######## hazard_trap_ctrl_flat ########
$ cat src/rtl/hazard_trap_ctrl_if.sv
// rtl/hazard_trap_ctrl_if.sv - pipeline-side signal bundle for hazard_trap_ctrl
interface hazard_trap_ctrl_if;
   logic        ID_valid;
   logic [31:0] ID_PC_plus4;
   logic [4:0]  ID_Rs;
   logic [4:0]  ID_Rt;
   logic        ID_Z;
   logic        ID_J;
   logic        ID_JR;
   logic        ID_Eret;
   logic        ID_Illegal;
   logic        EX_MemRead;
   logic [4:0]  EX_WriteRegister;
   logic        irq;
   logic        PC_IF_ID_Write;
   logic        IF_ID_Flush;
   logic        ID_EX_Flush;
   logic [2:0]  pc_sel;
   logic [31:0] pc_target;
   logic [31:0] epc;
   logic        in_kernel;
   logic        irq_ack;
   logic        double_fault;

   modport master (
      output ID_valid, ID_PC_plus4, ID_Rs, ID_Rt, ID_Z, ID_J, ID_JR,
             ID_Eret, ID_Illegal, EX_MemRead, EX_WriteRegister, irq,
      input  PC_IF_ID_Write, IF_ID_Flush, ID_EX_Flush, pc_sel, pc_target,
             epc, in_kernel, irq_ack, double_fault
   );

   modport slave (
      input  ID_valid, ID_PC_plus4, ID_Rs, ID_Rt, ID_Z, ID_J, ID_JR,
             ID_Eret, ID_Illegal, EX_MemRead, EX_WriteRegister, irq,
      output PC_IF_ID_Write, IF_ID_Flush, ID_EX_Flush, pc_sel, pc_target,
             epc, in_kernel, irq_ack, double_fault
   );
endinterface

$ cat src/rtl/hazard_trap_ctrl.sv
// rtl/hazard_trap_ctrl.sv - stall/flush, trap entry and eret control with EPC
// Optional IRQ_SYNC_EN: route irq through a 2-flop synchronizer before use.
module hazard_trap_ctrl #(
   parameter logic [31:0] IRQ_VECTOR = 32'h80000004,
   parameter logic [31:0] EXC_VECTOR = 32'h80000008
) (
   input  logic               clk,
   input  logic               rst_n,
   hazard_trap_ctrl_if.slave  bus
);

   typedef enum logic {ST_RUN, ST_KERNEL} state_t;

   state_t      r_state;
   logic [31:0] r_epc;
   logic        r_double_fault;

   logic        w_irq_eff;
   logic        w_lu;
   logic        w_run;
   logic        w_exc_take;
   logic        w_irq_take;
   logic        w_eret_take;
   logic        w_dfault;

   logic        w_pcw;
   logic        w_if_flush;
   logic        w_idex_flush;
   logic [2:0]  w_pc_sel;
   logic [31:0] w_pc_target;
   logic        w_irq_ack;

`ifdef IRQ_SYNC_EN
   logic r_irq_s1;
   logic r_irq_s2;

   always_ff @(posedge clk or negedge rst_n) begin
      if (!rst_n) begin
         r_irq_s1 <= 1'b0;
         r_irq_s2 <= 1'b0;
      end else begin
         r_irq_s1 <= bus.irq;
         r_irq_s2 <= r_irq_s1;
      end
   end

   assign w_irq_eff = r_irq_s2;
`else
   assign w_irq_eff = bus.irq;
`endif

   assign w_lu = bus.EX_MemRead && (bus.EX_WriteRegister != 5'd0) &&
                 ((bus.EX_WriteRegister == bus.ID_Rs) ||
                  (bus.EX_WriteRegister == bus.ID_Rt));

   assign w_run       = (r_state == ST_RUN);
   assign w_exc_take  = w_run && bus.ID_valid && bus.ID_Illegal;
   assign w_irq_take  = w_run && w_irq_eff && bus.ID_valid && !w_lu && !bus.ID_Illegal;
   assign w_eret_take = !w_run && bus.ID_valid && bus.ID_Eret && !w_lu;
   assign w_dfault    = !w_run && bus.ID_valid && bus.ID_Illegal;

   // Priority: trap > eret > load-use > branch/jump > sequential; all idle in reset.
   always_comb begin
      w_pcw        = 1'b1;
      w_if_flush   = 1'b0;
      w_idex_flush = 1'b0;
      w_pc_sel     = 3'd0;
      w_pc_target  = 32'd0;
      w_irq_ack    = 1'b0;
      if (!rst_n) begin
         w_pcw = 1'b1;
      end else if (w_exc_take) begin
         w_pc_sel     = 3'd5;
         w_pc_target  = EXC_VECTOR;
         w_if_flush   = 1'b1;
         w_idex_flush = 1'b1;
      end else if (w_irq_take) begin
         w_pc_sel     = 3'd4;
         w_pc_target  = IRQ_VECTOR;
         w_if_flush   = 1'b1;
         w_idex_flush = 1'b1;
         w_irq_ack    = 1'b1;
      end else if (w_eret_take) begin
         w_pc_sel     = 3'd6;
         w_pc_target  = r_epc;
         w_if_flush   = 1'b1;
      end else if (w_lu) begin
         w_pcw        = 1'b0;
         w_idex_flush = 1'b1;
      end else if (bus.ID_Z) begin
         w_pc_sel     = 3'd1;
         w_if_flush   = 1'b1;
      end else if (bus.ID_J) begin
         w_pc_sel     = 3'd2;
         w_if_flush   = 1'b1;
      end else if (bus.ID_JR) begin
         w_pc_sel     = 3'd3;
         w_if_flush   = 1'b1;
      end
   end

   // An exception resumes after the faulting instruction; an interrupt replays it.
   always_ff @(posedge clk or negedge rst_n) begin
      if (!rst_n) begin
         r_state        <= ST_RUN;
         r_epc          <= 32'd0;
         r_double_fault <= 1'b0;
      end else begin
         case (r_state)
            ST_RUN: begin
               if (w_exc_take) begin
                  r_epc   <= bus.ID_PC_plus4;
                  r_state <= ST_KERNEL;
               end else if (w_irq_take) begin
                  r_epc   <= bus.ID_PC_plus4 - 32'd4;
                  r_state <= ST_KERNEL;
               end
            end
            ST_KERNEL: begin
               if (w_dfault) begin
                  r_double_fault <= 1'b1;
               end
               if (w_eret_take) begin
                  r_state <= ST_RUN;
               end
            end
            default: r_state <= ST_RUN;
         endcase
      end
   end

   assign bus.PC_IF_ID_Write = w_pcw;
   assign bus.IF_ID_Flush    = w_if_flush;
   assign bus.ID_EX_Flush    = w_idex_flush;
   assign bus.pc_sel         = w_pc_sel;
   assign bus.pc_target      = w_pc_target;
   assign bus.irq_ack        = w_irq_ack;
   assign bus.epc            = r_epc;
   assign bus.in_kernel      = (r_state == ST_KERNEL);
   assign bus.double_fault   = r_double_fault;

endmodule

$ cat src/flat_wrapper.sv
// flat-port wrapper written by rule: the top's interface ports become plain ports
module hazard_trap_ctrl_flat 
#(
   parameter logic [31:0] IRQ_VECTOR = 32'h80000004,
   parameter logic [31:0] EXC_VECTOR = 32'h80000008
)
  (clk, rst_n, bus_ID_valid, bus_ID_PC_plus4, bus_ID_Rs, bus_ID_Rt, bus_ID_Z, bus_ID_J, bus_ID_JR, bus_ID_Eret, bus_ID_Illegal, bus_EX_MemRead, bus_EX_WriteRegister, bus_irq, bus_PC_IF_ID_Write, bus_IF_ID_Flush, bus_ID_EX_Flush, bus_pc_sel, bus_pc_target, bus_epc, bus_in_kernel, bus_irq_ack, bus_double_fault);
  hazard_trap_ctrl_if bus_i ();
  input  logic clk;
  input  logic rst_n;
  input wire logic [$bits(bus_i.ID_valid)-1:0] bus_ID_valid;
  input wire logic [$bits(bus_i.ID_PC_plus4)-1:0] bus_ID_PC_plus4;
  input wire logic [$bits(bus_i.ID_Rs)-1:0] bus_ID_Rs;
  input wire logic [$bits(bus_i.ID_Rt)-1:0] bus_ID_Rt;
  input wire logic [$bits(bus_i.ID_Z)-1:0] bus_ID_Z;
  input wire logic [$bits(bus_i.ID_J)-1:0] bus_ID_J;
  input wire logic [$bits(bus_i.ID_JR)-1:0] bus_ID_JR;
  input wire logic [$bits(bus_i.ID_Eret)-1:0] bus_ID_Eret;
  input wire logic [$bits(bus_i.ID_Illegal)-1:0] bus_ID_Illegal;
  input wire logic [$bits(bus_i.EX_MemRead)-1:0] bus_EX_MemRead;
  input wire logic [$bits(bus_i.EX_WriteRegister)-1:0] bus_EX_WriteRegister;
  input wire logic [$bits(bus_i.irq)-1:0] bus_irq;
  output wire logic [$bits(bus_i.PC_IF_ID_Write)-1:0] bus_PC_IF_ID_Write;
  output wire logic [$bits(bus_i.IF_ID_Flush)-1:0] bus_IF_ID_Flush;
  output wire logic [$bits(bus_i.ID_EX_Flush)-1:0] bus_ID_EX_Flush;
  output wire logic [$bits(bus_i.pc_sel)-1:0] bus_pc_sel;
  output wire logic [$bits(bus_i.pc_target)-1:0] bus_pc_target;
  output wire logic [$bits(bus_i.epc)-1:0] bus_epc;
  output wire logic [$bits(bus_i.in_kernel)-1:0] bus_in_kernel;
  output wire logic [$bits(bus_i.irq_ack)-1:0] bus_irq_ack;
  output wire logic [$bits(bus_i.double_fault)-1:0] bus_double_fault;
  assign bus_i.ID_valid = bus_ID_valid;
  assign bus_i.ID_PC_plus4 = bus_ID_PC_plus4;
  assign bus_i.ID_Rs = bus_ID_Rs;
  assign bus_i.ID_Rt = bus_ID_Rt;
  assign bus_i.ID_Z = bus_ID_Z;
  assign bus_i.ID_J = bus_ID_J;
  assign bus_i.ID_JR = bus_ID_JR;
  assign bus_i.ID_Eret = bus_ID_Eret;
  assign bus_i.ID_Illegal = bus_ID_Illegal;
  assign bus_i.EX_MemRead = bus_EX_MemRead;
  assign bus_i.EX_WriteRegister = bus_EX_WriteRegister;
  assign bus_i.irq = bus_irq;
  assign bus_PC_IF_ID_Write = bus_i.PC_IF_ID_Write;
  assign bus_IF_ID_Flush = bus_i.IF_ID_Flush;
  assign bus_ID_EX_Flush = bus_i.ID_EX_Flush;
  assign bus_pc_sel = bus_i.pc_sel;
  assign bus_pc_target = bus_i.pc_target;
  assign bus_epc = bus_i.epc;
  assign bus_in_kernel = bus_i.in_kernel;
  assign bus_irq_ack = bus_i.irq_ack;
  assign bus_double_fault = bus_i.double_fault;
  hazard_trap_ctrl #(.IRQ_VECTOR(IRQ_VECTOR), .EXC_VECTOR(EXC_VECTOR)) u_core (.clk(clk), .rst_n(rst_n), .bus(bus_i));
endmodule
$ cat config.mk
export PLATFORM = sky130hd
export DESIGN_NAME = hazard_trap_ctrl_flat
export DESIGN_NICKNAME = d
export VERILOG_FILES = /design/src/rtl/hazard_trap_ctrl_if.sv /design/src/rtl/hazard_trap_ctrl.sv /design/src/flat_wrapper.sv
export SDC_FILE = /design/constraint.sdc
export NUM_CORES = 1
export LEC_CHECK = 0
export CAP_MARGIN = 15
export CELL_PAD_IN_SITES_DETAIL_PLACEMENT = 0
export CELL_PAD_IN_SITES_GLOBAL_PLACEMENT = 1
export CORE_MARGIN = 2
export CORE_UTILIZATION = 40
export CTS_BUF_LIST = sky130_fd_sc_hd__clkbuf_4 sky130_fd_sc_hd__clkbuf_8 sky130_fd_sc_hd__clkbuf_16
export DETAILED_ROUTE_END_ITERATION = 10
export DONT_BUFFER_PORTS = 1
export MAX_ROUTING_LAYER = met4
export PLACE_DENSITY_LB_ADDON = 0.1
export SYNTH_ARGS = -nofsm -noshare
export SYNTH_HDL_FRONTEND = slang
export SYNTH_SLANG_ARGS = --single-unit
$ cat constraint.sdc
create_clock -name clk -period 2.35 [get_ports clk]
set_input_delay 0.47 -clock clk [delete_from_list [all_inputs] [get_ports clk]]
set_output_delay 0.47 -clock clk [all_outputs]
set_load 0.005 [all_outputs]
######## imm_gen_pipe ########
$ cat src/rtl/rv_pkg.sv
// Shared definitions for the pipelined immediate generator: format encodings,
// default widths and the skid-buffer state type.
package rv_pkg;

   localparam int XLEN_DEF = 32;
   localparam int TAGW_DEF = 5;

   typedef enum logic [2:0] {
      IMM_I     = 3'b000,
      IMM_S     = 3'b001,
      IMM_B     = 3'b010,
      IMM_U     = 3'b011,
      IMM_J     = 3'b100,
      IMM_Z     = 3'b101,
      IMM_SHAMT = 3'b110,
      IMM_RSV   = 3'b111
   } imm_sel_e;

   typedef enum logic [1:0] {
      ST_EMPTY = 2'd0,
      ST_ONE   = 2'd1,
      ST_FULL  = 2'd2
   } skid_state_e;

   // Buffered entry at the default widths; the top declares the same layout
   // sized by its own parameters.
   typedef struct packed {
      logic [XLEN_DEF-1:0] imm;
      logic [TAGW_DEF-1:0] tag;
      logic                err;
   } imm_entry_t;

endpackage

$ cat src/rtl/imm_extract.sv
// Combinational immediate extraction and sign/zero extension to XLEN.
module imm_extract
   import rv_pkg::*;
#(
   parameter int XLEN = XLEN_DEF
) (
   input  logic [31:0]     instin,
   input  logic [2:0]      imgsel,
   output logic [XLEN-1:0] imm,
   output logic            err
);

   // The opcode field never contributes to any immediate.
   logic unused_opcode;
   assign unused_opcode = ^instin[6:0];

   always_comb begin
      imm = '0;
      err = 1'b0;
      case (imm_sel_e'(imgsel))
         IMM_I: imm = XLEN'($signed(instin[31:20]));
         IMM_S: imm = XLEN'($signed({instin[31:25], instin[11:7]}));
         IMM_B: imm = XLEN'($signed({instin[31], instin[7], instin[30:25],
                                     instin[11:8], 1'b0}));
         IMM_U: imm = XLEN'($signed({instin[31:12], 12'b0}));
         IMM_J: imm = XLEN'($signed({instin[31], instin[19:12], instin[20],
                                     instin[30:21], 1'b0}));
         IMM_Z: imm = XLEN'(instin[19:15]);
         IMM_SHAMT: begin
            if (XLEN == 64) imm = XLEN'(instin[25:20]);
            else            imm = XLEN'(instin[24:20]);
         end
         IMM_RSV: err = 1'b1;
         default: err = 1'b1;
      endcase
   end

endmodule

$ cat src/rtl/imm_gen_pipe.sv
// Immediate generator with a registered valid/ready output stage backed by a
// 2-entry skid buffer; a sideband tag travels with each immediate.
module imm_gen_pipe
   import rv_pkg::*;
#(
   parameter int XLEN = XLEN_DEF,
   parameter int TAGW = TAGW_DEF
) (
   input  logic            clk,
   input  logic            rst_n,
   input  logic            flush,
   input  logic            in_valid,
   output logic            in_ready,
   input  logic [31:0]     instin,
   input  logic [2:0]      imgsel,
   input  logic [TAGW-1:0] in_tag,
   output logic            out_valid,
   input  logic            out_ready,
   output logic [XLEN-1:0] imout,
   output logic [TAGW-1:0] out_tag,
   output logic            out_err
);

   typedef struct packed {
      logic [XLEN-1:0] imm;
      logic [TAGW-1:0] tag;
      logic            err;
   } entry_t;

   logic [XLEN-1:0] ext_imm;
   logic            ext_err;
   entry_t          new_entry;

   skid_state_e state_q, state_d;
   entry_t      main_q, main_d;
   entry_t      skid_q, skid_d;
   logic        out_valid_q, out_valid_d;
   logic        in_ready_q, in_ready_d;
   logic        in_fire, out_fire;

   imm_extract #(.XLEN(XLEN)) u_extract (
      .instin (instin),
      .imgsel (imgsel),
      .imm    (ext_imm),
      .err    (ext_err)
   );

   assign new_entry = '{imm: ext_imm, tag: in_tag, err: ext_err};
   assign in_fire   = in_valid && in_ready_q;
   assign out_fire  = out_valid_q && out_ready;

   always_comb begin
      state_d = state_q;
      main_d  = main_q;
      skid_d  = skid_q;
      if (flush) begin
         state_d = ST_EMPTY;
      end else begin
         case (state_q)
            ST_EMPTY: begin
               if (in_fire) begin
                  main_d  = new_entry;
                  state_d = ST_ONE;
               end
            end
            ST_ONE: begin
               if (in_fire && out_fire) begin
                  main_d = new_entry;
               end else if (in_fire) begin
                  skid_d  = new_entry;
                  state_d = ST_FULL;
               end else if (out_fire) begin
                  state_d = ST_EMPTY;
               end
            end
            ST_FULL: begin
               // in_ready is low here, so only a drain can happen.
               if (out_fire) begin
                  main_d  = skid_q;
                  state_d = ST_ONE;
               end
            end
            default: state_d = ST_EMPTY;
         endcase
      end
      out_valid_d = (state_d != ST_EMPTY);
      in_ready_d  = (state_d != ST_FULL);
   end

   always_ff @(posedge clk or negedge rst_n) begin
      if (!rst_n) begin
         state_q     <= ST_EMPTY;
         main_q      <= '0;
         skid_q      <= '0;
         out_valid_q <= 1'b0;
         in_ready_q  <= 1'b1;
      end else begin
         state_q     <= state_d;
         main_q      <= main_d;
         skid_q      <= skid_d;
         out_valid_q <= out_valid_d;
         in_ready_q  <= in_ready_d;
      end
   end

   assign in_ready  = in_ready_q;
   assign out_valid = out_valid_q;
   assign imout     = main_q.imm;
   assign out_tag   = main_q.tag;
   assign out_err   = main_q.err;

endmodule

$ cat config.mk
export PLATFORM = sky130hd
export DESIGN_NAME = imm_gen_pipe
export DESIGN_NICKNAME = d
export VERILOG_FILES = /design/src/rtl/rv_pkg.sv /design/src/rtl/imm_extract.sv /design/src/rtl/imm_gen_pipe.sv
export SDC_FILE = /design/constraint.sdc
export NUM_CORES = 1
export LEC_CHECK = 0
export CORE_MARGIN = 1.5
export CORE_UTILIZATION = 51
export DETAILED_ROUTE_END_ITERATION = 7
export PLACE_DENSITY = 0.91
export SLEW_MARGIN = 20
export SYNTH_ARGS = -nofsm -noshare
export SYNTH_HDL_FRONTEND = slang
export SYNTH_SLANG_ARGS = --single-unit
$ cat constraint.sdc
create_clock -name clk -period 2.6 [get_ports clk]
set_input_delay 0.52 -clock clk [delete_from_list [all_inputs] [get_ports clk]]
set_output_delay 0.52 -clock clk [all_outputs]
set_load 0.01 [all_outputs]
######## ram_bus_master_flat ########
===== src/rtl/mcu_mem_pkg.sv =====
// Shared types and constants for the MCU data-RAM bus master.
package mcu_mem_pkg;

  typedef enum logic [2:0] {
    IDLE   = 3'd0,
    SETUP  = 3'd1,
    STROBE = 3'd2,
    HOLD   = 3'd3,
    RESP   = 3'd4
  } state_e;

  localparam int RAM_ADDR_W = 8;
  localparam int RAM_DATA_W = 16;

  localparam int DEF_SETUP_CYC  = 1;
  localparam int DEF_STROBE_CYC = 1;
  localparam int DEF_HOLD_CYC   = 1;

  // Largest of the three phase lengths; sizes the shared phase counter.
  function automatic int max3(input int a, input int b, input int c);
    int m;
    m = (a > b) ? a : b;
    return (m > c) ? m : c;
  endfunction

endpackage


===== src/rtl/ram_bus_master_if.sv =====
// Core request/response channel plus RAM pin bundle for ram_bus_master.
// Handshake: a request transfers on a rising clk edge where req_valid && req_ready;
// rsp_valid is a one-cycle pulse with no backpressure, rsp_write/rsp_rdata qualified by it.
interface ram_bus_master_if
  import mcu_mem_pkg::*;
#(
  parameter int ADDR_W = RAM_ADDR_W,
  parameter int DATA_W = RAM_DATA_W
);
  logic              req_valid;
  logic              req_ready;
  logic              req_write;
  logic [ADDR_W-1:0] req_addr;
  logic [DATA_W-1:0] req_wdata;
  logic              rsp_valid;
  logic              rsp_write;
  logic [DATA_W-1:0] rsp_rdata;
  logic [ADDR_W-1:0] mem_addr;
  logic [DATA_W-1:0] mem_wdata;
  logic [DATA_W-1:0] mem_q;
  logic              mem_cs;
  logic              mem_we;
  logic              mem_re;

  modport master (
    input  req_valid, req_write, req_addr, req_wdata, mem_q,
    output req_ready, rsp_valid, rsp_write, rsp_rdata,
    output mem_addr, mem_wdata, mem_cs, mem_we, mem_re
  );

  modport slave (
    output req_valid, req_write, req_addr, req_wdata, mem_q,
    input  req_ready, rsp_valid, rsp_write, rsp_rdata,
    input  mem_addr, mem_wdata, mem_cs, mem_we, mem_re
  );
endinterface


===== src/rtl/ram_phase_timer.sv =====
// Load / count-down / done counter, reloaded at the start of each bus phase.
module ram_phase_timer #(
  parameter int CNT_W = 2
) (
  input  logic             clk,
  input  logic             rst_n,
  input  logic             load_i,
  input  logic [CNT_W-1:0] load_val_i,
  output logic             done_o
);
  logic [CNT_W-1:0] cnt_q;

  // Load N-1 on phase entry, then count down and park at zero.
  always_ff @(posedge clk or negedge rst_n) begin
    if (!rst_n) begin
      cnt_q <= '0;
    end else if (load_i) begin
      cnt_q <= load_val_i;
    end else if (cnt_q != '0) begin
      cnt_q <= cnt_q - 1'b1;
    end
  end

  assign done_o = (cnt_q == '0);
endmodule


===== src/rtl/ram_bus_master.sv =====
// Turns single-beat core requests into SETUP -> STROBE -> HOLD cycles on the
// strobe-triggered data RAM and returns a one-cycle response pulse.
module ram_bus_master
  import mcu_mem_pkg::*;
#(
  parameter int ADDR_W     = RAM_ADDR_W,
  parameter int DATA_W     = RAM_DATA_W,
  parameter int SETUP_CYC  = DEF_SETUP_CYC,
  parameter int STROBE_CYC = DEF_STROBE_CYC,
  parameter int HOLD_CYC   = DEF_HOLD_CYC
) (
  input  logic              clk,
  input  logic              rst_n,
  ram_bus_master_if.master  bus,
  output state_e            state_o
);
  localparam int CNT_W = $clog2(max3(SETUP_CYC, STROBE_CYC, HOLD_CYC)) + 1;

  state_e            state_q;
  logic [ADDR_W-1:0] addr_q;
  logic [DATA_W-1:0] wdata_q;
  logic              write_q;
  logic              req_ready_q;
  logic              rsp_valid_q;
  logic              rsp_write_q;
  logic [DATA_W-1:0] rsp_rdata_q;
  logic              cs_q;
  logic              we_q;
  logic              re_q;

  logic              load_d;
  logic [CNT_W-1:0]  load_val_d;
  logic              phase_done;

  ram_phase_timer #(.CNT_W(CNT_W)) u_timer (
    .clk        (clk),
    .rst_n      (rst_n),
    .load_i     (load_d),
    .load_val_i (load_val_d),
    .done_o     (phase_done)
  );

  // Reload the phase timer on entry to SETUP, STROBE and HOLD.
  always_comb begin
    load_d     = 1'b0;
    load_val_d = '0;
    case (state_q)
      IDLE: if (bus.req_valid) begin
        load_d     = 1'b1;
        load_val_d = CNT_W'(SETUP_CYC - 1);
      end
      SETUP: if (phase_done) begin
        load_d     = 1'b1;
        load_val_d = CNT_W'(STROBE_CYC - 1);
      end
      STROBE: if (phase_done) begin
        load_d     = 1'b1;
        load_val_d = CNT_W'(HOLD_CYC - 1);
      end
      default: ;
    endcase
  end

  // Bus-cycle FSM; every output is set on the transition so it comes straight from a flop.
  always_ff @(posedge clk or negedge rst_n) begin
    if (!rst_n) begin
      state_q     <= IDLE;
      addr_q      <= '0;
      wdata_q     <= '0;
      write_q     <= 1'b0;
      req_ready_q <= 1'b1;
      rsp_valid_q <= 1'b0;
      rsp_write_q <= 1'b0;
      rsp_rdata_q <= '0;
      cs_q        <= 1'b0;
      we_q        <= 1'b0;
      re_q        <= 1'b0;
    end else begin
      case (state_q)
        IDLE: if (bus.req_valid) begin
          addr_q      <= bus.req_addr;
          wdata_q     <= bus.req_wdata;
          write_q     <= bus.req_write;
          req_ready_q <= 1'b0;
          cs_q        <= 1'b1;
          state_q     <= SETUP;
        end
        SETUP: if (phase_done) begin
          we_q    <= write_q;
          re_q    <= !write_q;
          state_q <= STROBE;
        end
        STROBE: if (phase_done) begin
          we_q <= 1'b0;
          re_q <= 1'b0;
          if (!write_q) rsp_rdata_q <= bus.mem_q;
          state_q <= HOLD;
        end
        HOLD: if (phase_done) begin
          cs_q        <= 1'b0;
          rsp_valid_q <= 1'b1;
          rsp_write_q <= write_q;
          state_q     <= RESP;
        end
        RESP: begin
          rsp_valid_q <= 1'b0;
          req_ready_q <= 1'b1;
          state_q     <= IDLE;
        end
        default: state_q <= IDLE;
      endcase
    end
  end

  assign bus.req_ready = req_ready_q;
  assign bus.rsp_valid = rsp_valid_q;
  assign bus.rsp_write = rsp_write_q;
  assign bus.rsp_rdata = rsp_rdata_q;
  assign bus.mem_addr  = addr_q;
  assign bus.mem_wdata = wdata_q;
  assign bus.mem_cs    = cs_q;
  assign bus.mem_we    = we_q;
  assign bus.mem_re    = re_q;
  assign state_o       = state_q;
endmodule


===== src/flat_wrapper.sv =====
// flat-port wrapper written by rule: the top's interface ports become plain ports
module ram_bus_master_flat import mcu_mem_pkg::*;
#(
  parameter int ADDR_W     = RAM_ADDR_W,
  parameter int DATA_W     = RAM_DATA_W,
  parameter int SETUP_CYC  = DEF_SETUP_CYC,
  parameter int STROBE_CYC = DEF_STROBE_CYC,
  parameter int HOLD_CYC   = DEF_HOLD_CYC
)
  (clk, rst_n, state_o, bus_req_valid, bus_req_write, bus_req_addr, bus_req_wdata, bus_mem_q, bus_req_ready, bus_rsp_valid, bus_rsp_write, bus_rsp_rdata, bus_mem_addr, bus_mem_wdata, bus_mem_cs, bus_mem_we, bus_mem_re);
  ram_bus_master_if #(.ADDR_W(ADDR_W), .DATA_W(DATA_W)) bus_i ();
  input  logic clk;
  input  logic rst_n;
  output state_e state_o;
  input wire logic [$bits(bus_i.req_valid)-1:0] bus_req_valid;
  input wire logic [$bits(bus_i.req_write)-1:0] bus_req_write;
  input wire logic [$bits(bus_i.req_addr)-1:0] bus_req_addr;
  input wire logic [$bits(bus_i.req_wdata)-1:0] bus_req_wdata;
  input wire logic [$bits(bus_i.mem_q)-1:0] bus_mem_q;
  output wire logic [$bits(bus_i.req_ready)-1:0] bus_req_ready;
  output wire logic [$bits(bus_i.rsp_valid)-1:0] bus_rsp_valid;
  output wire logic [$bits(bus_i.rsp_write)-1:0] bus_rsp_write;
  output wire logic [$bits(bus_i.rsp_rdata)-1:0] bus_rsp_rdata;
  output wire logic [$bits(bus_i.mem_addr)-1:0] bus_mem_addr;
  output wire logic [$bits(bus_i.mem_wdata)-1:0] bus_mem_wdata;
  output wire logic [$bits(bus_i.mem_cs)-1:0] bus_mem_cs;
  output wire logic [$bits(bus_i.mem_we)-1:0] bus_mem_we;
  output wire logic [$bits(bus_i.mem_re)-1:0] bus_mem_re;
  assign bus_i.req_valid = bus_req_valid;
  assign bus_i.req_write = bus_req_write;
  assign bus_i.req_addr = bus_req_addr;
  assign bus_i.req_wdata = bus_req_wdata;
  assign bus_i.mem_q = bus_mem_q;
  assign bus_req_ready = bus_i.req_ready;
  assign bus_rsp_valid = bus_i.rsp_valid;
  assign bus_rsp_write = bus_i.rsp_write;
  assign bus_rsp_rdata = bus_i.rsp_rdata;
  assign bus_mem_addr = bus_i.mem_addr;
  assign bus_mem_wdata = bus_i.mem_wdata;
  assign bus_mem_cs = bus_i.mem_cs;
  assign bus_mem_we = bus_i.mem_we;
  assign bus_mem_re = bus_i.mem_re;
  ram_bus_master #(.ADDR_W(ADDR_W), .DATA_W(DATA_W), .SETUP_CYC(SETUP_CYC), .STROBE_CYC(STROBE_CYC), .HOLD_CYC(HOLD_CYC)) u_core (.clk(clk), .rst_n(rst_n), .bus(bus_i), .state_o(state_o));
endmodule

===== config.mk =====
export PLATFORM = sky130hd
export DESIGN_NAME = ram_bus_master_flat
export DESIGN_NICKNAME = d
export VERILOG_FILES = /design/src/rtl/mcu_mem_pkg.sv /design/src/rtl/ram_bus_master_if.sv /design/src/rtl/ram_phase_timer.sv /design/src/rtl/ram_bus_master.sv /design/src/flat_wrapper.sv
export SDC_FILE = /design/constraint.sdc
export NUM_CORES = 1
export LEC_CHECK = 0
export CORE_MARGIN = 2
export CORE_UTILIZATION = 40
export CTS_CLUSTER_DIAMETER = 50
export DETAILED_ROUTE_END_ITERATION = 16
export GPL_ROUTABILITY_DRIVEN = 0
export PLACE_DENSITY = 0.78
export SYNTH_ARGS = -nofsm -noshare
export SYNTH_HDL_FRONTEND = slang
export SYNTH_SLANG_ARGS = --single-unit

===== constraint.sdc =====
create_clock -name clk -period 2.9 [get_ports clk]
set_input_delay 0.58 -clock clk [delete_from_list [all_inputs] [get_ports clk]]
set_output_delay 0.58 -clock clk [all_outputs]
set_load 0.02 [all_outputs]

######## alu_result_serializer ########
## src/rtl/alu_result_serializer.sv

```systemverilog
// +----------------------------------------------------------------------------+
// | Module   : alu_result_serializer                                           |
// | Purpose  : Frames one ALU result plus flags as HEADER, result bytes (MS    |
// |            first), flags, XOR checksum over a valid/ready byte stream.     |
// | Revision : 1.0 - initial release                                           |
// +----------------------------------------------------------------------------+
`default_nettype none

module alu_result_serializer #(
  parameter int          N      = 16,
  parameter logic [7:0]  HEADER = 8'hA5
) (
  input  logic         clk,
  input  logic         rst_n,
  input  logic         res_valid,
  output logic         res_ready,
  input  logic [N-1:0] result,
  input  logic [4:0]   flags,
  output logic [7:0]   tx_data,
  output logic         tx_valid,
  input  logic         tx_ready,
  output logic         busy,
  output logic         frame_done
);

  localparam int         c_NB      = N / 8;
  localparam logic [1:0] c_CNT_TOP = 2'(c_NB - 1);

  localparam logic [2:0] c_IDLE = 3'd0;
  localparam logic [2:0] c_HDR  = 3'd1;
  localparam logic [2:0] c_DATA = 3'd2;
  localparam logic [2:0] c_FLG  = 3'd3;
  localparam logic [2:0] c_CHK  = 3'd4;

  logic [2:0]   r_state;
  logic [N-1:0] r_shift;
  logic [4:0]   r_flags;
  logic [1:0]   r_cnt;
  logic [7:0]   r_chk;
  logic [7:0]   r_tx_data;
  logic         r_tx_valid;
  logic         r_frame_done;

  logic         w_idle;
  logic         w_res_hs;
  logic         w_tx_hs;

  assign w_idle   = (r_state == c_IDLE);
  assign w_res_hs = res_valid & w_idle;
  assign w_tx_hs  = r_tx_valid & tx_ready;

  assign res_ready  = w_idle;
  assign busy       = ~w_idle;
  assign tx_data    = r_tx_data;
  assign tx_valid   = r_tx_valid;
  assign frame_done = r_frame_done;

  // Result bytes leave from the top of a shift register, so the MS byte is
  // always r_shift[N-1 -: 8] and no variable indexing is needed.
  always_ff @(posedge clk or negedge rst_n) begin
    if (!rst_n) begin
      r_state      <= c_IDLE;
      r_shift      <= '0;
      r_flags      <= '0;
      r_cnt        <= '0;
      r_chk        <= '0;
      r_tx_data    <= '0;
      r_tx_valid   <= 1'b0;
      r_frame_done <= 1'b0;
    end else begin
      r_frame_done <= 1'b0;
      case (r_state)
        c_IDLE: begin
          if (w_res_hs) begin
            r_shift    <= result;
            r_flags    <= flags;
            r_tx_data  <= HEADER;
            r_tx_valid <= 1'b1;
            r_chk      <= HEADER;
            r_state    <= c_HDR;
          end
        end
        c_HDR: begin
          if (w_tx_hs) begin
            r_tx_data <= r_shift[N-1 -: 8];
            r_shift   <= r_shift << 8;
            r_cnt     <= c_CNT_TOP;
            r_state   <= c_DATA;
          end
        end
        c_DATA: begin
          if (w_tx_hs) begin
            r_chk <= r_chk ^ r_tx_data;
            if (r_cnt != 2'd0) begin
              r_tx_data <= r_shift[N-1 -: 8];
              r_shift   <= r_shift << 8;
              r_cnt     <= r_cnt - 2'd1;
            end else begin
              r_tx_data <= {3'b000, r_flags};
              r_state   <= c_FLG;
            end
          end
        end
        c_FLG: begin
          // Fold the flags byte in and present the finished checksum at once.
          if (w_tx_hs) begin
            r_chk     <= r_chk ^ r_tx_data;
            r_tx_data <= r_chk ^ r_tx_data;
            r_state   <= c_CHK;
          end
        end
        c_CHK: begin
          if (w_tx_hs) begin
            r_tx_valid   <= 1'b0;
            r_frame_done <= 1'b1;
            r_state      <= c_IDLE;
          end
        end
        default: begin
          r_tx_valid <= 1'b0;
          r_state    <= c_IDLE;
        end
      endcase
    end
  end

endmodule

`default_nettype wire
```

## config.mk

```make
export PLATFORM = sky130hd
export DESIGN_NAME = alu_result_serializer
export DESIGN_NICKNAME = d
export VERILOG_FILES = /design/src/rtl/alu_result_serializer.sv
export SDC_FILE = /design/constraint.sdc
export NUM_CORES = 1
export LEC_CHECK = 0
export CELL_PAD_IN_SITES_DETAIL_PLACEMENT = 0
export CELL_PAD_IN_SITES_GLOBAL_PLACEMENT = 2
export CORE_UTILIZATION = 37
export DETAILED_ROUTE_END_ITERATION = 12
export GPL_ROUTABILITY_DRIVEN = 0
export GPL_TIMING_DRIVEN = 0
export PLACE_DENSITY_LB_ADDON = 0.15
export SLEW_MARGIN = 20
export SYNTH_ARGS = -nofsm -noshare
export SYNTH_HDL_FRONTEND = slang
export SYNTH_SLANG_ARGS = --single-unit
```

## constraint.sdc

```tcl
create_clock -name clk -period 3 [get_ports clk]
set_clock_uncertainty 0.05 [all_clocks]
set_input_delay 0.6 -clock clk [delete_from_list [all_inputs] [get_ports clk]]
set_output_delay 0.6 -clock clk [all_outputs]
set_load 0.02 [all_outputs]
```

imm_gen_pipe, cell classes on the final placement:
Bar = 20 µm. Fill, decap, tap and diode cells in gray.
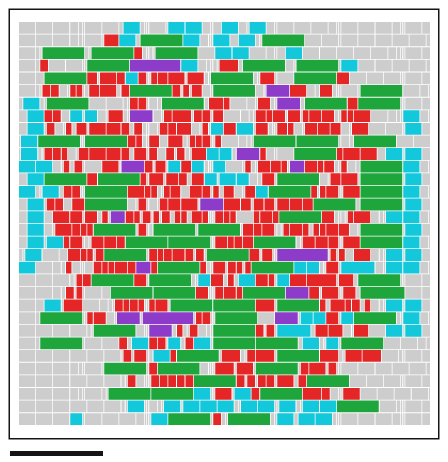
Red marks all other logic, cells 305. Cyan marks other buffers and delay cells, cells 100. Green marks flip-flops, cells 80. Purple marks clock drivers and dummy loads, cells 16.

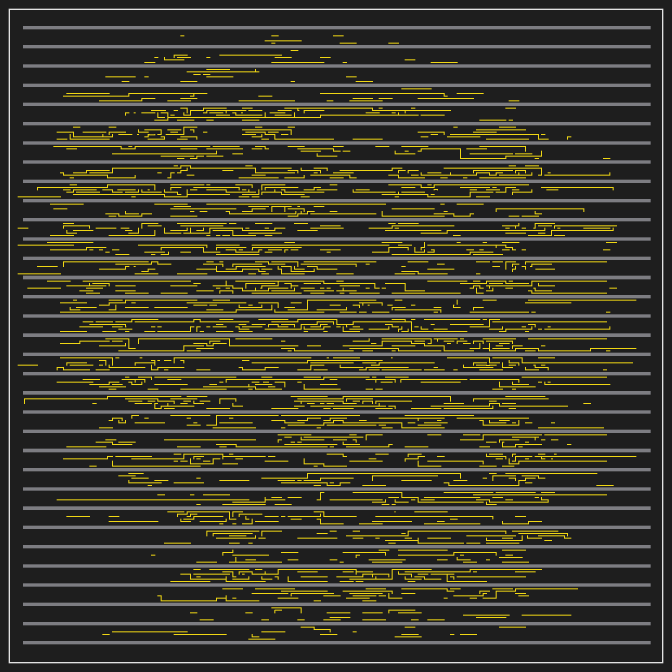
imm_gen_pipe: met1 routing
Supply wires on this layer in gray.
The wires run mostly horizontal. The longest straight run is 27.1 µm.
Vias: 3,744
WL final: 10.8 mm
GRT met1 Usage: 35.5%

==> deck_impl_summary.md, imm_gen_pipe <==
Physical Implementation Snapshot

Critical path
  – Crit path max fanout: 17
  – Crit path max-delay family: buffers and inverters
  – Crit path DRT: 2.86 ns
  – Slowest cell delay on critical path: 0.59 ns
  – Worst r2r src: state_q[1]
  – FF-to-FF path depth: 5
  – R2R Path End: skid_q[34]

Timing
  – Slew HR: 47.3%
  – PnR worst setup slack: 0.486 ns
  – Final hold slack: 0.133 ns
  – Worst Tran Pin Value: 0.790 ns
  – Final Max-Slew Violation Tally: 0

Placement
  – DPL Wire Length: 7.20 mm
  – Area after DPL: 4980 µm²

Floorplanning
  – Die area: 8510 µm²
  – Fp_density: 52.6%

Final layout
  – Syn-to-layout area delta: 28.8%
  – Fin nets: 541
  – Seq cells: 80

Power and ir drop
  – Final Power: 0.00425 W
  – Int Pwr: 0.00300 W

Clocking
  – Post-CTS Hold Fix Bufs: 0
  – Number of CTS-inserted buffers: 9
  – # resized after CTS: 0
  – Root Buffer Master: clkbuf_8

Flow run
  – Max Cap Violations: 0

Global route
  – First-pass GRT wire length: 17.7 mm
  – Global Route met3 Usage: 5.56%

Status
  – Status: finished, final reports clean

Yosys
  – Area share, top type: 48.7%
  – Leading area contributor after synthesis: dfrtp_1

Drt
  – Highest Signal Layer: met4
[imm_gen_pipe: logic make-up after synthesis]
| group | count (synthesis) | synth area share, % |
|---|---|---|
| buffers and inverters | 41 | 4.71 |
| and+or+nand+nor | 113 | 13.0 |
| muxes | 19 | 4.96 |
| DFF | 80 | 49.3 |
| xor gates and xnor gates | 1 | 0.216 |
| adders and majority gates | 1 | 0.246 |
| AOI/OAI and AO/OA | 168 | 27.5 |
[imm_gen_pipe: per-stage QoR]
stage                     instances  utilization [%]
after global routing            603             67.7
after CTS                       603             67.7
final                           603             67.7
after floorplan                 423                -
after global placement          587             64.4
after detailed placement        587             64.4
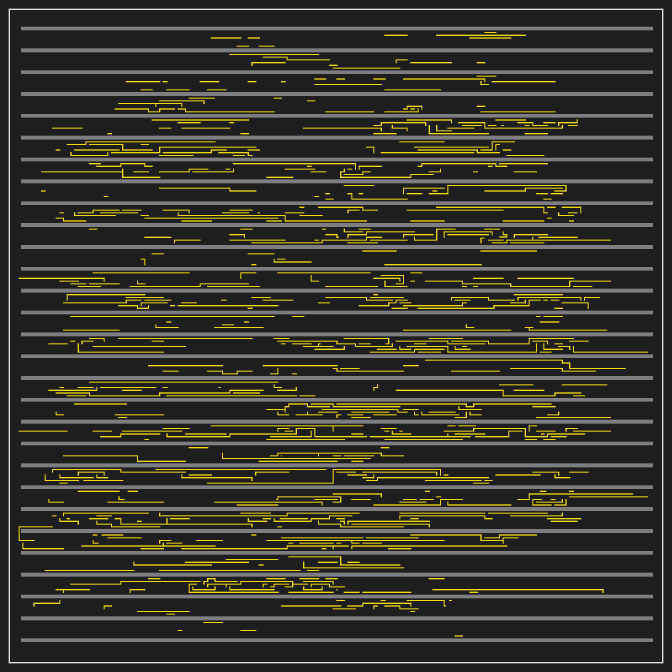
alu_result_serializer: met1 routing
Supply wires on this layer in gray.
The longest straight run is 25.3 µm. The wires run mostly horizontal.

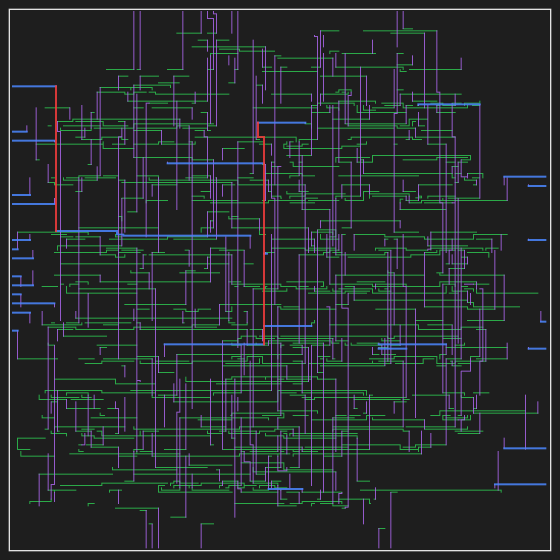
alu_result_serializer: signal wires by layer
Green marks met1, wire length 2,880 µm. Purple marks met2, wire length 2,190 µm. Red marks met4, wire length 56.0 µm. Blue marks met3, wire length 175 µm.

==> deck_impl_summary.md, alu_result_serializer <==
Physical Implementation Snapshot

Floorplanning
  – Core area: 5990 µm²
  – Die H: 81.2 µm

Critical path
  – Worst setup path start: r_state[1]
  – R2R setup slack: 1.09 ns

Timing
  – RSZ-0062 raised after global routing: no

Final layout
  – Most used logic cell in the final layout: dfrtp_1
  – Diode count: 0
  – Storage cell area: 1100 µm²

Flow run
  – Tool warnings: 27

Global route
  – Remaining Overflow, GRT: 0

Yosys
  – Most frequent cell after synthesis: dfrtp_1
  – FFs w/ async S/R, synth: 100%

Power and ir drop
  – Fraction of power consumed by sequential logic: 33.5%
  – Logic gate share of total power: 54.0%

Status
  – Status: finished, final reports clean
==> alu_result_serializer: stage by stage <==
step / instances / power, W / utilization (%)
final: 341 / 0.00310 / 48.1
after global routing: 341 / 0.00333 / 48.1
after CTS: 341 / 0.00312 / 48.1
after detailed placement: 333 / 0.00272 / 46.6
after global placement: 332 / 0.00270 / 46.3
after floorplan: 221 / 0.00223 / -
==> alu_result_serializer: flip-flops by register name, indices dropped and copies added (netlist names) <==
signal      count
r_shift        16
r_chk           8
tx_data         8
r_flags         5
r_state         3
r_cnt           2
frame_done      1
tx_valid        1
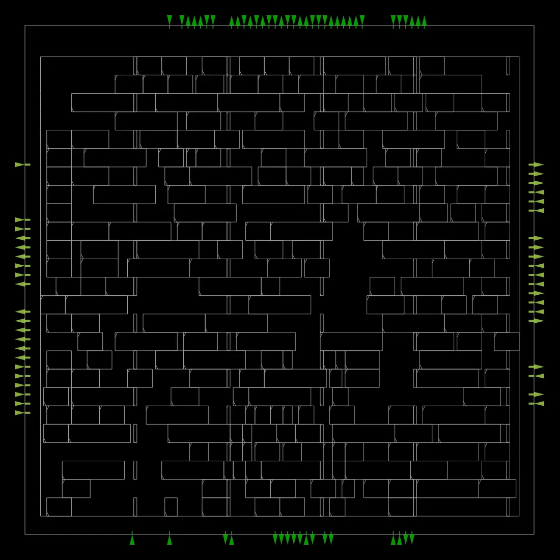
ram_bus_master_flat: cell placement
flop share of the area: 40.3%
# fillers: 393
row cnt: 25

==> deck_impl_summary.md, ram_bus_master_flat <==
Physical Implementation Snapshot

Clocking
  – Root Buffer Master: clkbuf_8
  – Worst-path clk slew: 0.09 ns
  – Setup bufs post-CTS: 0
  – # resized after CTS: 0

Flow run
  – Max Cap Violations: 0

Final layout
  – Inverters: 2
  – Nonclk buf count: 96
  – Seq cells: 50
  – Comb area share: 23.3%
  – Layout cells sized above 1: 25.4%
  – Diode count: 0

Critical path
  – Worst setup endpoint: state_o[1]
  – CP Launch Type: flip-flop
  – R2R setup slack: 1.11 ns
  – Crit path max fanout: 13
  – Crit path buf inv count: 1

Timing
  – RSZ-0062 raised after global routing: no
  – Final hold slack: 0.176 ns
  – Worst Tran Pin Value: 0.435 ns

Status
  – Status: finished, final reports clean

Yosys
  – Syn_area_per_cell: 16.2 µm²
  – Synth warn: 0
  – Most frequent cell after synthesis: dfrtp_1
  – Cell Area, Synth: 2040 µm²
  – Commonest flop: dfrtp_1

Drt
  – WL final: 4.21 mm
  – Drt first pass iters: 4
  – Drt drc: 0

Power and ir drop
  – Seq pwr: 0.00130 W
  – Final Power: 0.00367 W
  – PwrDens: 1180 nW/µm²
  – Switching share of power: 35.3%

Floorplanning
  – Core area: 4820 µm²
  – Top Ports: 93

Global route
  – First-pass GRT wire length: 6.55 mm
  – Remaining Overflow, GRT: 0
-- ram_bus_master_flat: routing by layer --
metal	wire (µm)	vias up	global-route usage [%]	share of wire (%)
li1	-	628	-	-
met1	1710	655	19.7	41
met2	2200	48	26.2	52
met3	215	8	2.78	5.1
met4	85	0	7.60	2.0
met5	0	-	0	0
-- ram_bus_master_flat: logic make-up after synthesis --
| family | synth area share [%] |
|---|---|
| buf+inv | 2.95 |
| xor+xnor | 0.430 |
| flops | 61.5 |
| simple gates | 5.22 |
| mux | 27.2 |
| compound gates | 2.64 |
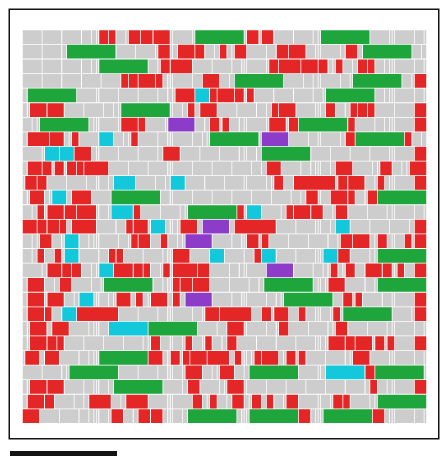
hazard_trap_ctrl_flat: cell classes on the final placement
Bar = 20 µm. Fill, decap, tap and diode cells in gray.
Red marks all other logic, cells 223. Cyan marks other buffers and delay cells, cells 21. Purple marks clock drivers and dummy loads, cells 6. Green marks flip-flops, cells 34.
flop share of the area: 32.0%
row cnt: 27

==> deck_impl_summary.md, hazard_trap_ctrl_flat <==
Physical Implementation Snapshot

Yosys
  – Number of enable flip-flop cells: 0
  – Number of distinct library cells after synthesis: 45
  – XOR/XNOR Area Share: 13.3%
  – Commonest flop: dfrtp_1
  – Top non-seq family: simple AND/OR/NAND/NOR gates
  – Chip area line of the yosys report: 2300 µm²
  – Seq cells post-synth: 34

Critical path
  – WS Path Type: in -> out
  – Worst r2r src: u_core.bus.in_kernel
  – Crit end category: primary output
  – CP Launch Type: input port

Final layout
  – Top cell category: combinational gates
  – Clk tree area frac: 3.10%
  – #MultiIn Comb: 218

Power and ir drop
  – PwrDens: 796 nW/µm²

Clocking
  – Worst-path clk slew: 0.07 ns
  – Setup bufs post-CTS: 2

Global route
  – Largest net degree at the start of global routing: 35
  – GRT Total Usage: 18.3%
  – First-pass GRT wire length: 8.78 mm

Status
  – Status: finished, final reports clean

Drt
  – Vias: 1,919
  – Drt first pass iters: 4
-- hazard_trap_ctrl_flat: routing by layer --
layer,up-vias,routed length (µm)
li1,961,-
met1,867,2390
met2,86,2610
met3,5,561
met4,0,59
met5,-,0
-- hazard_trap_ctrl_flat: worst register-to-register path, delay by kind of cell, from the launching register on --
family / cells / cell delay (ns)
AOI/OAI and AO/OA: 3 / 0.56
buffers and inverters: 2 / 0.24
DFF: 1 / 0.47
and+or+nand+nor: 3 / 0.65
-- hazard_trap_ctrl_flat: state kept, by name (all words and copies together) (netlist names) --
register                 count
u_core.bus.epc              32
u_core.bus.double_fault      1
u_core.bus.in_kernel         1

######## uart_rx_word ########
uart_rx_word, met1 routing:
Supply wires on this layer in gray.
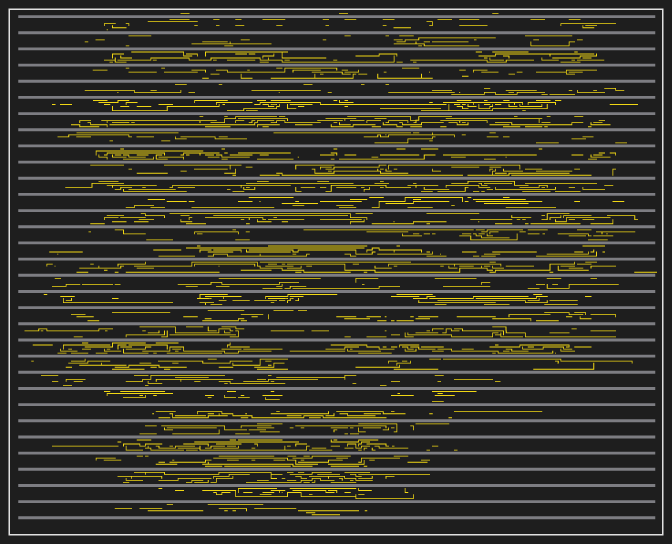

<file path="src/rtl/uart_pkg.sv">
// Shared definitions for the UART receive path: FSM state encoding and
// frame-format constants.
package uart_pkg;

    localparam int   UART_DATA_BITS  = 8;
    localparam logic UART_IDLE_LEVEL = 1'b1;

    typedef enum logic [2:0] {
        IDLE,
        START,
        DATA,
        STOP,
        WAIT_HIGH
    } uart_rx_state_t;

endpackage

</file>
<file path="src/rtl/uart_rx_byte.sv">
// 8N1 byte receiver: synchronises the raw line, samples each bit at mid-bit
// and emits a one-cycle strobe per good byte or a frame_error pulse.
module uart_rx_byte
    import uart_pkg::*;
#(
    parameter int CLKS_PER_BIT = 868
) (
    input  logic                      clk,
    input  logic                      reset,
    input  logic                      rxd,
    output logic [UART_DATA_BITS-1:0] byte_data,
    output logic                      byte_strobe,
    output logic                      frame_error
);

    localparam int CNT_W = $clog2(CLKS_PER_BIT);
    localparam logic [CNT_W-1:0] HALF_LAST = CNT_W'(CLKS_PER_BIT / 2 - 1);
    localparam logic [CNT_W-1:0] BIT_LAST  = CNT_W'(CLKS_PER_BIT - 1);
    localparam logic [2:0]       LAST_BIT  = 3'(UART_DATA_BITS - 1);

    logic                      rxd_meta;
    logic                      rxd_s;
    uart_rx_state_t            state;
    uart_rx_state_t            state_next;
    logic [CNT_W-1:0]          clk_cnt;
    logic [CNT_W-1:0]          clk_cnt_next;
    logic [2:0]                bit_cnt;
    logic [2:0]                bit_cnt_next;
    logic [UART_DATA_BITS-1:0] shift_reg;
    logic [UART_DATA_BITS-1:0] shift_next;
    logic                      strobe_next;
    logic                      frame_error_next;

    always_ff @(posedge clk) begin
        if (reset) begin
            rxd_meta    <= UART_IDLE_LEVEL;
            rxd_s       <= UART_IDLE_LEVEL;
            state       <= IDLE;
            clk_cnt     <= '0;
            bit_cnt     <= '0;
            shift_reg   <= '0;
            byte_strobe <= 1'b0;
            frame_error <= 1'b0;
        end else begin
            rxd_meta    <= rxd;
            rxd_s       <= rxd_meta;
            state       <= state_next;
            clk_cnt     <= clk_cnt_next;
            bit_cnt     <= bit_cnt_next;
            shift_reg   <= shift_next;
            byte_strobe <= strobe_next;
            frame_error <= frame_error_next;
        end
    end

    always_comb begin
        state_next       = state;
        clk_cnt_next     = clk_cnt;
        bit_cnt_next     = bit_cnt;
        shift_next       = shift_reg;
        strobe_next      = 1'b0;
        frame_error_next = 1'b0;
        case (state)
            IDLE: begin
                if (rxd_s != UART_IDLE_LEVEL) begin
                    state_next   = START;
                    clk_cnt_next = '0;
                    bit_cnt_next = '0;
                end
            end
            // A start bit that is high again at its mid-point is a glitch.
            START: begin
                if (clk_cnt == HALF_LAST) begin
                    clk_cnt_next = '0;
                    state_next   = (rxd_s == UART_IDLE_LEVEL) ? IDLE : DATA;
                end else begin
                    clk_cnt_next = clk_cnt + 1'b1;
                end
            end
            DATA: begin
                if (clk_cnt == BIT_LAST) begin
                    clk_cnt_next = '0;
                    shift_next   = {rxd_s, shift_reg[UART_DATA_BITS-1:1]};
                    if (bit_cnt == LAST_BIT) begin
                        state_next = STOP;
                    end else begin
                        bit_cnt_next = bit_cnt + 1'b1;
                    end
                end else begin
                    clk_cnt_next = clk_cnt + 1'b1;
                end
            end
            STOP: begin
                if (clk_cnt == BIT_LAST) begin
                    clk_cnt_next = '0;
                    if (rxd_s == UART_IDLE_LEVEL) begin
                        strobe_next = 1'b1;
                        state_next  = IDLE;
                    end else begin
                        frame_error_next = 1'b1;
                        state_next       = WAIT_HIGH;
                    end
                end else begin
                    clk_cnt_next = clk_cnt + 1'b1;
                end
            end
            // Hold off until the line returns high so a break cannot retrigger.
            WAIT_HIGH: begin
                if (rxd_s == UART_IDLE_LEVEL) begin
                    state_next = IDLE;
                end
            end
            default: begin
                state_next = IDLE;
            end
        endcase
    end

    assign byte_data = shift_reg;

endmodule

</file>
<file path="src/rtl/uart_rx_word.sv">
// UART receive front end: packs four received bytes little-endian into a
// 32-bit word and holds it in a one-entry valid/ready buffer.
module uart_rx_word
    import uart_pkg::*;
#(
    parameter int CLKS_PER_BIT = 868
) (
    input  logic        clk,
    input  logic        reset,
    input  logic        rxd,
    output logic [31:0] word_data,
    output logic        word_valid,
    input  logic        word_ready,
    output logic        frame_error,
    output logic        overrun
);

    logic [UART_DATA_BITS-1:0] byte_data;
    logic                      byte_strobe;
    logic [1:0]                byte_cnt;
    logic [23:0]               asm_word;
    logic                      word_done;
    logic                      load;

    uart_rx_byte #(
        .CLKS_PER_BIT(CLKS_PER_BIT)
    ) u_rx_byte (
        .clk        (clk),
        .reset      (reset),
        .rxd        (rxd),
        .byte_data  (byte_data),
        .byte_strobe(byte_strobe),
        .frame_error(frame_error)
    );

    // A completing word may load while the current one drains in the same cycle.
    assign word_done = byte_strobe && (byte_cnt == 2'd3);
    assign load      = word_done && (!word_valid || word_ready);

    always_ff @(posedge clk) begin
        if (reset) begin
            byte_cnt   <= '0;
            asm_word   <= '0;
            word_data  <= '0;
            word_valid <= 1'b0;
            overrun    <= 1'b0;
        end else begin
            if (frame_error) begin
                byte_cnt <= '0;
            end else if (byte_strobe) begin
                case (byte_cnt)
                    2'd0:    asm_word[7:0]   <= byte_data;
                    2'd1:    asm_word[15:8]  <= byte_data;
                    2'd2:    asm_word[23:16] <= byte_data;
                    default: asm_word        <= asm_word;
                endcase
                byte_cnt <= byte_cnt + 1'b1;
            end

            if (load) begin
                word_data  <= {byte_data, asm_word};
                word_valid <= 1'b1;
            end else if (word_valid && word_ready) begin
                word_valid <= 1'b0;
            end

            if (word_done && !load) begin
                overrun <= 1'b1;
            end
        end
    end

endmodule
</file>
<file path="config.mk">
export PLATFORM = sky130hd
export DESIGN_NAME = uart_rx_word
export DESIGN_NICKNAME = d
export VERILOG_FILES = /design/src/rtl/uart_pkg.sv /design/src/rtl/uart_rx_byte.sv /design/src/rtl/uart_rx_word.sv
export SDC_FILE = /design/constraint.sdc
export NUM_CORES = 1
export LEC_CHECK = 0
export CAP_MARGIN = 30
export CORE_ASPECT_RATIO = 0.8
export CORE_UTILIZATION = 40
export CTS_CLUSTER_DIAMETER = 150
export DETAILED_ROUTE_END_ITERATION = 6
export PLACE_DENSITY = 0.59
export SETUP_SLACK_MARGIN = 0.02
export SKIP_LAST_GASP = 1
export SYNTH_ARGS = -nofsm -noshare
export SYNTH_HDL_FRONTEND = slang
export SYNTH_HIERARCHICAL = 1
export SYNTH_SLANG_ARGS = --single-unit
</file>
<file path="constraint.sdc">
create_clock -name clk -period 2 [get_ports clk]
set_input_delay 0.3 -clock clk [delete_from_list [all_inputs] [get_ports clk]]
set_output_delay 0.3 -clock clk [all_outputs]
set_load 0.02 [all_outputs]
</file>
######## pic_priority_core_flat ########
==> src/rtl/pic_priority_core_if.sv <==
// CPU-side handshake bundle of the interrupt controller: INT/ACK/vector plus EOI commands.
interface pic_priority_core_if #(
  parameter int ID_W  = 3,
  parameter int VEC_W = 8
);
  logic             int_out;
  logic             ack;
  logic             vector_valid;
  logic [VEC_W-1:0] vector;
  logic             eoi_valid;
  logic             eoi_specific;
  logic [ID_W-1:0]  eoi_id;

  // CPU-interface block
  modport master (
    input  int_out, vector_valid, vector,
    output ack, eoi_valid, eoi_specific, eoi_id
  );

  // interrupt controller core
  modport slave (
    output int_out, vector_valid, vector,
    input  ack, eoi_valid, eoi_specific, eoi_id
  );
endinterface

==> src/rtl/pic_priority_core.sv <==
// Interrupt controller core: request latching, masking, rotating priority,
// in-service nesting and the INT/ACK/vector handshake.
//
// state | meaning
// IDLE  | no request presented to the CPU
// REQ   | int_out high, waiting for ack
// VEC   | vector strobe cycle; auto-EOI applied here
module pic_priority_core #(
  parameter int NUM_IRQ = 8,
  parameter int ID_W    = $clog2(NUM_IRQ),
  parameter int VEC_W   = 8
) (
  input  logic               clock,
  input  logic               reset,
  input  logic [NUM_IRQ-1:0] irq_in,
  input  logic               level_mode,
  input  logic [VEC_W-1:0]   vector_base,
  input  logic               mask_we,
  input  logic [NUM_IRQ-1:0] mask_wdata,
  input  logic               rotate_on_eoi,
  input  logic               auto_eoi,
  pic_priority_core_if.slave cpu,
  output logic [NUM_IRQ-1:0] irr,
  output logic [NUM_IRQ-1:0] isr,
  output logic [NUM_IRQ-1:0] imr
);

  typedef enum logic [1:0] {IDLE, REQ, VEC} state_t;

  state_t             state, state_n;
  logic [NUM_IRQ-1:0] irq_prev;
  logic [ID_W-1:0]    lowest_prio, lowest_prio_n;
  logic [NUM_IRQ-1:0] irr_n, isr_n;
  logic [ID_W-1:0]    id_q, id_n;
  logic               spur_q, spur_n;
  logic               int_q, vv_q;
  logic [VEC_W-1:0]   vector_q, vector_n;

  // Returns {found, rank, id} of the best-ranked set bit of v; rank 0 is the
  // channel just after lp.
  function automatic logic [2*ID_W:0] best_of(input logic [NUM_IRQ-1:0] v,
                                               input logic [ID_W-1:0] lp);
    logic            found;
    logic [ID_W-1:0] id, rank, idx;
    int              tmp;
    found = 1'b0;
    id    = '0;
    rank  = '0;
    for (int k = NUM_IRQ - 1; k >= 0; k--) begin
      tmp = int'(lp) + 1 + k;
      if (tmp >= NUM_IRQ) tmp = tmp - NUM_IRQ;
      idx = ID_W'(tmp);
      if (v[idx]) begin
        found = 1'b1;
        id    = idx;
        rank  = ID_W'(k);
      end
    end
    return {found, rank, id};
  endfunction

  logic [2*ID_W:0]    isr_best, cand, isr_a_best;
  logic               eoi_hit, cand_ok, ack_take;
  logic [ID_W-1:0]    eoi_target;
  logic [NUM_IRQ-1:0] isr_a, isr_b, irr_set;
  logic [ID_W-1:0]    lp_a;

  // EOI first, then auto-EOI, then the ack set; resolve the candidate against post-EOI state.
  always_comb begin
    isr_best   = best_of(isr, lowest_prio);
    eoi_target = cpu.eoi_specific ? cpu.eoi_id : isr_best[ID_W-1:0];
    eoi_hit    = cpu.eoi_valid &&
                 (cpu.eoi_specific ? isr[cpu.eoi_id] : isr_best[2*ID_W]);
    isr_a = isr;
    lp_a  = lowest_prio;
    if (eoi_hit) begin
      isr_a[eoi_target] = 1'b0;
      if (rotate_on_eoi) lp_a = eoi_target;
    end
    isr_b         = isr_a;
    lowest_prio_n = lp_a;
    if (state == VEC && auto_eoi && !spur_q) begin
      isr_b[id_q] = 1'b0;
      if (rotate_on_eoi) lowest_prio_n = id_q;
    end

    cand       = best_of(irr & ~imr, lp_a);
    isr_a_best = best_of(isr_a, lp_a);
    cand_ok    = cand[2*ID_W] &&
                 (!isr_a_best[2*ID_W] ||
                  (cand[2*ID_W-1:ID_W] < isr_a_best[2*ID_W-1:ID_W]));

    irr_set  = level_mode ? irq_in : (irr | (irq_in & ~irq_prev));
    irr_n    = irr_set;
    isr_n    = isr_b;
    id_n     = id_q;
    spur_n   = spur_q;
    vector_n = vector_q;
    ack_take = (state == REQ) && cpu.ack;
    if (ack_take) begin
      if (cand_ok) begin
        id_n   = cand[ID_W-1:0];
        spur_n = 1'b0;
        isr_n[cand[ID_W-1:0]] = 1'b1;
        irr_n[cand[ID_W-1:0]] = 1'b0;
      end else begin
        id_n   = ID_W'(NUM_IRQ - 1);
        spur_n = 1'b1;
      end
      vector_n = vector_base + VEC_W'(id_n);
    end
  end

  // Next-state logic of the handshake FSM.
  always_comb begin
    state_n = state;
    case (state)
      IDLE:    if (cand_ok) state_n = REQ;
      REQ:     if (cpu.ack) state_n = VEC;
      VEC:     state_n = IDLE;
      default: state_n = IDLE;
    endcase
  end

  // State register and all controller storage.
  always_ff @(posedge clock or posedge reset) begin
    if (reset) begin
      state       <= IDLE;
      irq_prev    <= '0;
      irr         <= '0;
      isr         <= '0;
      imr         <= '1;
      lowest_prio <= ID_W'(NUM_IRQ - 1);
      id_q        <= '0;
      spur_q      <= 1'b0;
      int_q       <= 1'b0;
      vv_q        <= 1'b0;
      vector_q    <= '0;
    end else begin
      state       <= state_n;
      irq_prev    <= irq_in;
      irr         <= irr_n;
      isr         <= isr_n;
      if (mask_we) imr <= mask_wdata;
      lowest_prio <= lowest_prio_n;
      id_q        <= id_n;
      spur_q      <= spur_n;
      int_q       <= (state_n == REQ);
      vv_q        <= (state_n == VEC);
      vector_q    <= vector_n;
    end
  end

  assign cpu.int_out      = int_q;
  assign cpu.vector_valid = vv_q;
  assign cpu.vector       = vector_q;

endmodule
==> src/flat_wrapper.sv <==
// flat-port wrapper written by rule: the top's interface ports become plain ports
module pic_priority_core_flat 
#(
  parameter int NUM_IRQ = 8,
  parameter int ID_W    = $clog2(NUM_IRQ),
  parameter int VEC_W   = 8
)
  (clock, reset, irq_in, level_mode, vector_base, mask_we, mask_wdata, rotate_on_eoi, auto_eoi, irr, isr, imr, cpu_int_out, cpu_vector_valid, cpu_vector, cpu_ack, cpu_eoi_valid, cpu_eoi_specific, cpu_eoi_id);
  pic_priority_core_if #(.ID_W(ID_W), .VEC_W(VEC_W)) cpu_i ();
  input  logic clock;
  input  logic reset;
  input  logic [NUM_IRQ-1:0] irq_in;
  input  logic level_mode;
  input  logic [VEC_W-1:0] vector_base;
  input  logic mask_we;
  input  logic [NUM_IRQ-1:0] mask_wdata;
  input  logic rotate_on_eoi;
  input  logic auto_eoi;
  output logic [NUM_IRQ-1:0] irr;
  output logic [NUM_IRQ-1:0] isr;
  output logic [NUM_IRQ-1:0] imr;
  output wire logic [$bits(cpu_i.int_out)-1:0] cpu_int_out;
  output wire logic [$bits(cpu_i.vector_valid)-1:0] cpu_vector_valid;
  output wire logic [$bits(cpu_i.vector)-1:0] cpu_vector;
  input wire logic [$bits(cpu_i.ack)-1:0] cpu_ack;
  input wire logic [$bits(cpu_i.eoi_valid)-1:0] cpu_eoi_valid;
  input wire logic [$bits(cpu_i.eoi_specific)-1:0] cpu_eoi_specific;
  input wire logic [$bits(cpu_i.eoi_id)-1:0] cpu_eoi_id;
  assign cpu_int_out = cpu_i.int_out;
  assign cpu_vector_valid = cpu_i.vector_valid;
  assign cpu_vector = cpu_i.vector;
  assign cpu_i.ack = cpu_ack;
  assign cpu_i.eoi_valid = cpu_eoi_valid;
  assign cpu_i.eoi_specific = cpu_eoi_specific;
  assign cpu_i.eoi_id = cpu_eoi_id;
  pic_priority_core #(.NUM_IRQ(NUM_IRQ), .ID_W(ID_W), .VEC_W(VEC_W)) u_core (.clock(clock), .reset(reset), .irq_in(irq_in), .level_mode(level_mode), .vector_base(vector_base), .mask_we(mask_we), .mask_wdata(mask_wdata), .rotate_on_eoi(rotate_on_eoi), .auto_eoi(auto_eoi), .cpu(cpu_i), .irr(irr), .isr(isr), .imr(imr));
endmodule
==> config.mk <==
export PLATFORM = sky130hd
export DESIGN_NAME = pic_priority_core_flat
export DESIGN_NICKNAME = d
export VERILOG_FILES = /design/src/rtl/pic_priority_core_if.sv /design/src/rtl/pic_priority_core.sv /design/src/flat_wrapper.sv
export SDC_FILE = /design/constraint.sdc
export NUM_CORES = 1
export LEC_CHECK = 0
export ABC_AREA = 0
export CAP_MARGIN = 10
export CORE_MARGIN = 2
export CORE_UTILIZATION = 25
export DETAILED_ROUTE_END_ITERATION = 12
export PLACE_DENSITY = 0.49
export SLEW_MARGIN = 20
export SYNTH_ARGS = -nofsm -noshare
export SYNTH_HDL_FRONTEND = slang
export SYNTH_SLANG_ARGS = --single-unit
==> constraint.sdc <==
create_clock -name clock -period 14.9 [get_ports clock]
set_clock_uncertainty 0.1 [all_clocks]
set_input_delay 2.98 -clock clock [delete_from_list [all_inputs] [get_ports clock]]
set_output_delay 2.98 -clock clock [all_outputs]
set_load 0.02 [all_outputs]
######## subcalc_serial ########
--- config.mk ---
export PLATFORM = sky130hd
export DESIGN_NAME = subcalc_serial
export DESIGN_NICKNAME = d
export VERILOG_FILES = /design/src/rtl/subcalc_serial.sv
export SDC_FILE = /design/constraint.sdc
export NUM_CORES = 1
export LEC_CHECK = 0
export ABC_AREA = 1
export ABC_CLOCK_PERIOD_IN_PS = 2800
export CORE_MARGIN = 4
export CORE_UTILIZATION = 30
export CTS_CLUSTER_SIZE = 12
export DETAILED_ROUTE_END_ITERATION = 10
export SETUP_SLACK_MARGIN = 0.1
export SLEW_MARGIN = 20
export SYNTH_ARGS = -nofsm -noshare
export SYNTH_HDL_FRONTEND = slang
export SYNTH_SLANG_ARGS = --single-unit
--- constraint.sdc ---
create_clock -name CLK -period 2.8 [get_ports CLK]
set_clock_uncertainty 0.15 [all_clocks]
set_input_delay 0.7 -clock CLK [delete_from_list [all_inputs] [get_ports CLK]]
set_output_delay 0.7 -clock CLK [all_outputs]
set_load 0.02 [all_outputs]
--- src/rtl/subcalc_serial.sv ---
// subcalc_serial: single-operand calculator with a bit-serial shift/rotate path.
// NOT, INC and DEC, and any shift/rotate with a zero step count, finish on the
// accepting edge. A shift/rotate with a non-zero count runs one single-bit step
// per clock in a private working register. OUTPUT/FLAG change only on completion.
//
// Ports
//   CLK     in   1      single clock, rising edge
//   RESET   in   1      asynchronous, active-high reset
//   START   in   1      operation request, sampled only while idle
//   INPUT   in   WIDTH  operand, captured on the accepting edge
//   KIND    in   3      operation select, captured on the accepting edge
//   AMOUNT  in   CNTW   step count for shift/rotate kinds
//   BUSY    out  1      multi-cycle operation in progress
//   DONE    out  1      one-cycle pulse, result valid
//   OUTPUT  out  WIDTH  registered result
//   FLAG    out  1      registered flag
//
// State | meaning
// IDLE  | waiting for START; single-cycle operations complete here
// STEP  | one shift/rotate step per clock until the step counter expires
module subcalc_serial #(
    parameter int WIDTH = 4,
    parameter int CNTW  = $clog2(WIDTH) + 1
) (
    input  logic             CLK,
    input  logic             RESET,
    input  logic             START,
    input  logic [WIDTH-1:0] INPUT,
    input  logic [2:0]       KIND,
    input  logic [CNTW-1:0]  AMOUNT,
    output logic             BUSY,
    output logic             DONE,
    output logic [WIDTH-1:0] OUTPUT,
    output logic             FLAG
);

    localparam logic [2:0] K_NOT = 3'b000;
    localparam logic [2:0] K_SRL = 3'b001;
    localparam logic [2:0] K_INC = 3'b010;
    localparam logic [2:0] K_DEC = 3'b011;
    localparam logic [2:0] K_SLL = 3'b100;
    localparam logic [2:0] K_SRA = 3'b101;
    localparam logic [2:0] K_ROR = 3'b110;
    localparam logic [2:0] K_ROL = 3'b111;

    localparam logic [WIDTH-1:0] ONE_W   = WIDTH'(1);
    localparam logic [CNTW-1:0]  ONE_C   = CNTW'(1);

    typedef enum logic {IDLE, STEP} state_t;

    state_t           state, state_nxt;
    logic [WIDTH-1:0] work, work_nxt;
    logic [CNTW-1:0]  cnt, cnt_nxt;
    logic [2:0]       kind_q, kind_nxt;
    logic [WIDTH-1:0] result_nxt;
    logic             flag_nxt;
    logic             done_nxt;
    logic [WIDTH:0]   step_res;
    logic [WIDTH:0]   inc_sum;
    logic             start_is_shift;

    // One single-bit step; result is {flag, value}.
    function automatic logic [WIDTH:0] step_once(input logic [2:0] k, input logic [WIDTH-1:0] v);
        case (k)
            K_SRL:   step_once = {v[0], 1'b0, v[WIDTH-1:1]};
            K_SRA:   step_once = {v[0], v[WIDTH-1], v[WIDTH-1:1]};
            K_ROR:   step_once = {v[0], v[0], v[WIDTH-1:1]};
            K_SLL:   step_once = {v[WIDTH-1], v[WIDTH-2:0], 1'b0};
            K_ROL:   step_once = {v[WIDTH-1], v[WIDTH-2:0], v[WIDTH-1]};
            default: step_once = {1'b0, v};
        endcase
    endfunction

    assign BUSY           = (state == STEP);
    assign step_res       = step_once(kind_q, work);
    assign inc_sum        = {1'b0, INPUT} + {1'b0, ONE_W};
    assign start_is_shift = KIND[2] | (KIND == K_SRL);

    always_ff @(posedge CLK or posedge RESET) begin
        if (RESET) begin
            state  <= IDLE;
            work   <= '0;
            cnt    <= '0;
            kind_q <= K_NOT;
            OUTPUT <= '0;
            FLAG   <= 1'b0;
            DONE   <= 1'b0;
        end else begin
            state  <= state_nxt;
            work   <= work_nxt;
            cnt    <= cnt_nxt;
            kind_q <= kind_nxt;
            OUTPUT <= result_nxt;
            FLAG   <= flag_nxt;
            DONE   <= done_nxt;
        end
    end

    always_comb begin
        state_nxt  = state;
        work_nxt   = work;
        cnt_nxt    = cnt;
        kind_nxt   = kind_q;
        result_nxt = OUTPUT;
        flag_nxt   = FLAG;
        done_nxt   = 1'b0;
        case (state)
            IDLE: begin
                if (START) begin
                    kind_nxt = KIND;
                    if (start_is_shift) begin
                        if (AMOUNT == '0) begin
                            result_nxt = INPUT;
                            flag_nxt   = 1'b0;
                            done_nxt   = 1'b1;
                        end else begin
                            work_nxt  = INPUT;
                            cnt_nxt   = AMOUNT;
                            state_nxt = STEP;
                        end
                    end else begin
                        done_nxt = 1'b1;
                        case (KIND)
                            K_INC: begin
                                result_nxt = inc_sum[WIDTH-1:0];
                                flag_nxt   = inc_sum[WIDTH];
                            end
                            K_DEC: begin
                                result_nxt = INPUT - ONE_W;
                                flag_nxt   = (INPUT != '0);
                            end
                            default: begin
                                result_nxt = ~INPUT;
                                flag_nxt   = 1'b1;
                            end
                        endcase
                    end
                end
            end
            STEP: begin
                work_nxt = step_res[WIDTH-1:0];
                cnt_nxt  = cnt - ONE_C;
                // Last step: publish straight from the step result so the
                // final value appears together with DONE.
                if (cnt == ONE_C) begin
                    result_nxt = step_res[WIDTH-1:0];
                    flag_nxt   = step_res[WIDTH];
                    done_nxt   = 1'b1;
                    state_nxt  = IDLE;
                end
            end
            default: state_nxt = IDLE;
        endcase
    end

endmodule

pic_priority_core_flat, met1 routing:
Supply wires on this layer in gray.
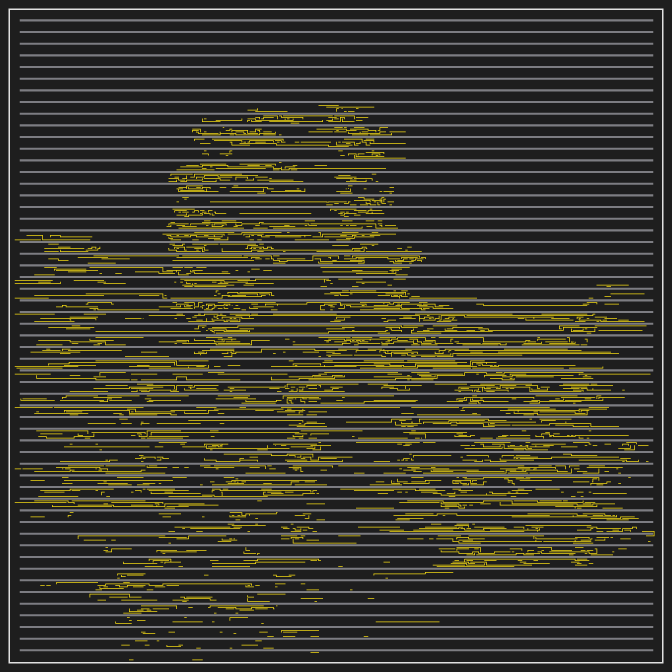
The layer carries 8,310 µm of wire. The wires run mostly horizontal. The layer holds 48% of the routed length. 650 nets have wire on it. The longest straight run is 43.2 µm.

==> deck_impl_summary.md, pic_priority_core_flat <==
Physical Implementation Snapshot

Yosys
  – Commonest flop: dfrtp_1
  – Number of distinct library cells after synthesis: 98
  – Synth Seq Share: 23.5%
  – Syn_area_per_cell: 8.89 µm²
  – Most frequent cells after synthesis: nand2_1 (52), dfrtp_1 (40), nor2_1 (40), o21ai_0 (38), mux2i_1 (33)
  – XOR/XNOR Area Share: 2.74%
  – Leading area contributor after synthesis: dfrtp_1
  – Top non-seq family: AND-OR/OR-AND gates
  – Area share, top type: 18.3%

Min path
  – Worst Hold Path EP: u_core.cpu.vector[7]

Final layout
  – Top cell category: combinational gates
  – Final Util: 30.0%
  – Post-Layout Cell Count: 939
  – #MultiIn Comb: 500

Timing
  – RSZ-0062 raised after global routing: no
  – Final count of hold timing violations: 0

Global route
  – GRT Total Usage: 14.4%
  – Vias in the first global route: 4,988
  – Remaining Overflow, GRT: 0

Critical path
  – Slowest cell delay on critical path: 0.76 ns
  – Crit path max fanout: 26

Clocking
  – Clock buffer depth: 2
  – Setup bufs post-CTS: 0

Status
  – Status: finished, final reports clean

Placement
  – Area after DPL: 6340 µm²
[pic_priority_core_flat: state kept, by name (all words and copies together) (netlist names)]
register / count
u_core.cpu.vector_valid: 1
u_core.isr: 8
u_core.cpu.int_out: 1
u_core.id_q: 3
u_core.irr: 8
u_core.spur_q: 1
u_core.cpu.vector: 8
u_core.irq_prev: 8
u_core.imr: 8
u_core.lowest_prio: 3
u_core.state: 2
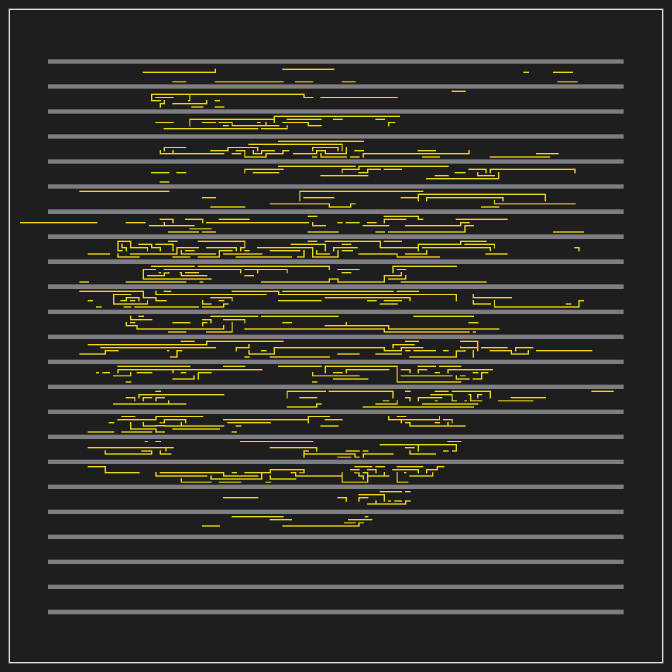
subcalc_serial: met1 routing
Supply wires on this layer in gray.
190 nets have wire on it. The wires run mostly horizontal. The longest straight run is 19.3 µm. The layer carries 1,460 µm of wire.
GRT met1 Usage: 17.6%
WL final: 2.79 mm
Vias: 1,166

==> deck_impl_summary.md, subcalc_serial <==
Physical Implementation Snapshot

Final layout
  – Clk tree area frac: 3.13%
  – Most frequent cells in the layout: nand2_1 (51), inv_1 (27), nor2_1 (25)
  – Layout cells sized above 1: 6.90%
  – #MultiIn Comb: 133
  – Inverters: 30

Clocking
  – H-tree lvl count: 1
  – CTS tree: yes

Critical path
  – Crit path buf inv count: 1
  – Slowest cell delay on critical path: 0.70 ns
  – Crit end category: primary output
  – CP Depth: 1
  – Worst setup path start: BUSY
  – Worst r2r src: BUSY
  – Worst setup endpoint: BUSY

Timing
  – Final Max-Slew Violation Tally: 0
  – Final cycle utilization of the critical path: 87.8%
  – PnR worst setup slack: 0.343 ns

Status
  – Status: finished, final reports clean

Yosys
  – Commonest flop: dfrtp_1
  – Synth warn: 0
  – Post-Syn Nets: 198
  – Number of distinct library cells after synthesis: 20
  – Top cells by area: dfrtp_1 (36%), nand2_1 (16%), inv_1 (8.5%), nor2_1 (7.9%), o21ai_0 (6.8%)
  – Cells in synth_stat.txt: 181

Global route
  – Largest net degree at the start of global routing: 18
  – Initial antenna violation count: 0
  – GRT busiest layer: met1

Placement
  – DPL Wire Length: 2.21 mm
  – Area after DPL: 1430 µm²
  – # port buffers: 19

Drt
  – Drt first pass iters: 5
  – Drt drc: 0
[subcalc_serial: cell families (layout without fill, tap and decap cells)]
family,count (synthesis),after routing,share of synthesized area (%)
and+or+nand+nor,99,99,35.1
buffers and inverters,31,53,10.3
AOI/OAI and AO/OA,30,30,14.5
DFF,17,17,35.9
adders and majority gates,4,4,4.22
[subcalc_serial: cells in the mapped netlist (2+ instances only)]
cell type and n:
nand4_1 3, dfrtp_1 17, ha_1 4, o21ai_0 16, nand2_1 51, nand3_1 14, nor2_1 25, inv_1 27
a21oi_1 8, nand2_2 3, inv_2 2, a31oi_1 3
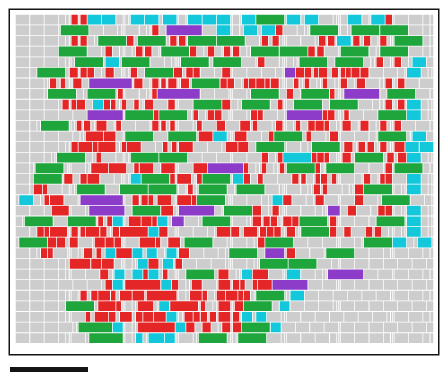
uart_rx_word: cell classes on the final placement
Bar = 20 µm. Fill, decap, tap and diode cells in gray.
Red marks all other logic, cells 304. Cyan marks other buffers and delay cells, cells 68. Purple marks clock drivers and dummy loads, cells 16. Green marks flip-flops, cells 88.

About 'met1 routing' of uart_rx_word:
The wires run mostly horizontal. 450 nets have wire on it.
GRT met1 Usage: 27.1%
Vias: 3,188

==> deck_impl_summary.md, uart_rx_word <==
Physical Implementation Snapshot

Placement
  – Inst Count DP: 569
  – Pre-CTS WS: -0.201 ns

Timing
  – PnR worst setup slack: 0.0732 ns
  – Final cycle utilization of the critical path: 96.3%
  – Final hold slack: 0.299 ns
  – Highest Clock Rate: 519 MHz

Critical path
  – Worst setup endpoint: u_rx_byte/byte_data[7]
  – Crit path max fanout: 8
  – FF-to-FF path depth: 7
  – CP Launch Type: flip-flop
  – Crit path DRT: 2.19 ns
  – R2R Path End: u_rx_byte/byte_data[7]

Yosys
  – Commonest flop: dfxtp_1
  – Cell Area, Synth: 3710 µm²
  – Post-Syn Nets: 434
  – Synth warn: 6
  – Number of distinct library cells after synthesis: 49
  – Syn_area_per_cell: 8.79 µm²
  – Number of enable flip-flop cells: 0
  – Aoi share: 18.1%
  – Top cells by area: dfxtp_1 (47%), a21oi_1 (8.2%), nand2_1 (5.3%), nand4_1 (5.2%), o21ai_0 (5.0%)
  – Leading area contributor after synthesis: dfxtp_1
  – Seq cells post-synth: 88
  – Top non-seq family: simple AND/OR/NAND/NOR gates
  – Adder Share, Synth: 2.70%

Floorplanning
  – Die H: 88.2 µm
  – Top Ports: 39
  – Fp_density: 41.1%

Final layout
  – Design area: 4730 µm²
  – Diode count: 0
  – Most used logic cell in the final layout: dfxtp_1
  – Biggest register: word_data
  – Storage cell area: 1770 µm²

Status
  – Status: finished, final reports clean

Min path
  – Worst Hold Path EP: u_rx_byte/clk_cnt[7]

Clocking
  – CTS tree: yes
  – Worst skew pair latency: 0.34 ns
  – Number of CTS-inserted buffers: 9

Drt
  – Met3 WL post-DR: 343 µm
  – Met2 Routed Length: 3.80 mm
-- uart_rx_word: final cells by class --
type / instances / share of cell area [%]
flip-flops and latches: 88 / 37.4
clock inverters: 6 / 2.43
multi-input cells: 298 / 38.5
clock buffers: 10 / 5.05
repair buffers: 68 / 13.0
inverters: 6 / 0.476
well taps: 115 / 3.04
-- uart_rx_word: critical path, cell delays in order (launching register included) --
cell	delay [ns]
dfxtp_4	0.38
ha_4	0.13
or2b_1	0.25
buf_6	0.14
or3_4	0.41
nor2_8	0.20
mux2i_1	0.22
nor2_1	0.05

######## priority_encoder_scan_flat ########
--- config.mk ---
export PLATFORM = sky130hd
export DESIGN_NAME = priority_encoder_scan_flat
export DESIGN_NICKNAME = d
export VERILOG_FILES = /design/src/rtl/prio_enc_pkg.sv /design/src/rtl/priority_encoder_scan_if.sv /design/src/rtl/prio_enc_comb.sv /design/src/rtl/priority_encoder_scan.sv /design/src/flat_wrapper.sv
export SDC_FILE = /design/constraint.sdc
export NUM_CORES = 1
export LEC_CHECK = 0
export CORE_MARGIN = 5
export CORE_UTILIZATION = 45
export DETAILED_ROUTE_END_ITERATION = 7
export PLACE_DENSITY = 0.75
export SLEW_MARGIN = 15
export SYNTH_ARGS = -nofsm -noshare
export SYNTH_HDL_FRONTEND = slang
export SYNTH_SLANG_ARGS = --single-unit
--- constraint.sdc ---
create_clock -name clk -period 2.26 [get_ports clk]
set_input_delay 0.452 -clock clk [delete_from_list [all_inputs] [get_ports clk]]
set_output_delay 0.452 -clock clk [all_outputs]
set_load 0.05 [all_outputs]
--- src/rtl/prio_enc_pkg.sv ---
// -----------------------------------------------------------------------------
// prio_enc_pkg
//   Shared types and helpers for the priority_encoder_scan block.
//
//   Contents:
//     state_t     - scan controller states (IDLE, SCAN)
//     MAX_W       - widest request vector the helper functions handle
//     vec_t       - MAX_W-bit vector type used by the helpers
//     idx_t       - index type wide enough for any bit of vec_t
//     onehot_clr  - returns a vector with one indexed bit cleared
//     popcnt_le1  - true when a vector has at most one bit set
//
//   Callers narrower than MAX_W zero-extend into vec_t and truncate results
//   back to their own width; the upper bits never carry information.
// -----------------------------------------------------------------------------
package prio_enc_pkg;

   typedef enum logic {
      IDLE = 1'b0,
      SCAN = 1'b1
   } state_t;

   localparam int MAX_W     = 64;
   localparam int MAX_IDX_W = $clog2(MAX_W);

   typedef logic [MAX_W-1:0]     vec_t;
   typedef logic [MAX_IDX_W-1:0] idx_t;

   // Clear bit 'idx' of 'vec'; all other bits pass through unchanged.
   function automatic vec_t onehot_clr(vec_t vec, idx_t idx);
      vec_t mask;
      mask = vec_t'(1) << idx;
      return vec & ~mask;
   endfunction

   // At most one bit set: removing the lowest set bit leaves nothing.
   // An all-zero vector also qualifies, which makes the zero beat a last beat.
   function automatic logic popcnt_le1(vec_t vec);
      return (vec & (vec - vec_t'(1))) == '0;
   endfunction

endpackage

--- src/rtl/priority_encoder_scan_if.sv ---
// -----------------------------------------------------------------------------
// priority_encoder_scan_if
//   Input (request vector) and output (index stream) handshakes of the
//   priority_encoder_scan block, bundled as one interface.
//
//   Parameter:
//     WIDTH     - request vector width (>= 2); IDX_W is derived from it
//
//   Signals:
//     in_valid  - request vector valid
//     in_ready  - block can accept a vector
//     in_data   - request vector (WIDTH bits)
//     out_valid - out_idx valid
//     out_ready - downstream accepts the current index
//     out_idx   - index of the current highest-priority pending bit
//     out_last  - current beat is the last for this vector
//     out_zero  - accepted vector was all-zero (qualified by out_valid)
//
//   Modports:
//     master - the side that supplies vectors and consumes indices
//     slave  - the encoder itself
// -----------------------------------------------------------------------------
interface priority_encoder_scan_if #(
   parameter int WIDTH = 8
);

   localparam int IDX_W = $clog2(WIDTH);

   logic             in_valid;
   logic             in_ready;
   logic [WIDTH-1:0] in_data;
   logic             out_valid;
   logic             out_ready;
   logic [IDX_W-1:0] out_idx;
   logic             out_last;
   logic             out_zero;

   modport master (
      output in_valid,
      output in_data,
      output out_ready,
      input  in_ready,
      input  out_valid,
      input  out_idx,
      input  out_last,
      input  out_zero
   );

   modport slave (
      input  in_valid,
      input  in_data,
      input  out_ready,
      output in_ready,
      output out_valid,
      output out_idx,
      output out_last,
      output out_zero
   );

endinterface

--- src/rtl/prio_enc_comb.sv ---
// -----------------------------------------------------------------------------
// prio_enc_comb
//   Generic combinational priority encoder.
//
//   Parameters:
//     WIDTH     - input vector width (>= 2)
//     MSB_FIRST - 1: highest set bit wins; 0: lowest set bit wins
//
//   Ports:
//     vec - input vector
//     idx - index of the winning bit; 0 when vec is all-zero
//     any - at least one bit of vec is set
//
//   idx is only ever assigned a loop index below WIDTH, so for
//   non-power-of-2 widths it never exceeds WIDTH-1.
// -----------------------------------------------------------------------------
module prio_enc_comb #(
   parameter  int WIDTH     = 8,
   parameter  int MSB_FIRST = 1,
   localparam int IDX_W     = $clog2(WIDTH)
) (
   input  logic [WIDTH-1:0] vec,
   output logic [IDX_W-1:0] idx,
   output logic             any
);

   // The scan direction is chosen so that the winning bit is the one
   // visited last; later assignments override earlier ones.
   always_comb begin
      // NOTE: every output of a combinational block gets a default before any
      // conditional assignment, otherwise synthesis infers a latch.
      idx = '0;
      any = |vec;
      if (MSB_FIRST != 0) begin
         for (int i = 0; i < WIDTH; i++) begin
            if (vec[i]) begin
               idx = IDX_W'(i);
            end
         end
      end else begin
         for (int i = WIDTH - 1; i >= 0; i--) begin
            if (vec[i]) begin
               idx = IDX_W'(i);
            end
         end
      end
   end

endmodule

--- src/rtl/priority_encoder_scan.sv ---
// -----------------------------------------------------------------------------
// priority_encoder_scan
//   Sequential priority encoder: accepts a WIDTH-bit request vector and emits
//   the index of every set bit, one per beat, in priority order, clearing each
//   bit as it is emitted. An all-zero vector yields a single beat with
//   out_idx = 0, out_zero = 1, out_last = 1.
//
//   Parameters:
//     WIDTH     - request vector width (>= 2, <= prio_enc_pkg::MAX_W)
//     MSB_FIRST - 1: highest set bit first; 0: lowest set bit first
//     IDX_W     - derived index width, not overridable
//
//   Ports:
//     clk   - clock, rising edge
//     rst_n - asynchronous active-low reset
//     flush - (only with PRIO_SCAN_FLUSH_EN) abandon the current vector
//     bus   - priority_encoder_scan_if.slave: in_valid/in_ready/in_data,
//             out_valid/out_ready/out_idx/out_last/out_zero
//
//   Optional feature macro: PRIO_SCAN_FLUSH_EN
//     Defined     : adds the flush input. flush clears pend and forces IDLE on
//                   the next edge, beating both a simultaneous output transfer
//                   and a simultaneous input handshake; in_ready is held low
//                   while flush is high.
//     Not defined : no flush port; a scan ends only by draining or by reset.
//
//   Timing: the first index is visible the cycle after the input handshake.
//   A new vector can be taken on the last beat of the previous one, so
//   back-to-back vectors stream with no idle cycle in between.
// -----------------------------------------------------------------------------
module priority_encoder_scan
   import prio_enc_pkg::*;
#(
   parameter  int WIDTH     = 8,
   parameter  int MSB_FIRST = 1,
   localparam int IDX_W     = $clog2(WIDTH)
) (
   input  logic                    clk,
   input  logic                    rst_n,
`ifdef PRIO_SCAN_FLUSH_EN
   input  logic                    flush,
`endif
   priority_encoder_scan_if.slave  bus
);

   state_t           state_q, state_d;
   logic [WIDTH-1:0] pend_q,  pend_d;
   logic             zero_q,  zero_d;

   logic [IDX_W-1:0] enc_idx;
   logic             enc_any;
   logic             pend_le1;
   logic [WIDTH-1:0] pend_clr;
   logic             in_fire;
   logic             out_fire;
   logic             flush_req;

`ifdef PRIO_SCAN_FLUSH_EN
   assign flush_req = flush;
`else
   assign flush_req = 1'b0;
`endif

   // --------------------------------------------------------------------------
   // Priority selection on the registered pending vector
   // --------------------------------------------------------------------------
   prio_enc_comb #(
      .WIDTH     (WIDTH),
      .MSB_FIRST (MSB_FIRST)
   ) u_enc (
      .vec (pend_q),
      .idx (enc_idx),
      .any (enc_any)
   );

   assign pend_le1 = popcnt_le1(vec_t'(pend_q));
   assign pend_clr = WIDTH'(onehot_clr(vec_t'(pend_q), idx_t'(enc_idx)));

   // --------------------------------------------------------------------------
   // Output decode: everything is a function of the registered state, so the
   // outputs hold still under backpressure without extra holding registers.
   // --------------------------------------------------------------------------
   always_comb begin
      bus.out_valid = 1'b0;
      bus.out_idx   = '0;
      bus.out_last  = 1'b0;
      bus.out_zero  = 1'b0;
      bus.in_ready  = 1'b1;
      if (state_q == SCAN) begin
         bus.out_valid = 1'b1;
         bus.out_idx   = enc_idx;
         bus.out_last  = pend_le1;
         bus.out_zero  = zero_q;
         // A new vector may only enter as the final index leaves.
         bus.in_ready  = bus.out_ready && pend_le1;
      end
      if (flush_req) begin
         bus.in_ready = 1'b0;
      end
   end

   assign in_fire  = bus.in_valid  && bus.in_ready;
   assign out_fire = bus.out_valid && bus.out_ready;

   // --------------------------------------------------------------------------
   // Next-state logic. Later assignments take priority: an input handshake
   // overrides the drain of the last beat, and flush overrides everything.
   // --------------------------------------------------------------------------
   always_comb begin
      state_d = state_q;
      pend_d  = pend_q;
      zero_d  = zero_q;

      if (out_fire) begin
         // The zero-vector beat has no bit to clear.
         if (enc_any) begin
            pend_d = pend_clr;
         end
         if (pend_le1) begin
            state_d = IDLE;
         end
      end

      if (in_fire) begin
         pend_d  = bus.in_data;
         zero_d  = (bus.in_data == '0);
         state_d = SCAN;
      end

      if (flush_req) begin
         pend_d  = '0;
         state_d = IDLE;
      end
   end

   // --------------------------------------------------------------------------
   // State registers
   // --------------------------------------------------------------------------
   always_ff @(posedge clk or negedge rst_n) begin
      // NOTE: pend is a plain control register, not a memory array, so it is
      // reset together with the state; a discarded vector must never reappear.
      if (!rst_n) begin
         state_q <= IDLE;
         pend_q  <= '0;
         zero_q  <= 1'b0;
      end else begin
         // NOTE: non-blocking assignments keep every register sampling the
         // pre-edge values, independent of statement order.
         state_q <= state_d;
         pend_q  <= pend_d;
         zero_q  <= zero_d;
      end
   end

endmodule

--- src/flat_wrapper.sv ---
// flat-port wrapper written by rule: the top's interface ports become plain ports
module priority_encoder_scan_flat import prio_enc_pkg::*;
#(
   parameter  int WIDTH     = 8,
   parameter  int MSB_FIRST = 1,
   localparam int IDX_W     = $clog2(WIDTH)
)
  (clk, rst_n, bus_in_valid, bus_in_data, bus_out_ready, bus_in_ready, bus_out_valid, bus_out_idx, bus_out_last, bus_out_zero);
  priority_encoder_scan_if #(.WIDTH(WIDTH)) bus_i ();
  input  logic clk;
  input  logic rst_n;
  input wire logic [$bits(bus_i.in_valid)-1:0] bus_in_valid;
  input wire logic [$bits(bus_i.in_data)-1:0] bus_in_data;
  input wire logic [$bits(bus_i.out_ready)-1:0] bus_out_ready;
  output wire logic [$bits(bus_i.in_ready)-1:0] bus_in_ready;
  output wire logic [$bits(bus_i.out_valid)-1:0] bus_out_valid;
  output wire logic [$bits(bus_i.out_idx)-1:0] bus_out_idx;
  output wire logic [$bits(bus_i.out_last)-1:0] bus_out_last;
  output wire logic [$bits(bus_i.out_zero)-1:0] bus_out_zero;
  assign bus_i.in_valid = bus_in_valid;
  assign bus_i.in_data = bus_in_data;
  assign bus_i.out_ready = bus_out_ready;
  assign bus_in_ready = bus_i.in_ready;
  assign bus_out_valid = bus_i.out_valid;
  assign bus_out_idx = bus_i.out_idx;
  assign bus_out_last = bus_i.out_last;
  assign bus_out_zero = bus_i.out_zero;
  priority_encoder_scan #(.WIDTH(WIDTH), .MSB_FIRST(MSB_FIRST)) u_core (.clk(clk), .rst_n(rst_n), .bus(bus_i));
endmodule
######## ifetch ########
File: config.mk
export PLATFORM = sky130hd
export DESIGN_NAME = ifetch
export DESIGN_NICKNAME = d
export VERILOG_FILES = /design/src/rtl/ifetch.sv
export SDC_FILE = /design/constraint.sdc
export NUM_CORES = 1
export LEC_CHECK = 0
export CAP_MARGIN = 20
export CORE_MARGIN = 1
export CORE_UTILIZATION = 49
export DETAILED_ROUTE_END_ITERATION = 10
export GPL_ROUTABILITY_DRIVEN = 1
export PLACE_DENSITY = 0.77
export REMOVE_ABC_BUFFERS = 1
export SLEW_MARGIN = 20
export SYNTH_ARGS = -nofsm -noshare
export SYNTH_HDL_FRONTEND = slang
export SYNTH_SLANG_ARGS = --single-unit
export TNS_END_PERCENT = 5
File: constraint.sdc
create_clock -name clk -period 2.5 [get_ports clk]
set_input_delay 0.5 -clock clk [delete_from_list [all_inputs] [get_ports clk]]
set_output_delay 0.5 -clock clk [all_outputs]
set_load 0.01 [all_outputs]
File: src/rtl/ifetch.sv
// Instruction fetch sequencer: reads a 32-bit instruction as two 16-bit beats and
// steps the decoder/datapath through DEC, EXEC and WB with a one-hot stage vector.
module ifetch #(
    parameter int unsigned AW = 16
) (
    input  logic          clk,
    input  logic          rst,
    input  logic [15:0]   pc,
    input  logic          stall,
    input  logic          halt,
    output logic          imem_req,
    output logic [AW-1:0] imem_addr,
    input  logic          imem_gnt,
    input  logic          imem_rvalid,
    input  logic [15:0]   imem_rdata,
    output logic [31:0]   inst,
    output logic [15:0]   inst_pc,
    output logic [3:0]    stage
);

    typedef enum logic [3:0] {
        StIdle,
        StReqLo,
        StWaitLo,
        StReqHi,
        StWaitHi,
        StDec,
        StExec,
        StWb,
        StHalt
    } state_e;

    state_e        state_q, state_d;
    logic [15:0]   fpc_q, fpc_d;
    logic [15:0]   shadow_lo_q, shadow_lo_d;
    logic [31:0]   inst_q, inst_d;
    logic [15:0]   inst_pc_q, inst_pc_d;
    logic          req_q, req_d;
    logic [AW-1:0] addr_q, addr_d;
    logic [3:0]    stage_q, stage_d;

    always_comb begin
        state_d = state_q;
        unique case (state_q)
            StIdle:   state_d = StReqLo;
            StReqLo:  if (imem_gnt) state_d = StWaitLo;
            StWaitLo: if (imem_rvalid) state_d = StReqHi;
            StReqHi:  if (imem_gnt) state_d = StWaitHi;
            StWaitHi: if (imem_rvalid) state_d = StDec;
            StDec:    state_d = StExec;
            StExec:   if (!stall) state_d = StWb;
            StWb:     state_d = halt ? StHalt : StReqLo;
            StHalt:   state_d = StHalt;
            default:  state_d = StIdle;
        endcase
    end

    // Outputs are registered from the next state so they line up with the state they describe.
    always_comb begin
        fpc_d       = fpc_q;
        shadow_lo_d = shadow_lo_q;
        inst_d      = inst_q;
        inst_pc_d   = inst_pc_q;
        addr_d      = addr_q;

        if (state_d == StReqLo && state_q != StReqLo) begin
            fpc_d = pc;
        end
        if (state_q == StWaitLo && imem_rvalid) begin
            shadow_lo_d = imem_rdata;
        end
        if (state_q == StWaitHi && imem_rvalid) begin
            inst_d    = {imem_rdata, shadow_lo_q};
            inst_pc_d = fpc_q;
        end

        req_d = (state_d == StReqLo) || (state_d == StReqHi);
        if (state_d == StReqLo) begin
            addr_d = {fpc_d[AW-2:0], 1'b0};
        end else if (state_d == StReqHi) begin
            addr_d = {fpc_d[AW-2:0], 1'b1};
        end

        stage_d = 4'b0000;
        unique case (state_d)
            StReqLo, StWaitLo, StReqHi, StWaitHi: stage_d = 4'b0001;
            StDec:                                stage_d = 4'b0010;
            StExec:                               stage_d = 4'b0100;
            StWb:                                 stage_d = 4'b1000;
            default:                              stage_d = 4'b0000;
        endcase
    end

    always_ff @(posedge clk) begin
        if (rst) begin
            state_q     <= StIdle;
            fpc_q       <= '0;
            shadow_lo_q <= '0;
            inst_q      <= '0;
            inst_pc_q   <= '0;
            req_q       <= 1'b0;
            addr_q      <= '0;
            stage_q     <= 4'b0000;
        end else begin
            state_q     <= state_d;
            fpc_q       <= fpc_d;
            shadow_lo_q <= shadow_lo_d;
            inst_q      <= inst_d;
            inst_pc_q   <= inst_pc_d;
            req_q       <= req_d;
            addr_q      <= addr_d;
            stage_q     <= stage_d;
        end
    end

    assign imem_req  = req_q;
    assign imem_addr = addr_q;
    assign inst      = inst_q;
    assign inst_pc   = inst_pc_q;
    assign stage     = stage_q;

endmodule

######## plant_timer ########
===== config.mk =====
export PLATFORM = sky130hd
export DESIGN_NAME = plant_timer
export DESIGN_NICKNAME = d
export VERILOG_FILES = /design/src/rtl/washer_plant_model_timer.sv
export SDC_FILE = /design/constraint.sdc
export NUM_CORES = 1
export LEC_CHECK = 0
export ABC_AREA = 1
export CAP_MARGIN = 20
export CORE_AREA = 2 2 39 41
export DETAILED_ROUTE_END_ITERATION = 8
export DIE_AREA = 0 0 41 43
export PLACE_DENSITY = 0.38
export SYNTH_ARGS = -nofsm -noshare
export SYNTH_HDL_FRONTEND = slang
export SYNTH_SLANG_ARGS = --single-unit

===== constraint.sdc =====
create_clock -name clk -period 1.03 [get_ports clk]
set_clock_uncertainty 0.05 [all_clocks]
set_input_delay 0.206 -clock clk [delete_from_list [all_inputs] [get_ports clk]]
set_output_delay 0.206 -clock clk [all_outputs]
set_load 0.03 [all_outputs]

===== src/rtl/washer_plant_model_timer.sv =====
// Saturating up-counter with clear and enable; done pulses on the cycle the
// count reaches TERM, so one uninterrupted run produces exactly one pulse.
module plant_timer #(
  parameter int TERM = 4,
  parameter int W    = 3
) (
  input  logic clk,
  input  logic reset,
  input  logic clear,
  input  logic enable,
  output logic done
);

  localparam logic [W-1:0] TC = W'(TERM);

  logic [W-1:0] count;

  assign done = enable && !clear && (count == TC - 1'b1);

  always_ff @(posedge clk) begin
    if (!reset) begin
      count <= '0;
    end else if (clear) begin
      count <= '0;
    end else if (enable && (count != TC)) begin
      count <= count + 1'b1;
    end
  end

endmodule


######## ps2_keyboard_rx ########
### src/rtl/ps2_keyboard_rx.sv
// ps2_keyboard_rx: receive-only PS/2 host for keyboard port A.
// Synchronizes and deglitches the raw PS/2 clock/data pins, deframes 11-bit
// device-to-host frames (start, 8 data LSB first, odd parity, stop), and
// presents each good byte as a one-cycle strobe.
//
// Ports:
//   clk         in   system clock
//   rst         in   synchronous reset, active-high
//   sixus       in   1-cycle pulse every ~6us (timeout time base)
//   ps2_clk_raw in   raw PS/2 clock pin (asynchronous)
//   ps2_dat_raw in   raw PS/2 data pin (asynchronous)
//   rx_dat      out  last good byte, held until the next good byte
//   rx_stb      out  1-cycle pulse: rx_dat newly valid
//   rx_err      out  1-cycle pulse: frame dropped (parity/stop/timeout)
//   busy        out  high while a frame is in progress
module ps2_keyboard_rx #(
    parameter int unsigned SYNC_STAGES   = 2,
    parameter int unsigned FILT_LEN      = 8,
    parameter int unsigned TIMEOUT_TICKS = 32
) (
    input  logic       clk,
    input  logic       rst,
    input  logic       sixus,
    input  logic       ps2_clk_raw,
    input  logic       ps2_dat_raw,
    output logic [7:0] rx_dat,
    output logic       rx_stb,
    output logic       rx_err,
    output logic       busy
);

    localparam int unsigned FILT_W = $clog2(FILT_LEN + 1);
    localparam int unsigned TOUT_W = $clog2(TIMEOUT_TICKS + 1);

    typedef enum logic [1:0] {
        IDLE   = 2'd0,
        DATA   = 2'd1,
        PARITY = 2'd2,
        STOP   = 2'd3
    } state_t;

    logic [SYNC_STAGES-1:0] clk_sync;
    logic [SYNC_STAGES-1:0] dat_sync;
    logic                   sclk;
    logic                   sdat;
    logic                   fclk;
    logic                   fclk_d;
    logic [FILT_W-1:0]      filt_cnt;
    logic                   fall;

    state_t                 state;
    logic [2:0]             bit_cnt;
    logic [7:0]             shreg;
    logic                   par_acc;
    logic                   par_ok;
    logic [TOUT_W-1:0]      tout_cnt;

    // Synchronizer chains; idle-high so reset looks like a quiet bus.
    always_ff @(posedge clk) begin
        if (rst) begin
            clk_sync <= '1;
            dat_sync <= '1;
        end else begin
            clk_sync <= {clk_sync[SYNC_STAGES-2:0], ps2_clk_raw};
            dat_sync <= {dat_sync[SYNC_STAGES-2:0], ps2_dat_raw};
        end
    end

    assign sclk = clk_sync[SYNC_STAGES-1];
    assign sdat = dat_sync[SYNC_STAGES-1];

    // Glitch filter: accept a new clock level only after FILT_LEN steady cycles.
    always_ff @(posedge clk) begin
        if (rst) begin
            fclk     <= 1'b1;
            fclk_d   <= 1'b1;
            filt_cnt <= '0;
        end else begin
            fclk_d <= fclk;
            if (sclk == fclk) begin
                filt_cnt <= '0;
            end else if (filt_cnt == FILT_W'(FILT_LEN - 1)) begin
                fclk     <= sclk;
                filt_cnt <= '0;
            end else begin
                filt_cnt <= filt_cnt + FILT_W'(1);
            end
        end
    end

    assign fall = fclk_d & ~fclk;

    // Frame deserializer with timeout; a clock fall always beats a timeout tick.
    always_ff @(posedge clk) begin
        if (rst) begin
            state    <= IDLE;
            bit_cnt  <= '0;
            shreg    <= '0;
            par_acc  <= 1'b0;
            par_ok   <= 1'b0;
            tout_cnt <= '0;
            rx_dat   <= '0;
            rx_stb   <= 1'b0;
            rx_err   <= 1'b0;
            busy     <= 1'b0;
        end else begin
            rx_stb <= 1'b0;
            rx_err <= 1'b0;
            if (state == IDLE) begin
                tout_cnt <= '0;
                if (fall && !sdat) begin
                    state   <= DATA;
                    bit_cnt <= '0;
                    par_acc <= 1'b0;
                    busy    <= 1'b1;
                end
            end else if (fall) begin
                tout_cnt <= '0;
                case (state)
                    DATA: begin
                        shreg   <= {sdat, shreg[7:1]};
                        par_acc <= par_acc ^ sdat;
                        if (bit_cnt == 3'd7) begin
                            state <= PARITY;
                        end else begin
                            bit_cnt <= bit_cnt + 3'd1;
                        end
                    end
                    PARITY: begin
                        // Odd parity: data ones plus parity bit must be odd.
                        par_ok <= par_acc ^ sdat;
                        state  <= STOP;
                    end
                    STOP: begin
                        if (sdat && par_ok) begin
                            rx_dat <= shreg;
                            rx_stb <= 1'b1;
                        end else begin
                            rx_err <= 1'b1;
                        end
                        state <= IDLE;
                        busy  <= 1'b0;
                    end
                    default: begin
                        state <= IDLE;
                        busy  <= 1'b0;
                    end
                endcase
            end else if (sixus) begin
                if (tout_cnt == TOUT_W'(TIMEOUT_TICKS - 1)) begin
                    // Abort: drop the partial byte, leave rx_dat alone.
                    tout_cnt <= TOUT_W'(TIMEOUT_TICKS);
                    rx_err   <= 1'b1;
                    state    <= IDLE;
                    busy     <= 1'b0;
                end else begin
                    tout_cnt <= tout_cnt + TOUT_W'(1);
                end
            end
        end
    end

endmodule
### config.mk
export PLATFORM = sky130hd
export DESIGN_NAME = ps2_keyboard_rx
export DESIGN_NICKNAME = d
export VERILOG_FILES = /design/src/rtl/ps2_keyboard_rx.sv
export SDC_FILE = /design/constraint.sdc
export NUM_CORES = 1
export LEC_CHECK = 0
export CORE_MARGIN = 2
export CORE_UTILIZATION = 50
export DETAILED_ROUTE_END_ITERATION = 12
export GPL_TIMING_DRIVEN = 1
export PLACE_DENSITY_LB_ADDON = 0.05
export SLEW_MARGIN = 20
export SYNTH_ARGS = -nofsm -noshare
export SYNTH_HDL_FRONTEND = slang
export SYNTH_SLANG_ARGS = --single-unit
### constraint.sdc
create_clock -name clk -period 1.5 [get_ports clk]
set_input_delay 0.225 -clock clk [delete_from_list [all_inputs] [get_ports clk]]
set_output_delay 0.225 -clock clk [all_outputs]
set_load 0.03 [all_outputs]

## Gallery

Cell placement.
shot_01.png
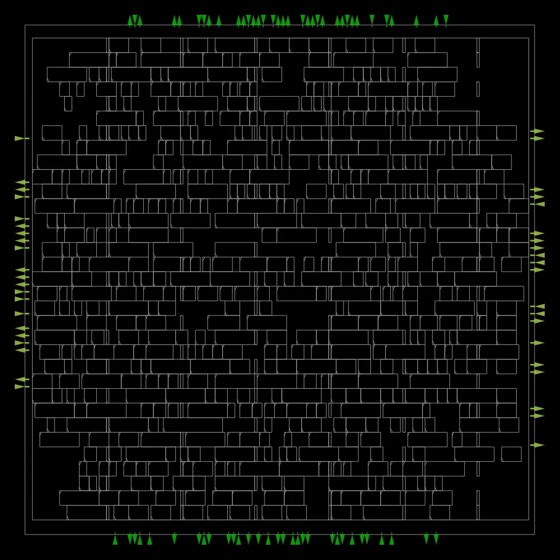
shot_02.png
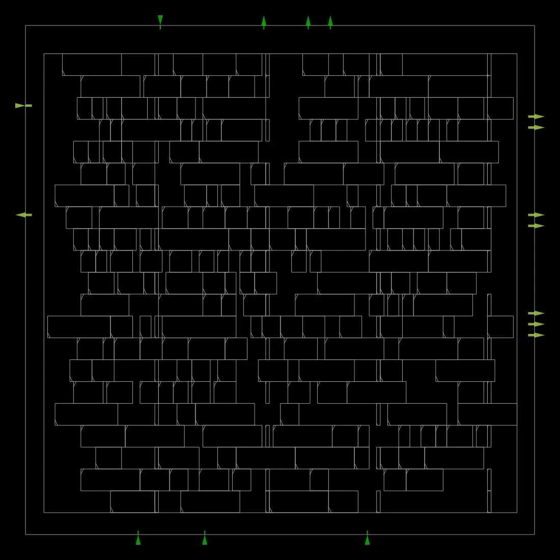
shot_03.png
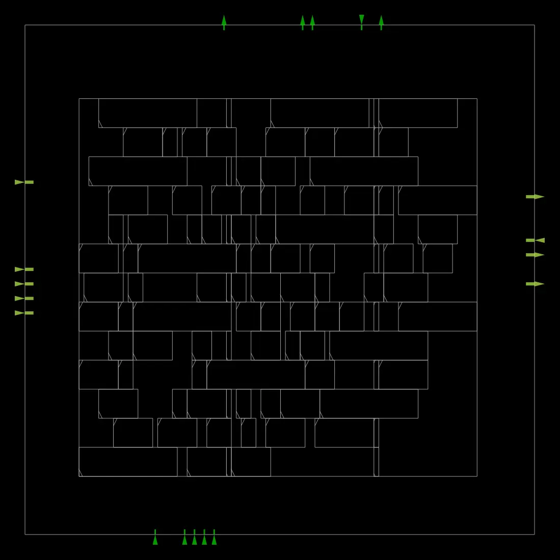
priority_encoder_scan_flat is shot_03.png.
ps2_keyboard_rx is shot_02.png.
ifetch is shot_01.png.
The one with the most sequential cells is shot_01.png.
The one with the most cells is shot_01.png.

priority_encoder_scan_flat, met1 routing:
Supply wires on this layer in gray.
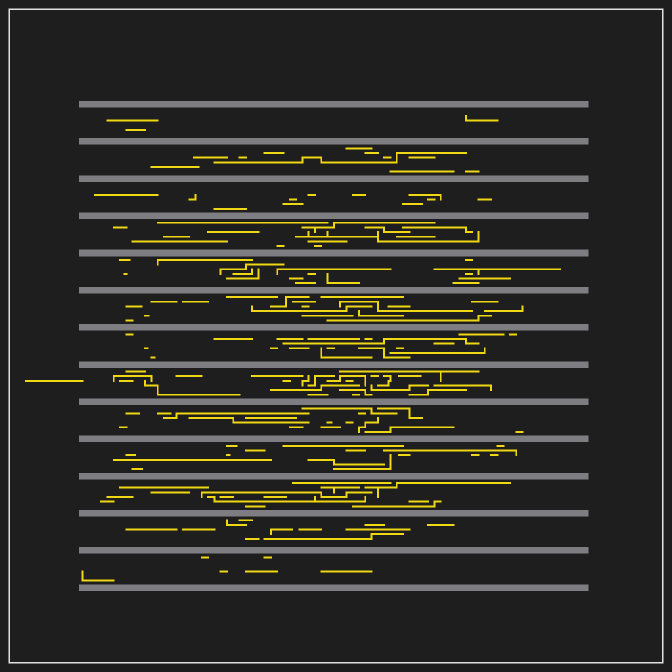
86 nets have wire on it. The layer holds 41% of the routed length. The wires run mostly horizontal. The longest straight run is 12.4 µm.
Vias: 580
WL final: 1.40 mm

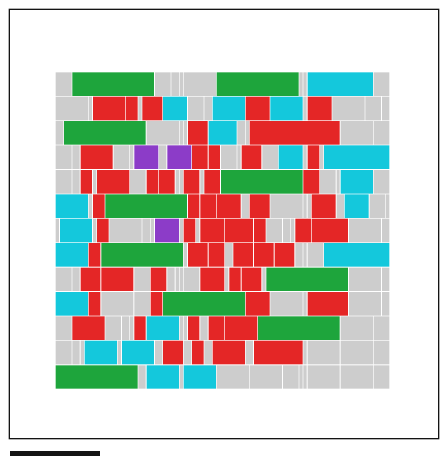
priority_encoder_scan_flat: cell classes on the final placement
Bar = 10 µm. Fill, decap, tap and diode cells in gray.
Green marks flip-flops, cells 10. Red marks all other logic, cells 57. Cyan marks other buffers and delay cells, cells 19. Purple marks cells driving clock nets, cells 3.
design area: 883 µm²
row cnt: 13
core area: 1320 µm²
flop share of the area: 28.3%
Final Util: 67.0%

==> deck_impl_summary.md, priority_encoder_scan_flat <==
Physical Implementation Snapshot

Final layout
  – Most frequent cells in the layout: clkdlybuf4s50_1 (12), dfrtp_1 (10), inv_1 (9)
  – Nonclk buf count: 19
  – Logic area: 347 µm²

Global route
  – First-pass GRT wire length: 2.29 mm
  – GRT Total Usage: 14.4%

Drt
  – Metal-1 WL: 575 µm
  – First DRT Iteration DRCs: 5

Floorplanning
  – Die Wd: 47.7 µm
  – Die H: 47.7 µm
  – Tap cell count: 15

Yosys
  – Cell Area, Synth: 639 µm²
  – Commonest flop: dfrtp_1
  – Post-synthesis cell count: 69

Placement
  – Pre-CTS WS: 0.197 ns

Clocking
  – Root Buffer Master: clkbuf_4
  – CTS tree: yes
  – Clock buffer depth: 2

Status
  – Status: finished, final reports clean

Critical path
  – Slowest cell delay on critical path: 0.46 ns
priority_encoder_scan_flat: flip-flops by register name, indices dropped and copies added (netlist names):
name / flops
u_core.pend_q: 8
u_core.zero_q: 1
u_core.state_q: 1
priority_encoder_scan_flat: timing repair:
action	in CTS	in global routing
setup endpoints to repair	1	1
hold buffers	0	0
gates resized	1	0
pin swaps	0	1
hold endpoints to repair	0	0
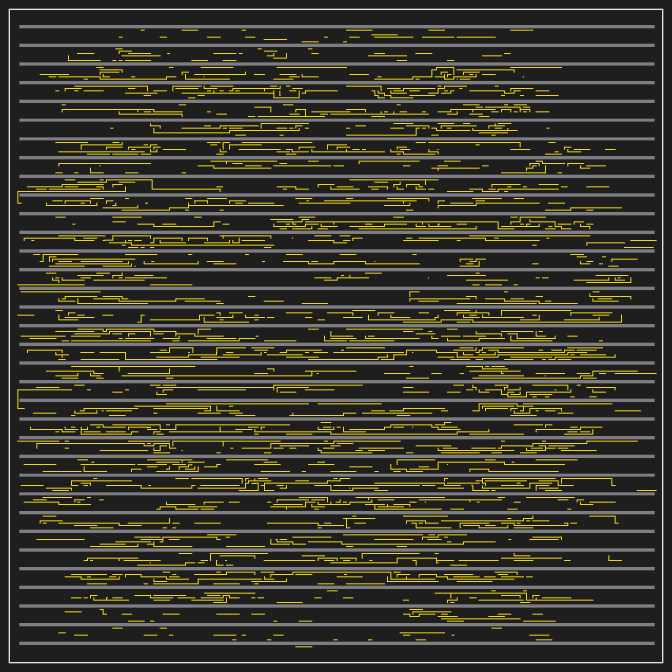
ifetch: met1 routing
Supply wires on this layer in gray.
The longest straight run is 28.1 µm. The layer carries 4,400 µm of wire. 564 nets have wire on it. The wires run mostly horizontal. The layer holds 45% of the routed length.
WL final: 9.81 mm
Vias: 3,655
GRT met1 Usage: 26.4%

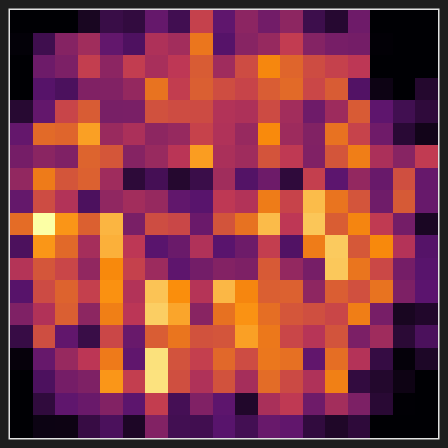
ifetch: routed metal per tile
The die is cut into 19 by 19 equal tiles; black is low, pale yellow is high, scaled to the fullest tile. Values are wire area over tile area, all layers added.
The mean over all tiles is 0.17. 39% of the tiles are over half the peak. The fullest tile reaches 0.42. 7.5% of the tiles are nearly empty.
average wire per standard cell: 14.1 µm
GRT Total Usage: 22.3%

==> deck_impl_summary.md, ifetch <==
Physical Implementation Snapshot

Final layout
  – Inverters: 0
  – # fillers: 706

Placement
  – DPL Wire Length: 6.45 mm

Critical path
  – R2R Path End: fpc_q[11]
  – CP Launch Type: input port
  – CP Depth: 9

Yosys
  – Top cells by area: dfxtp_1 (50%), nand2_1 (12%), a21oi_1 (10%), mux2i_1 (7.3%), nand2b_1 (5.5%)
  – Most frequent cells after synthesis: nand2_1 (133), dfxtp_1 (105), a21oi_1 (85), nand2b_1 (37), mux2i_1 (31)
  – Cell Area, Synth: 4230 µm²
  – Syn_area_per_cell: 8.53 µm²

Timing
  – RSZ-0062 raised after global routing: no
  – Post-route minimum period: 2.12 ns

Drt
  – Highest Signal Layer: met4

Floorplanning
  – Fp_density: 51.0%

Status
  – Status: finished, final reports clean
ifetch: per-layer routing:
| metal | global-route usage [%] | vias to the layer above |
|---|---|---|
| met5 | 0 | - |
| met4 | 9.09 | 0 |
| met3 | 3.62 | 15 |
| met2 | 39.7 | 79 |
| met1 | 26.4 | 1729 |
| li1 | - | 1832 |
ifetch: flip-flops by register name, indices dropped and copies added (netlist names):
signal	flops
inst	32
fpc_q	16
imem_addr	16
inst_pc	16
shadow_lo_q	16
stage	4
state_q	4
imem_req	1
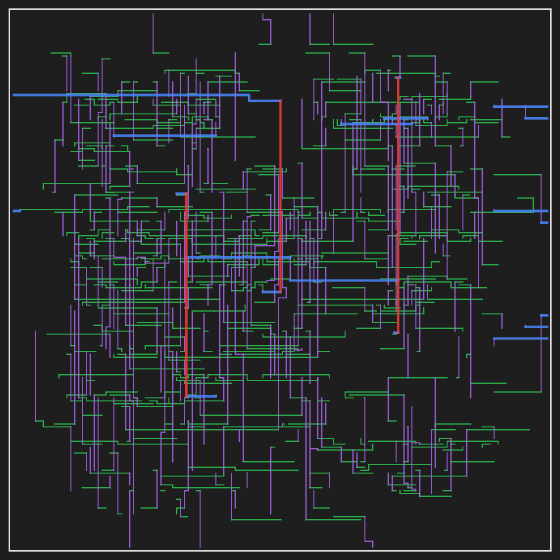
ps2_keyboard_rx: signal wires by layer
Blue marks met3, wire length 115 µm. Green marks met1, wire length 1,560 µm. Red marks met4, wire length 76.2 µm. Purple marks met2, wire length 1,670 µm.
Vias: 1,412
WL final: 3.43 mm
GRT Total Usage: 18.5%

==> deck_impl_summary.md, ps2_keyboard_rx <==
Physical Implementation Snapshot

Timing
  – Setup TNS: -0.0198 ns
  – RSZ-0062 raised after global routing: yes
  – Final count of hold timing violations: 0
  – Slew HR: 74.5%
  – Clock Skew: 0.0110 ns
  – Highest Clock Rate: 658 MHz
  – PnR worst setup slack: -0.0198 ns
  – Final hold slack: 0.417 ns
  – Setup violators final: 1

Yosys
  – Seq cells post-synth: 42
  – Area share, top type: 47.7%
  – Post-Syn Nets: 204
  – Synth Seq Share: 47.7%

Clocking
  – Root Buffer Master: clkbuf_4
  – Setup bufs post-CTS: 2
  – Clock sink total: 42
  – Worst-path clk slew: 0.12 ns

Final layout
  – Final Util: 65.6%
  – Syn-to-layout area delta: 25.2%

Min path
  – Hold crit path type: in -> reg

Floorplanning
  – Fp_density: 52.4%
  – Core area: 3360 µm²
  – Die Wd: 63.4 µm

Global route
  – Largest net degree at the start of global routing: 18
  – Initial antenna violation count: 0

Status
  – Status: complete, but fails checks
  – Failing checks: setup timing

Critical path
  – CP Depth: 7
  – R2R Path End: rx_dat[4]
  – WS Path Type: reg -> reg
  – Crit path max-delay family: simple AND/OR/NAND/NOR gates
  – Worst setup endpoint: rx_dat[4]

Placement
  – Area after DPL: 2090 µm²

Drt
  – Drt drc: 0
  – Antenna viol nets, final: 0
-- ps2_keyboard_rx: area by class of cell --
cell class / count / area, µm²
clock buffers: 6 / 51.3
repair buffers: 35 / 312
flip-flops and latches: 42 / 848
well taps: 46 / 57.6
inverters: 7 / 28.8
clock inverters: 2 / 12.5
fillers: 312 / 1160
multi-input cells: 133 / 896
-- ps2_keyboard_rx: registers in the layout, summed over array words and instances (netlist names) --
name,cells
rx_err,1
filt_cnt,4
state,2
tout_cnt,6
rx_stb,1
par_ok,1
fclk,1
shreg,8
busy,1
bit_cnt,3
clk_sync,2
dat_sync,2
fclk_d,1
par_acc,1
rx_dat,8
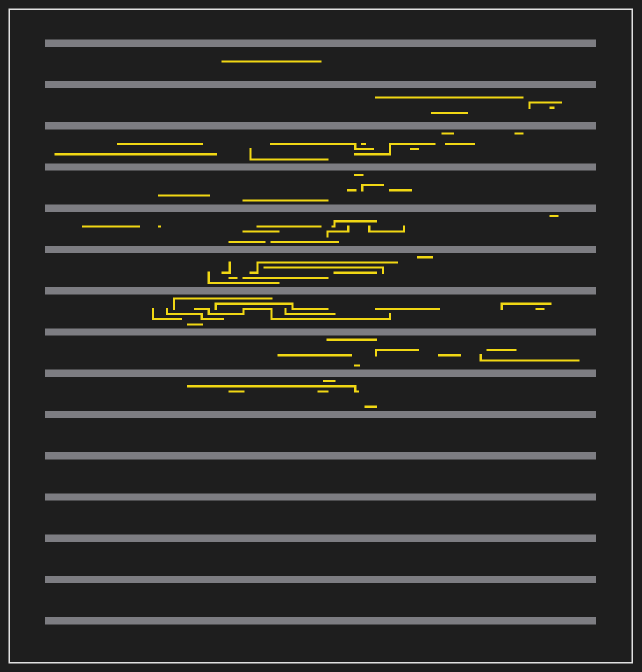
plant_timer: met1 routing
Supply wires on this layer in gray.
39 nets have wire on it. The layer holds 50% of the routed length. The longest straight run is 11.0 µm. The layer carries 217 µm of wire. The wires run mostly horizontal.

==> deck_impl_summary.md, plant_timer <==
Physical Implementation Snapshot

Critical path
  – Crit path max fanout: 2
  – Arrival time worst endpoint: 1.09 ns
  – Crit end category: primary output
  – Crit path max-delay family: flip-flops
  – R2R setup slack: -0.12 ns
  – Worst r2r src: count[0]
  – Worst setup path start: count[1]

Yosys
  – Post-Syn Nets: 36
  – Simple-Gate Fraction of Synth Area: 30.5%
  – Number of distinct library cells after synthesis: 8
  – XOR/XNOR Area Share: 0%
  – Post-synthesis cell count: 29
  – Aoi share: 5.19%
  – Syn_area_per_cell: 6.64 µm²

Floorplanning
  – Fp_density: 13.9%
  – Row cnt: 14

Final layout
  – Buffer share of cell area: 21.6%
  – Layout cells sized above 1: 40.5%
  – Syn-to-layout area delta: 89.6%
  – Flop share of the area: 17.1%
  – #MultiIn Comb: 19

Timing
  – PnR worst setup slack: -0.314 ns
  – Worst Tran Pin Value: 0.143 ns
  – Post-route minimum period: 1.34 ns
  – Setup violators final: 4
  – Final Max-Slew Violation Tally: 0
  – Setup TNS: -0.579 ns

Flow run
  – Max Cap Violations: 0

Clocking
  – Post-CTS Hold Fix Bufs: 0
  – CTS tree: yes

Placement
  – Routability cong.: 0.722
  – # port buffers: 4
  – Inst Count DP: 52

Global route
  – M2 GR Usage: 9.38%

Drt
  – Met3 WL post-DR: 23 µm
  – Met2 Routed Length: 197 µm
  – Metal-1 WL: 217 µm
  – WL final: 438 µm

Status
  – Failing checks: setup timing
  – Status: complete, but fails checks
-- plant_timer: worst min-delay path, cell delays in order (launching register included) --
cell and delay (ns):
dfxtp_2 0.35, buf_4 0.12, a21oi_1 0.03, nor2_1 0.08
-- plant_timer: cells in the mapped netlist (all sizes together) --
master	n	area (µm²)
inv	7	26.3
nand2	6	25.0
nor2	5	18.8
dfxtp	3	60.1
ha	3	37.5
nand3	3	15.0
a21oi	2	10.0
-- plant_timer: cell families after synthesis --
kind of cell / count (synthesis)
compound gates: 2
buf+inv: 7
simple gates: 14
fa+ha+maj: 3
flops: 3


==> gallery <==
Cell placement.
picture 1
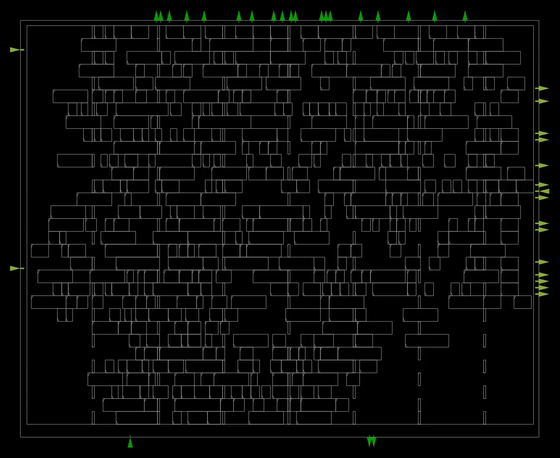
picture 2
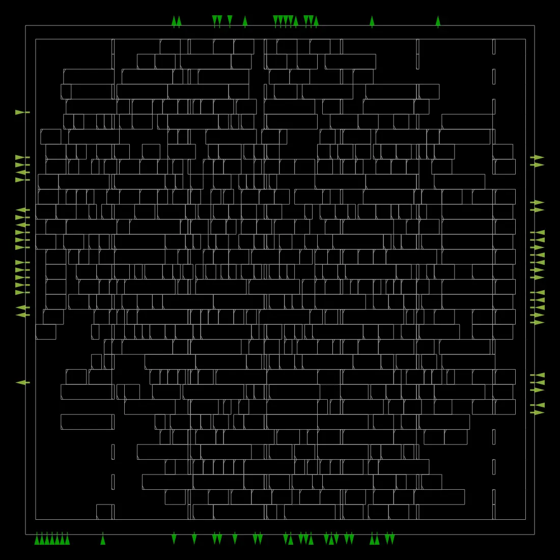
picture 3
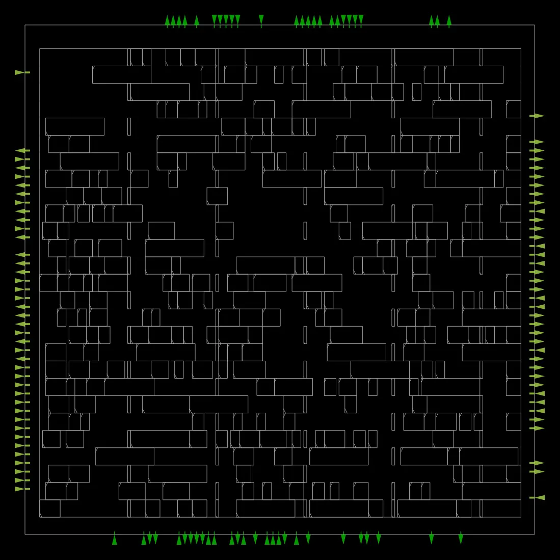
picture 4
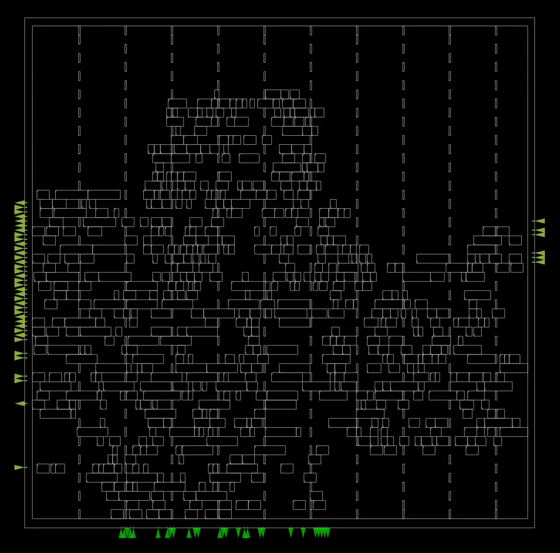
picture 5
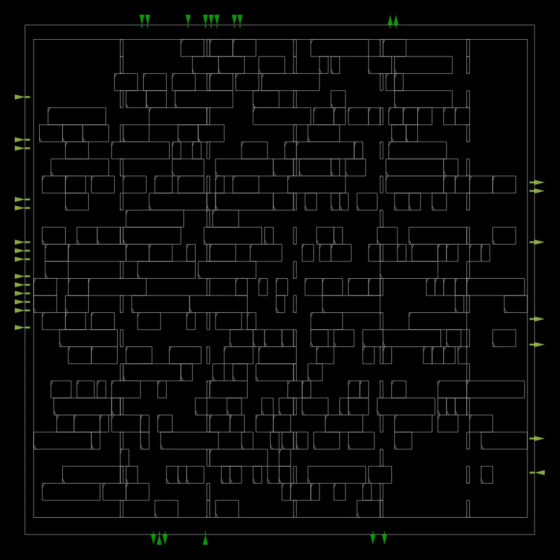
The one with the fewest sequential cells is picture 3.
The one with the highest utilization is picture 2.
uart_rx_word is picture 1.
imm_gen_pipe is picture 2.
alu_result_serializer is picture 5.
pic_priority_core_flat is picture 4.
hazard_trap_ctrl_flat is picture 3.


==> gallery <==
Signal wires by layer.
image #1
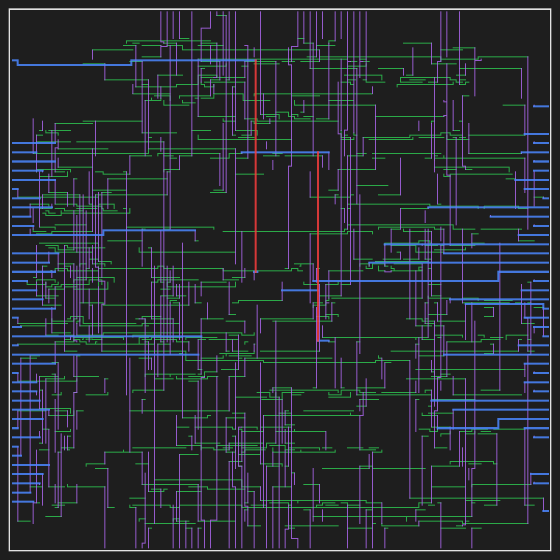
image #2
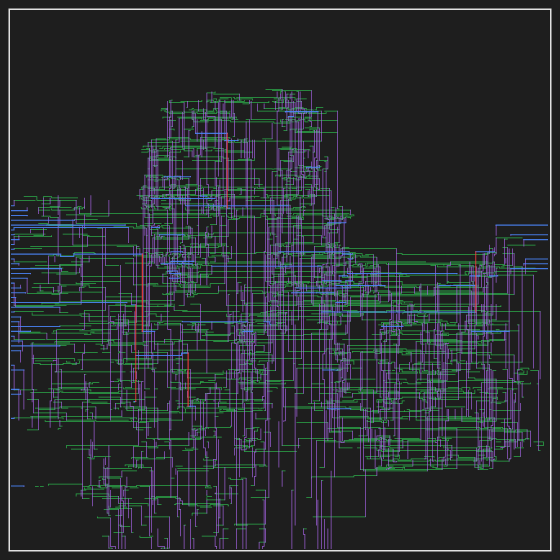
image #3
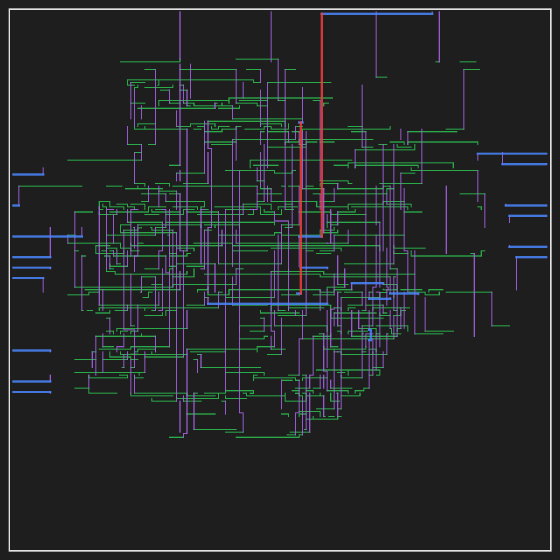
image #4
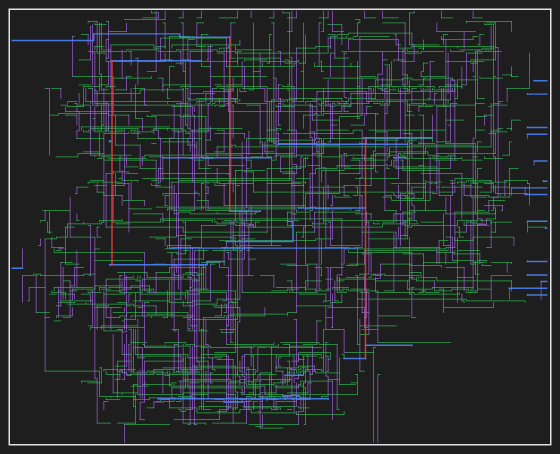
image #5
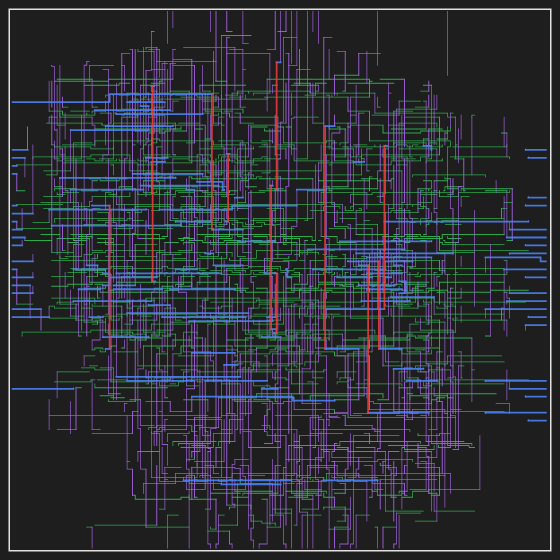
image #6
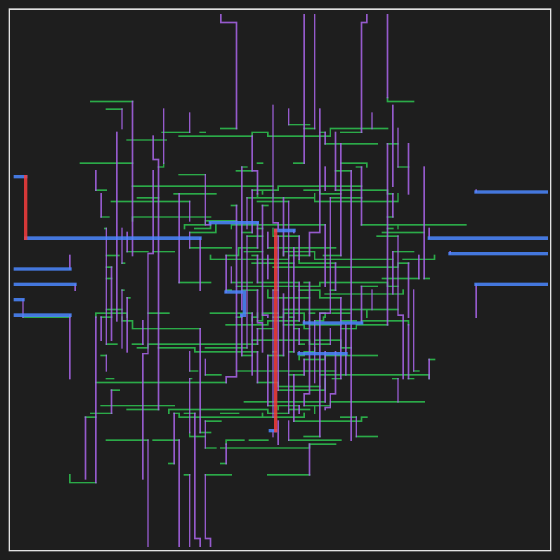
image #5 -> imm_gen_pipe
image #1 -> hazard_trap_ctrl_flat
image #3 -> subcalc_serial
image #2 -> pic_priority_core_flat
image #4 -> uart_rx_word
image #6 -> priority_encoder_scan_flat
The one with the most wire is image #2.
The one with the least wire is image #6.

Key to image #2:
Red marks met4, wire length 102 µm. Green marks met1, wire length 8,310 µm. Blue marks met3, wire length 727 µm. Purple marks met2, wire length 8,000 µm.

No activity file was given, so power comes from the tool's default toggle rates.
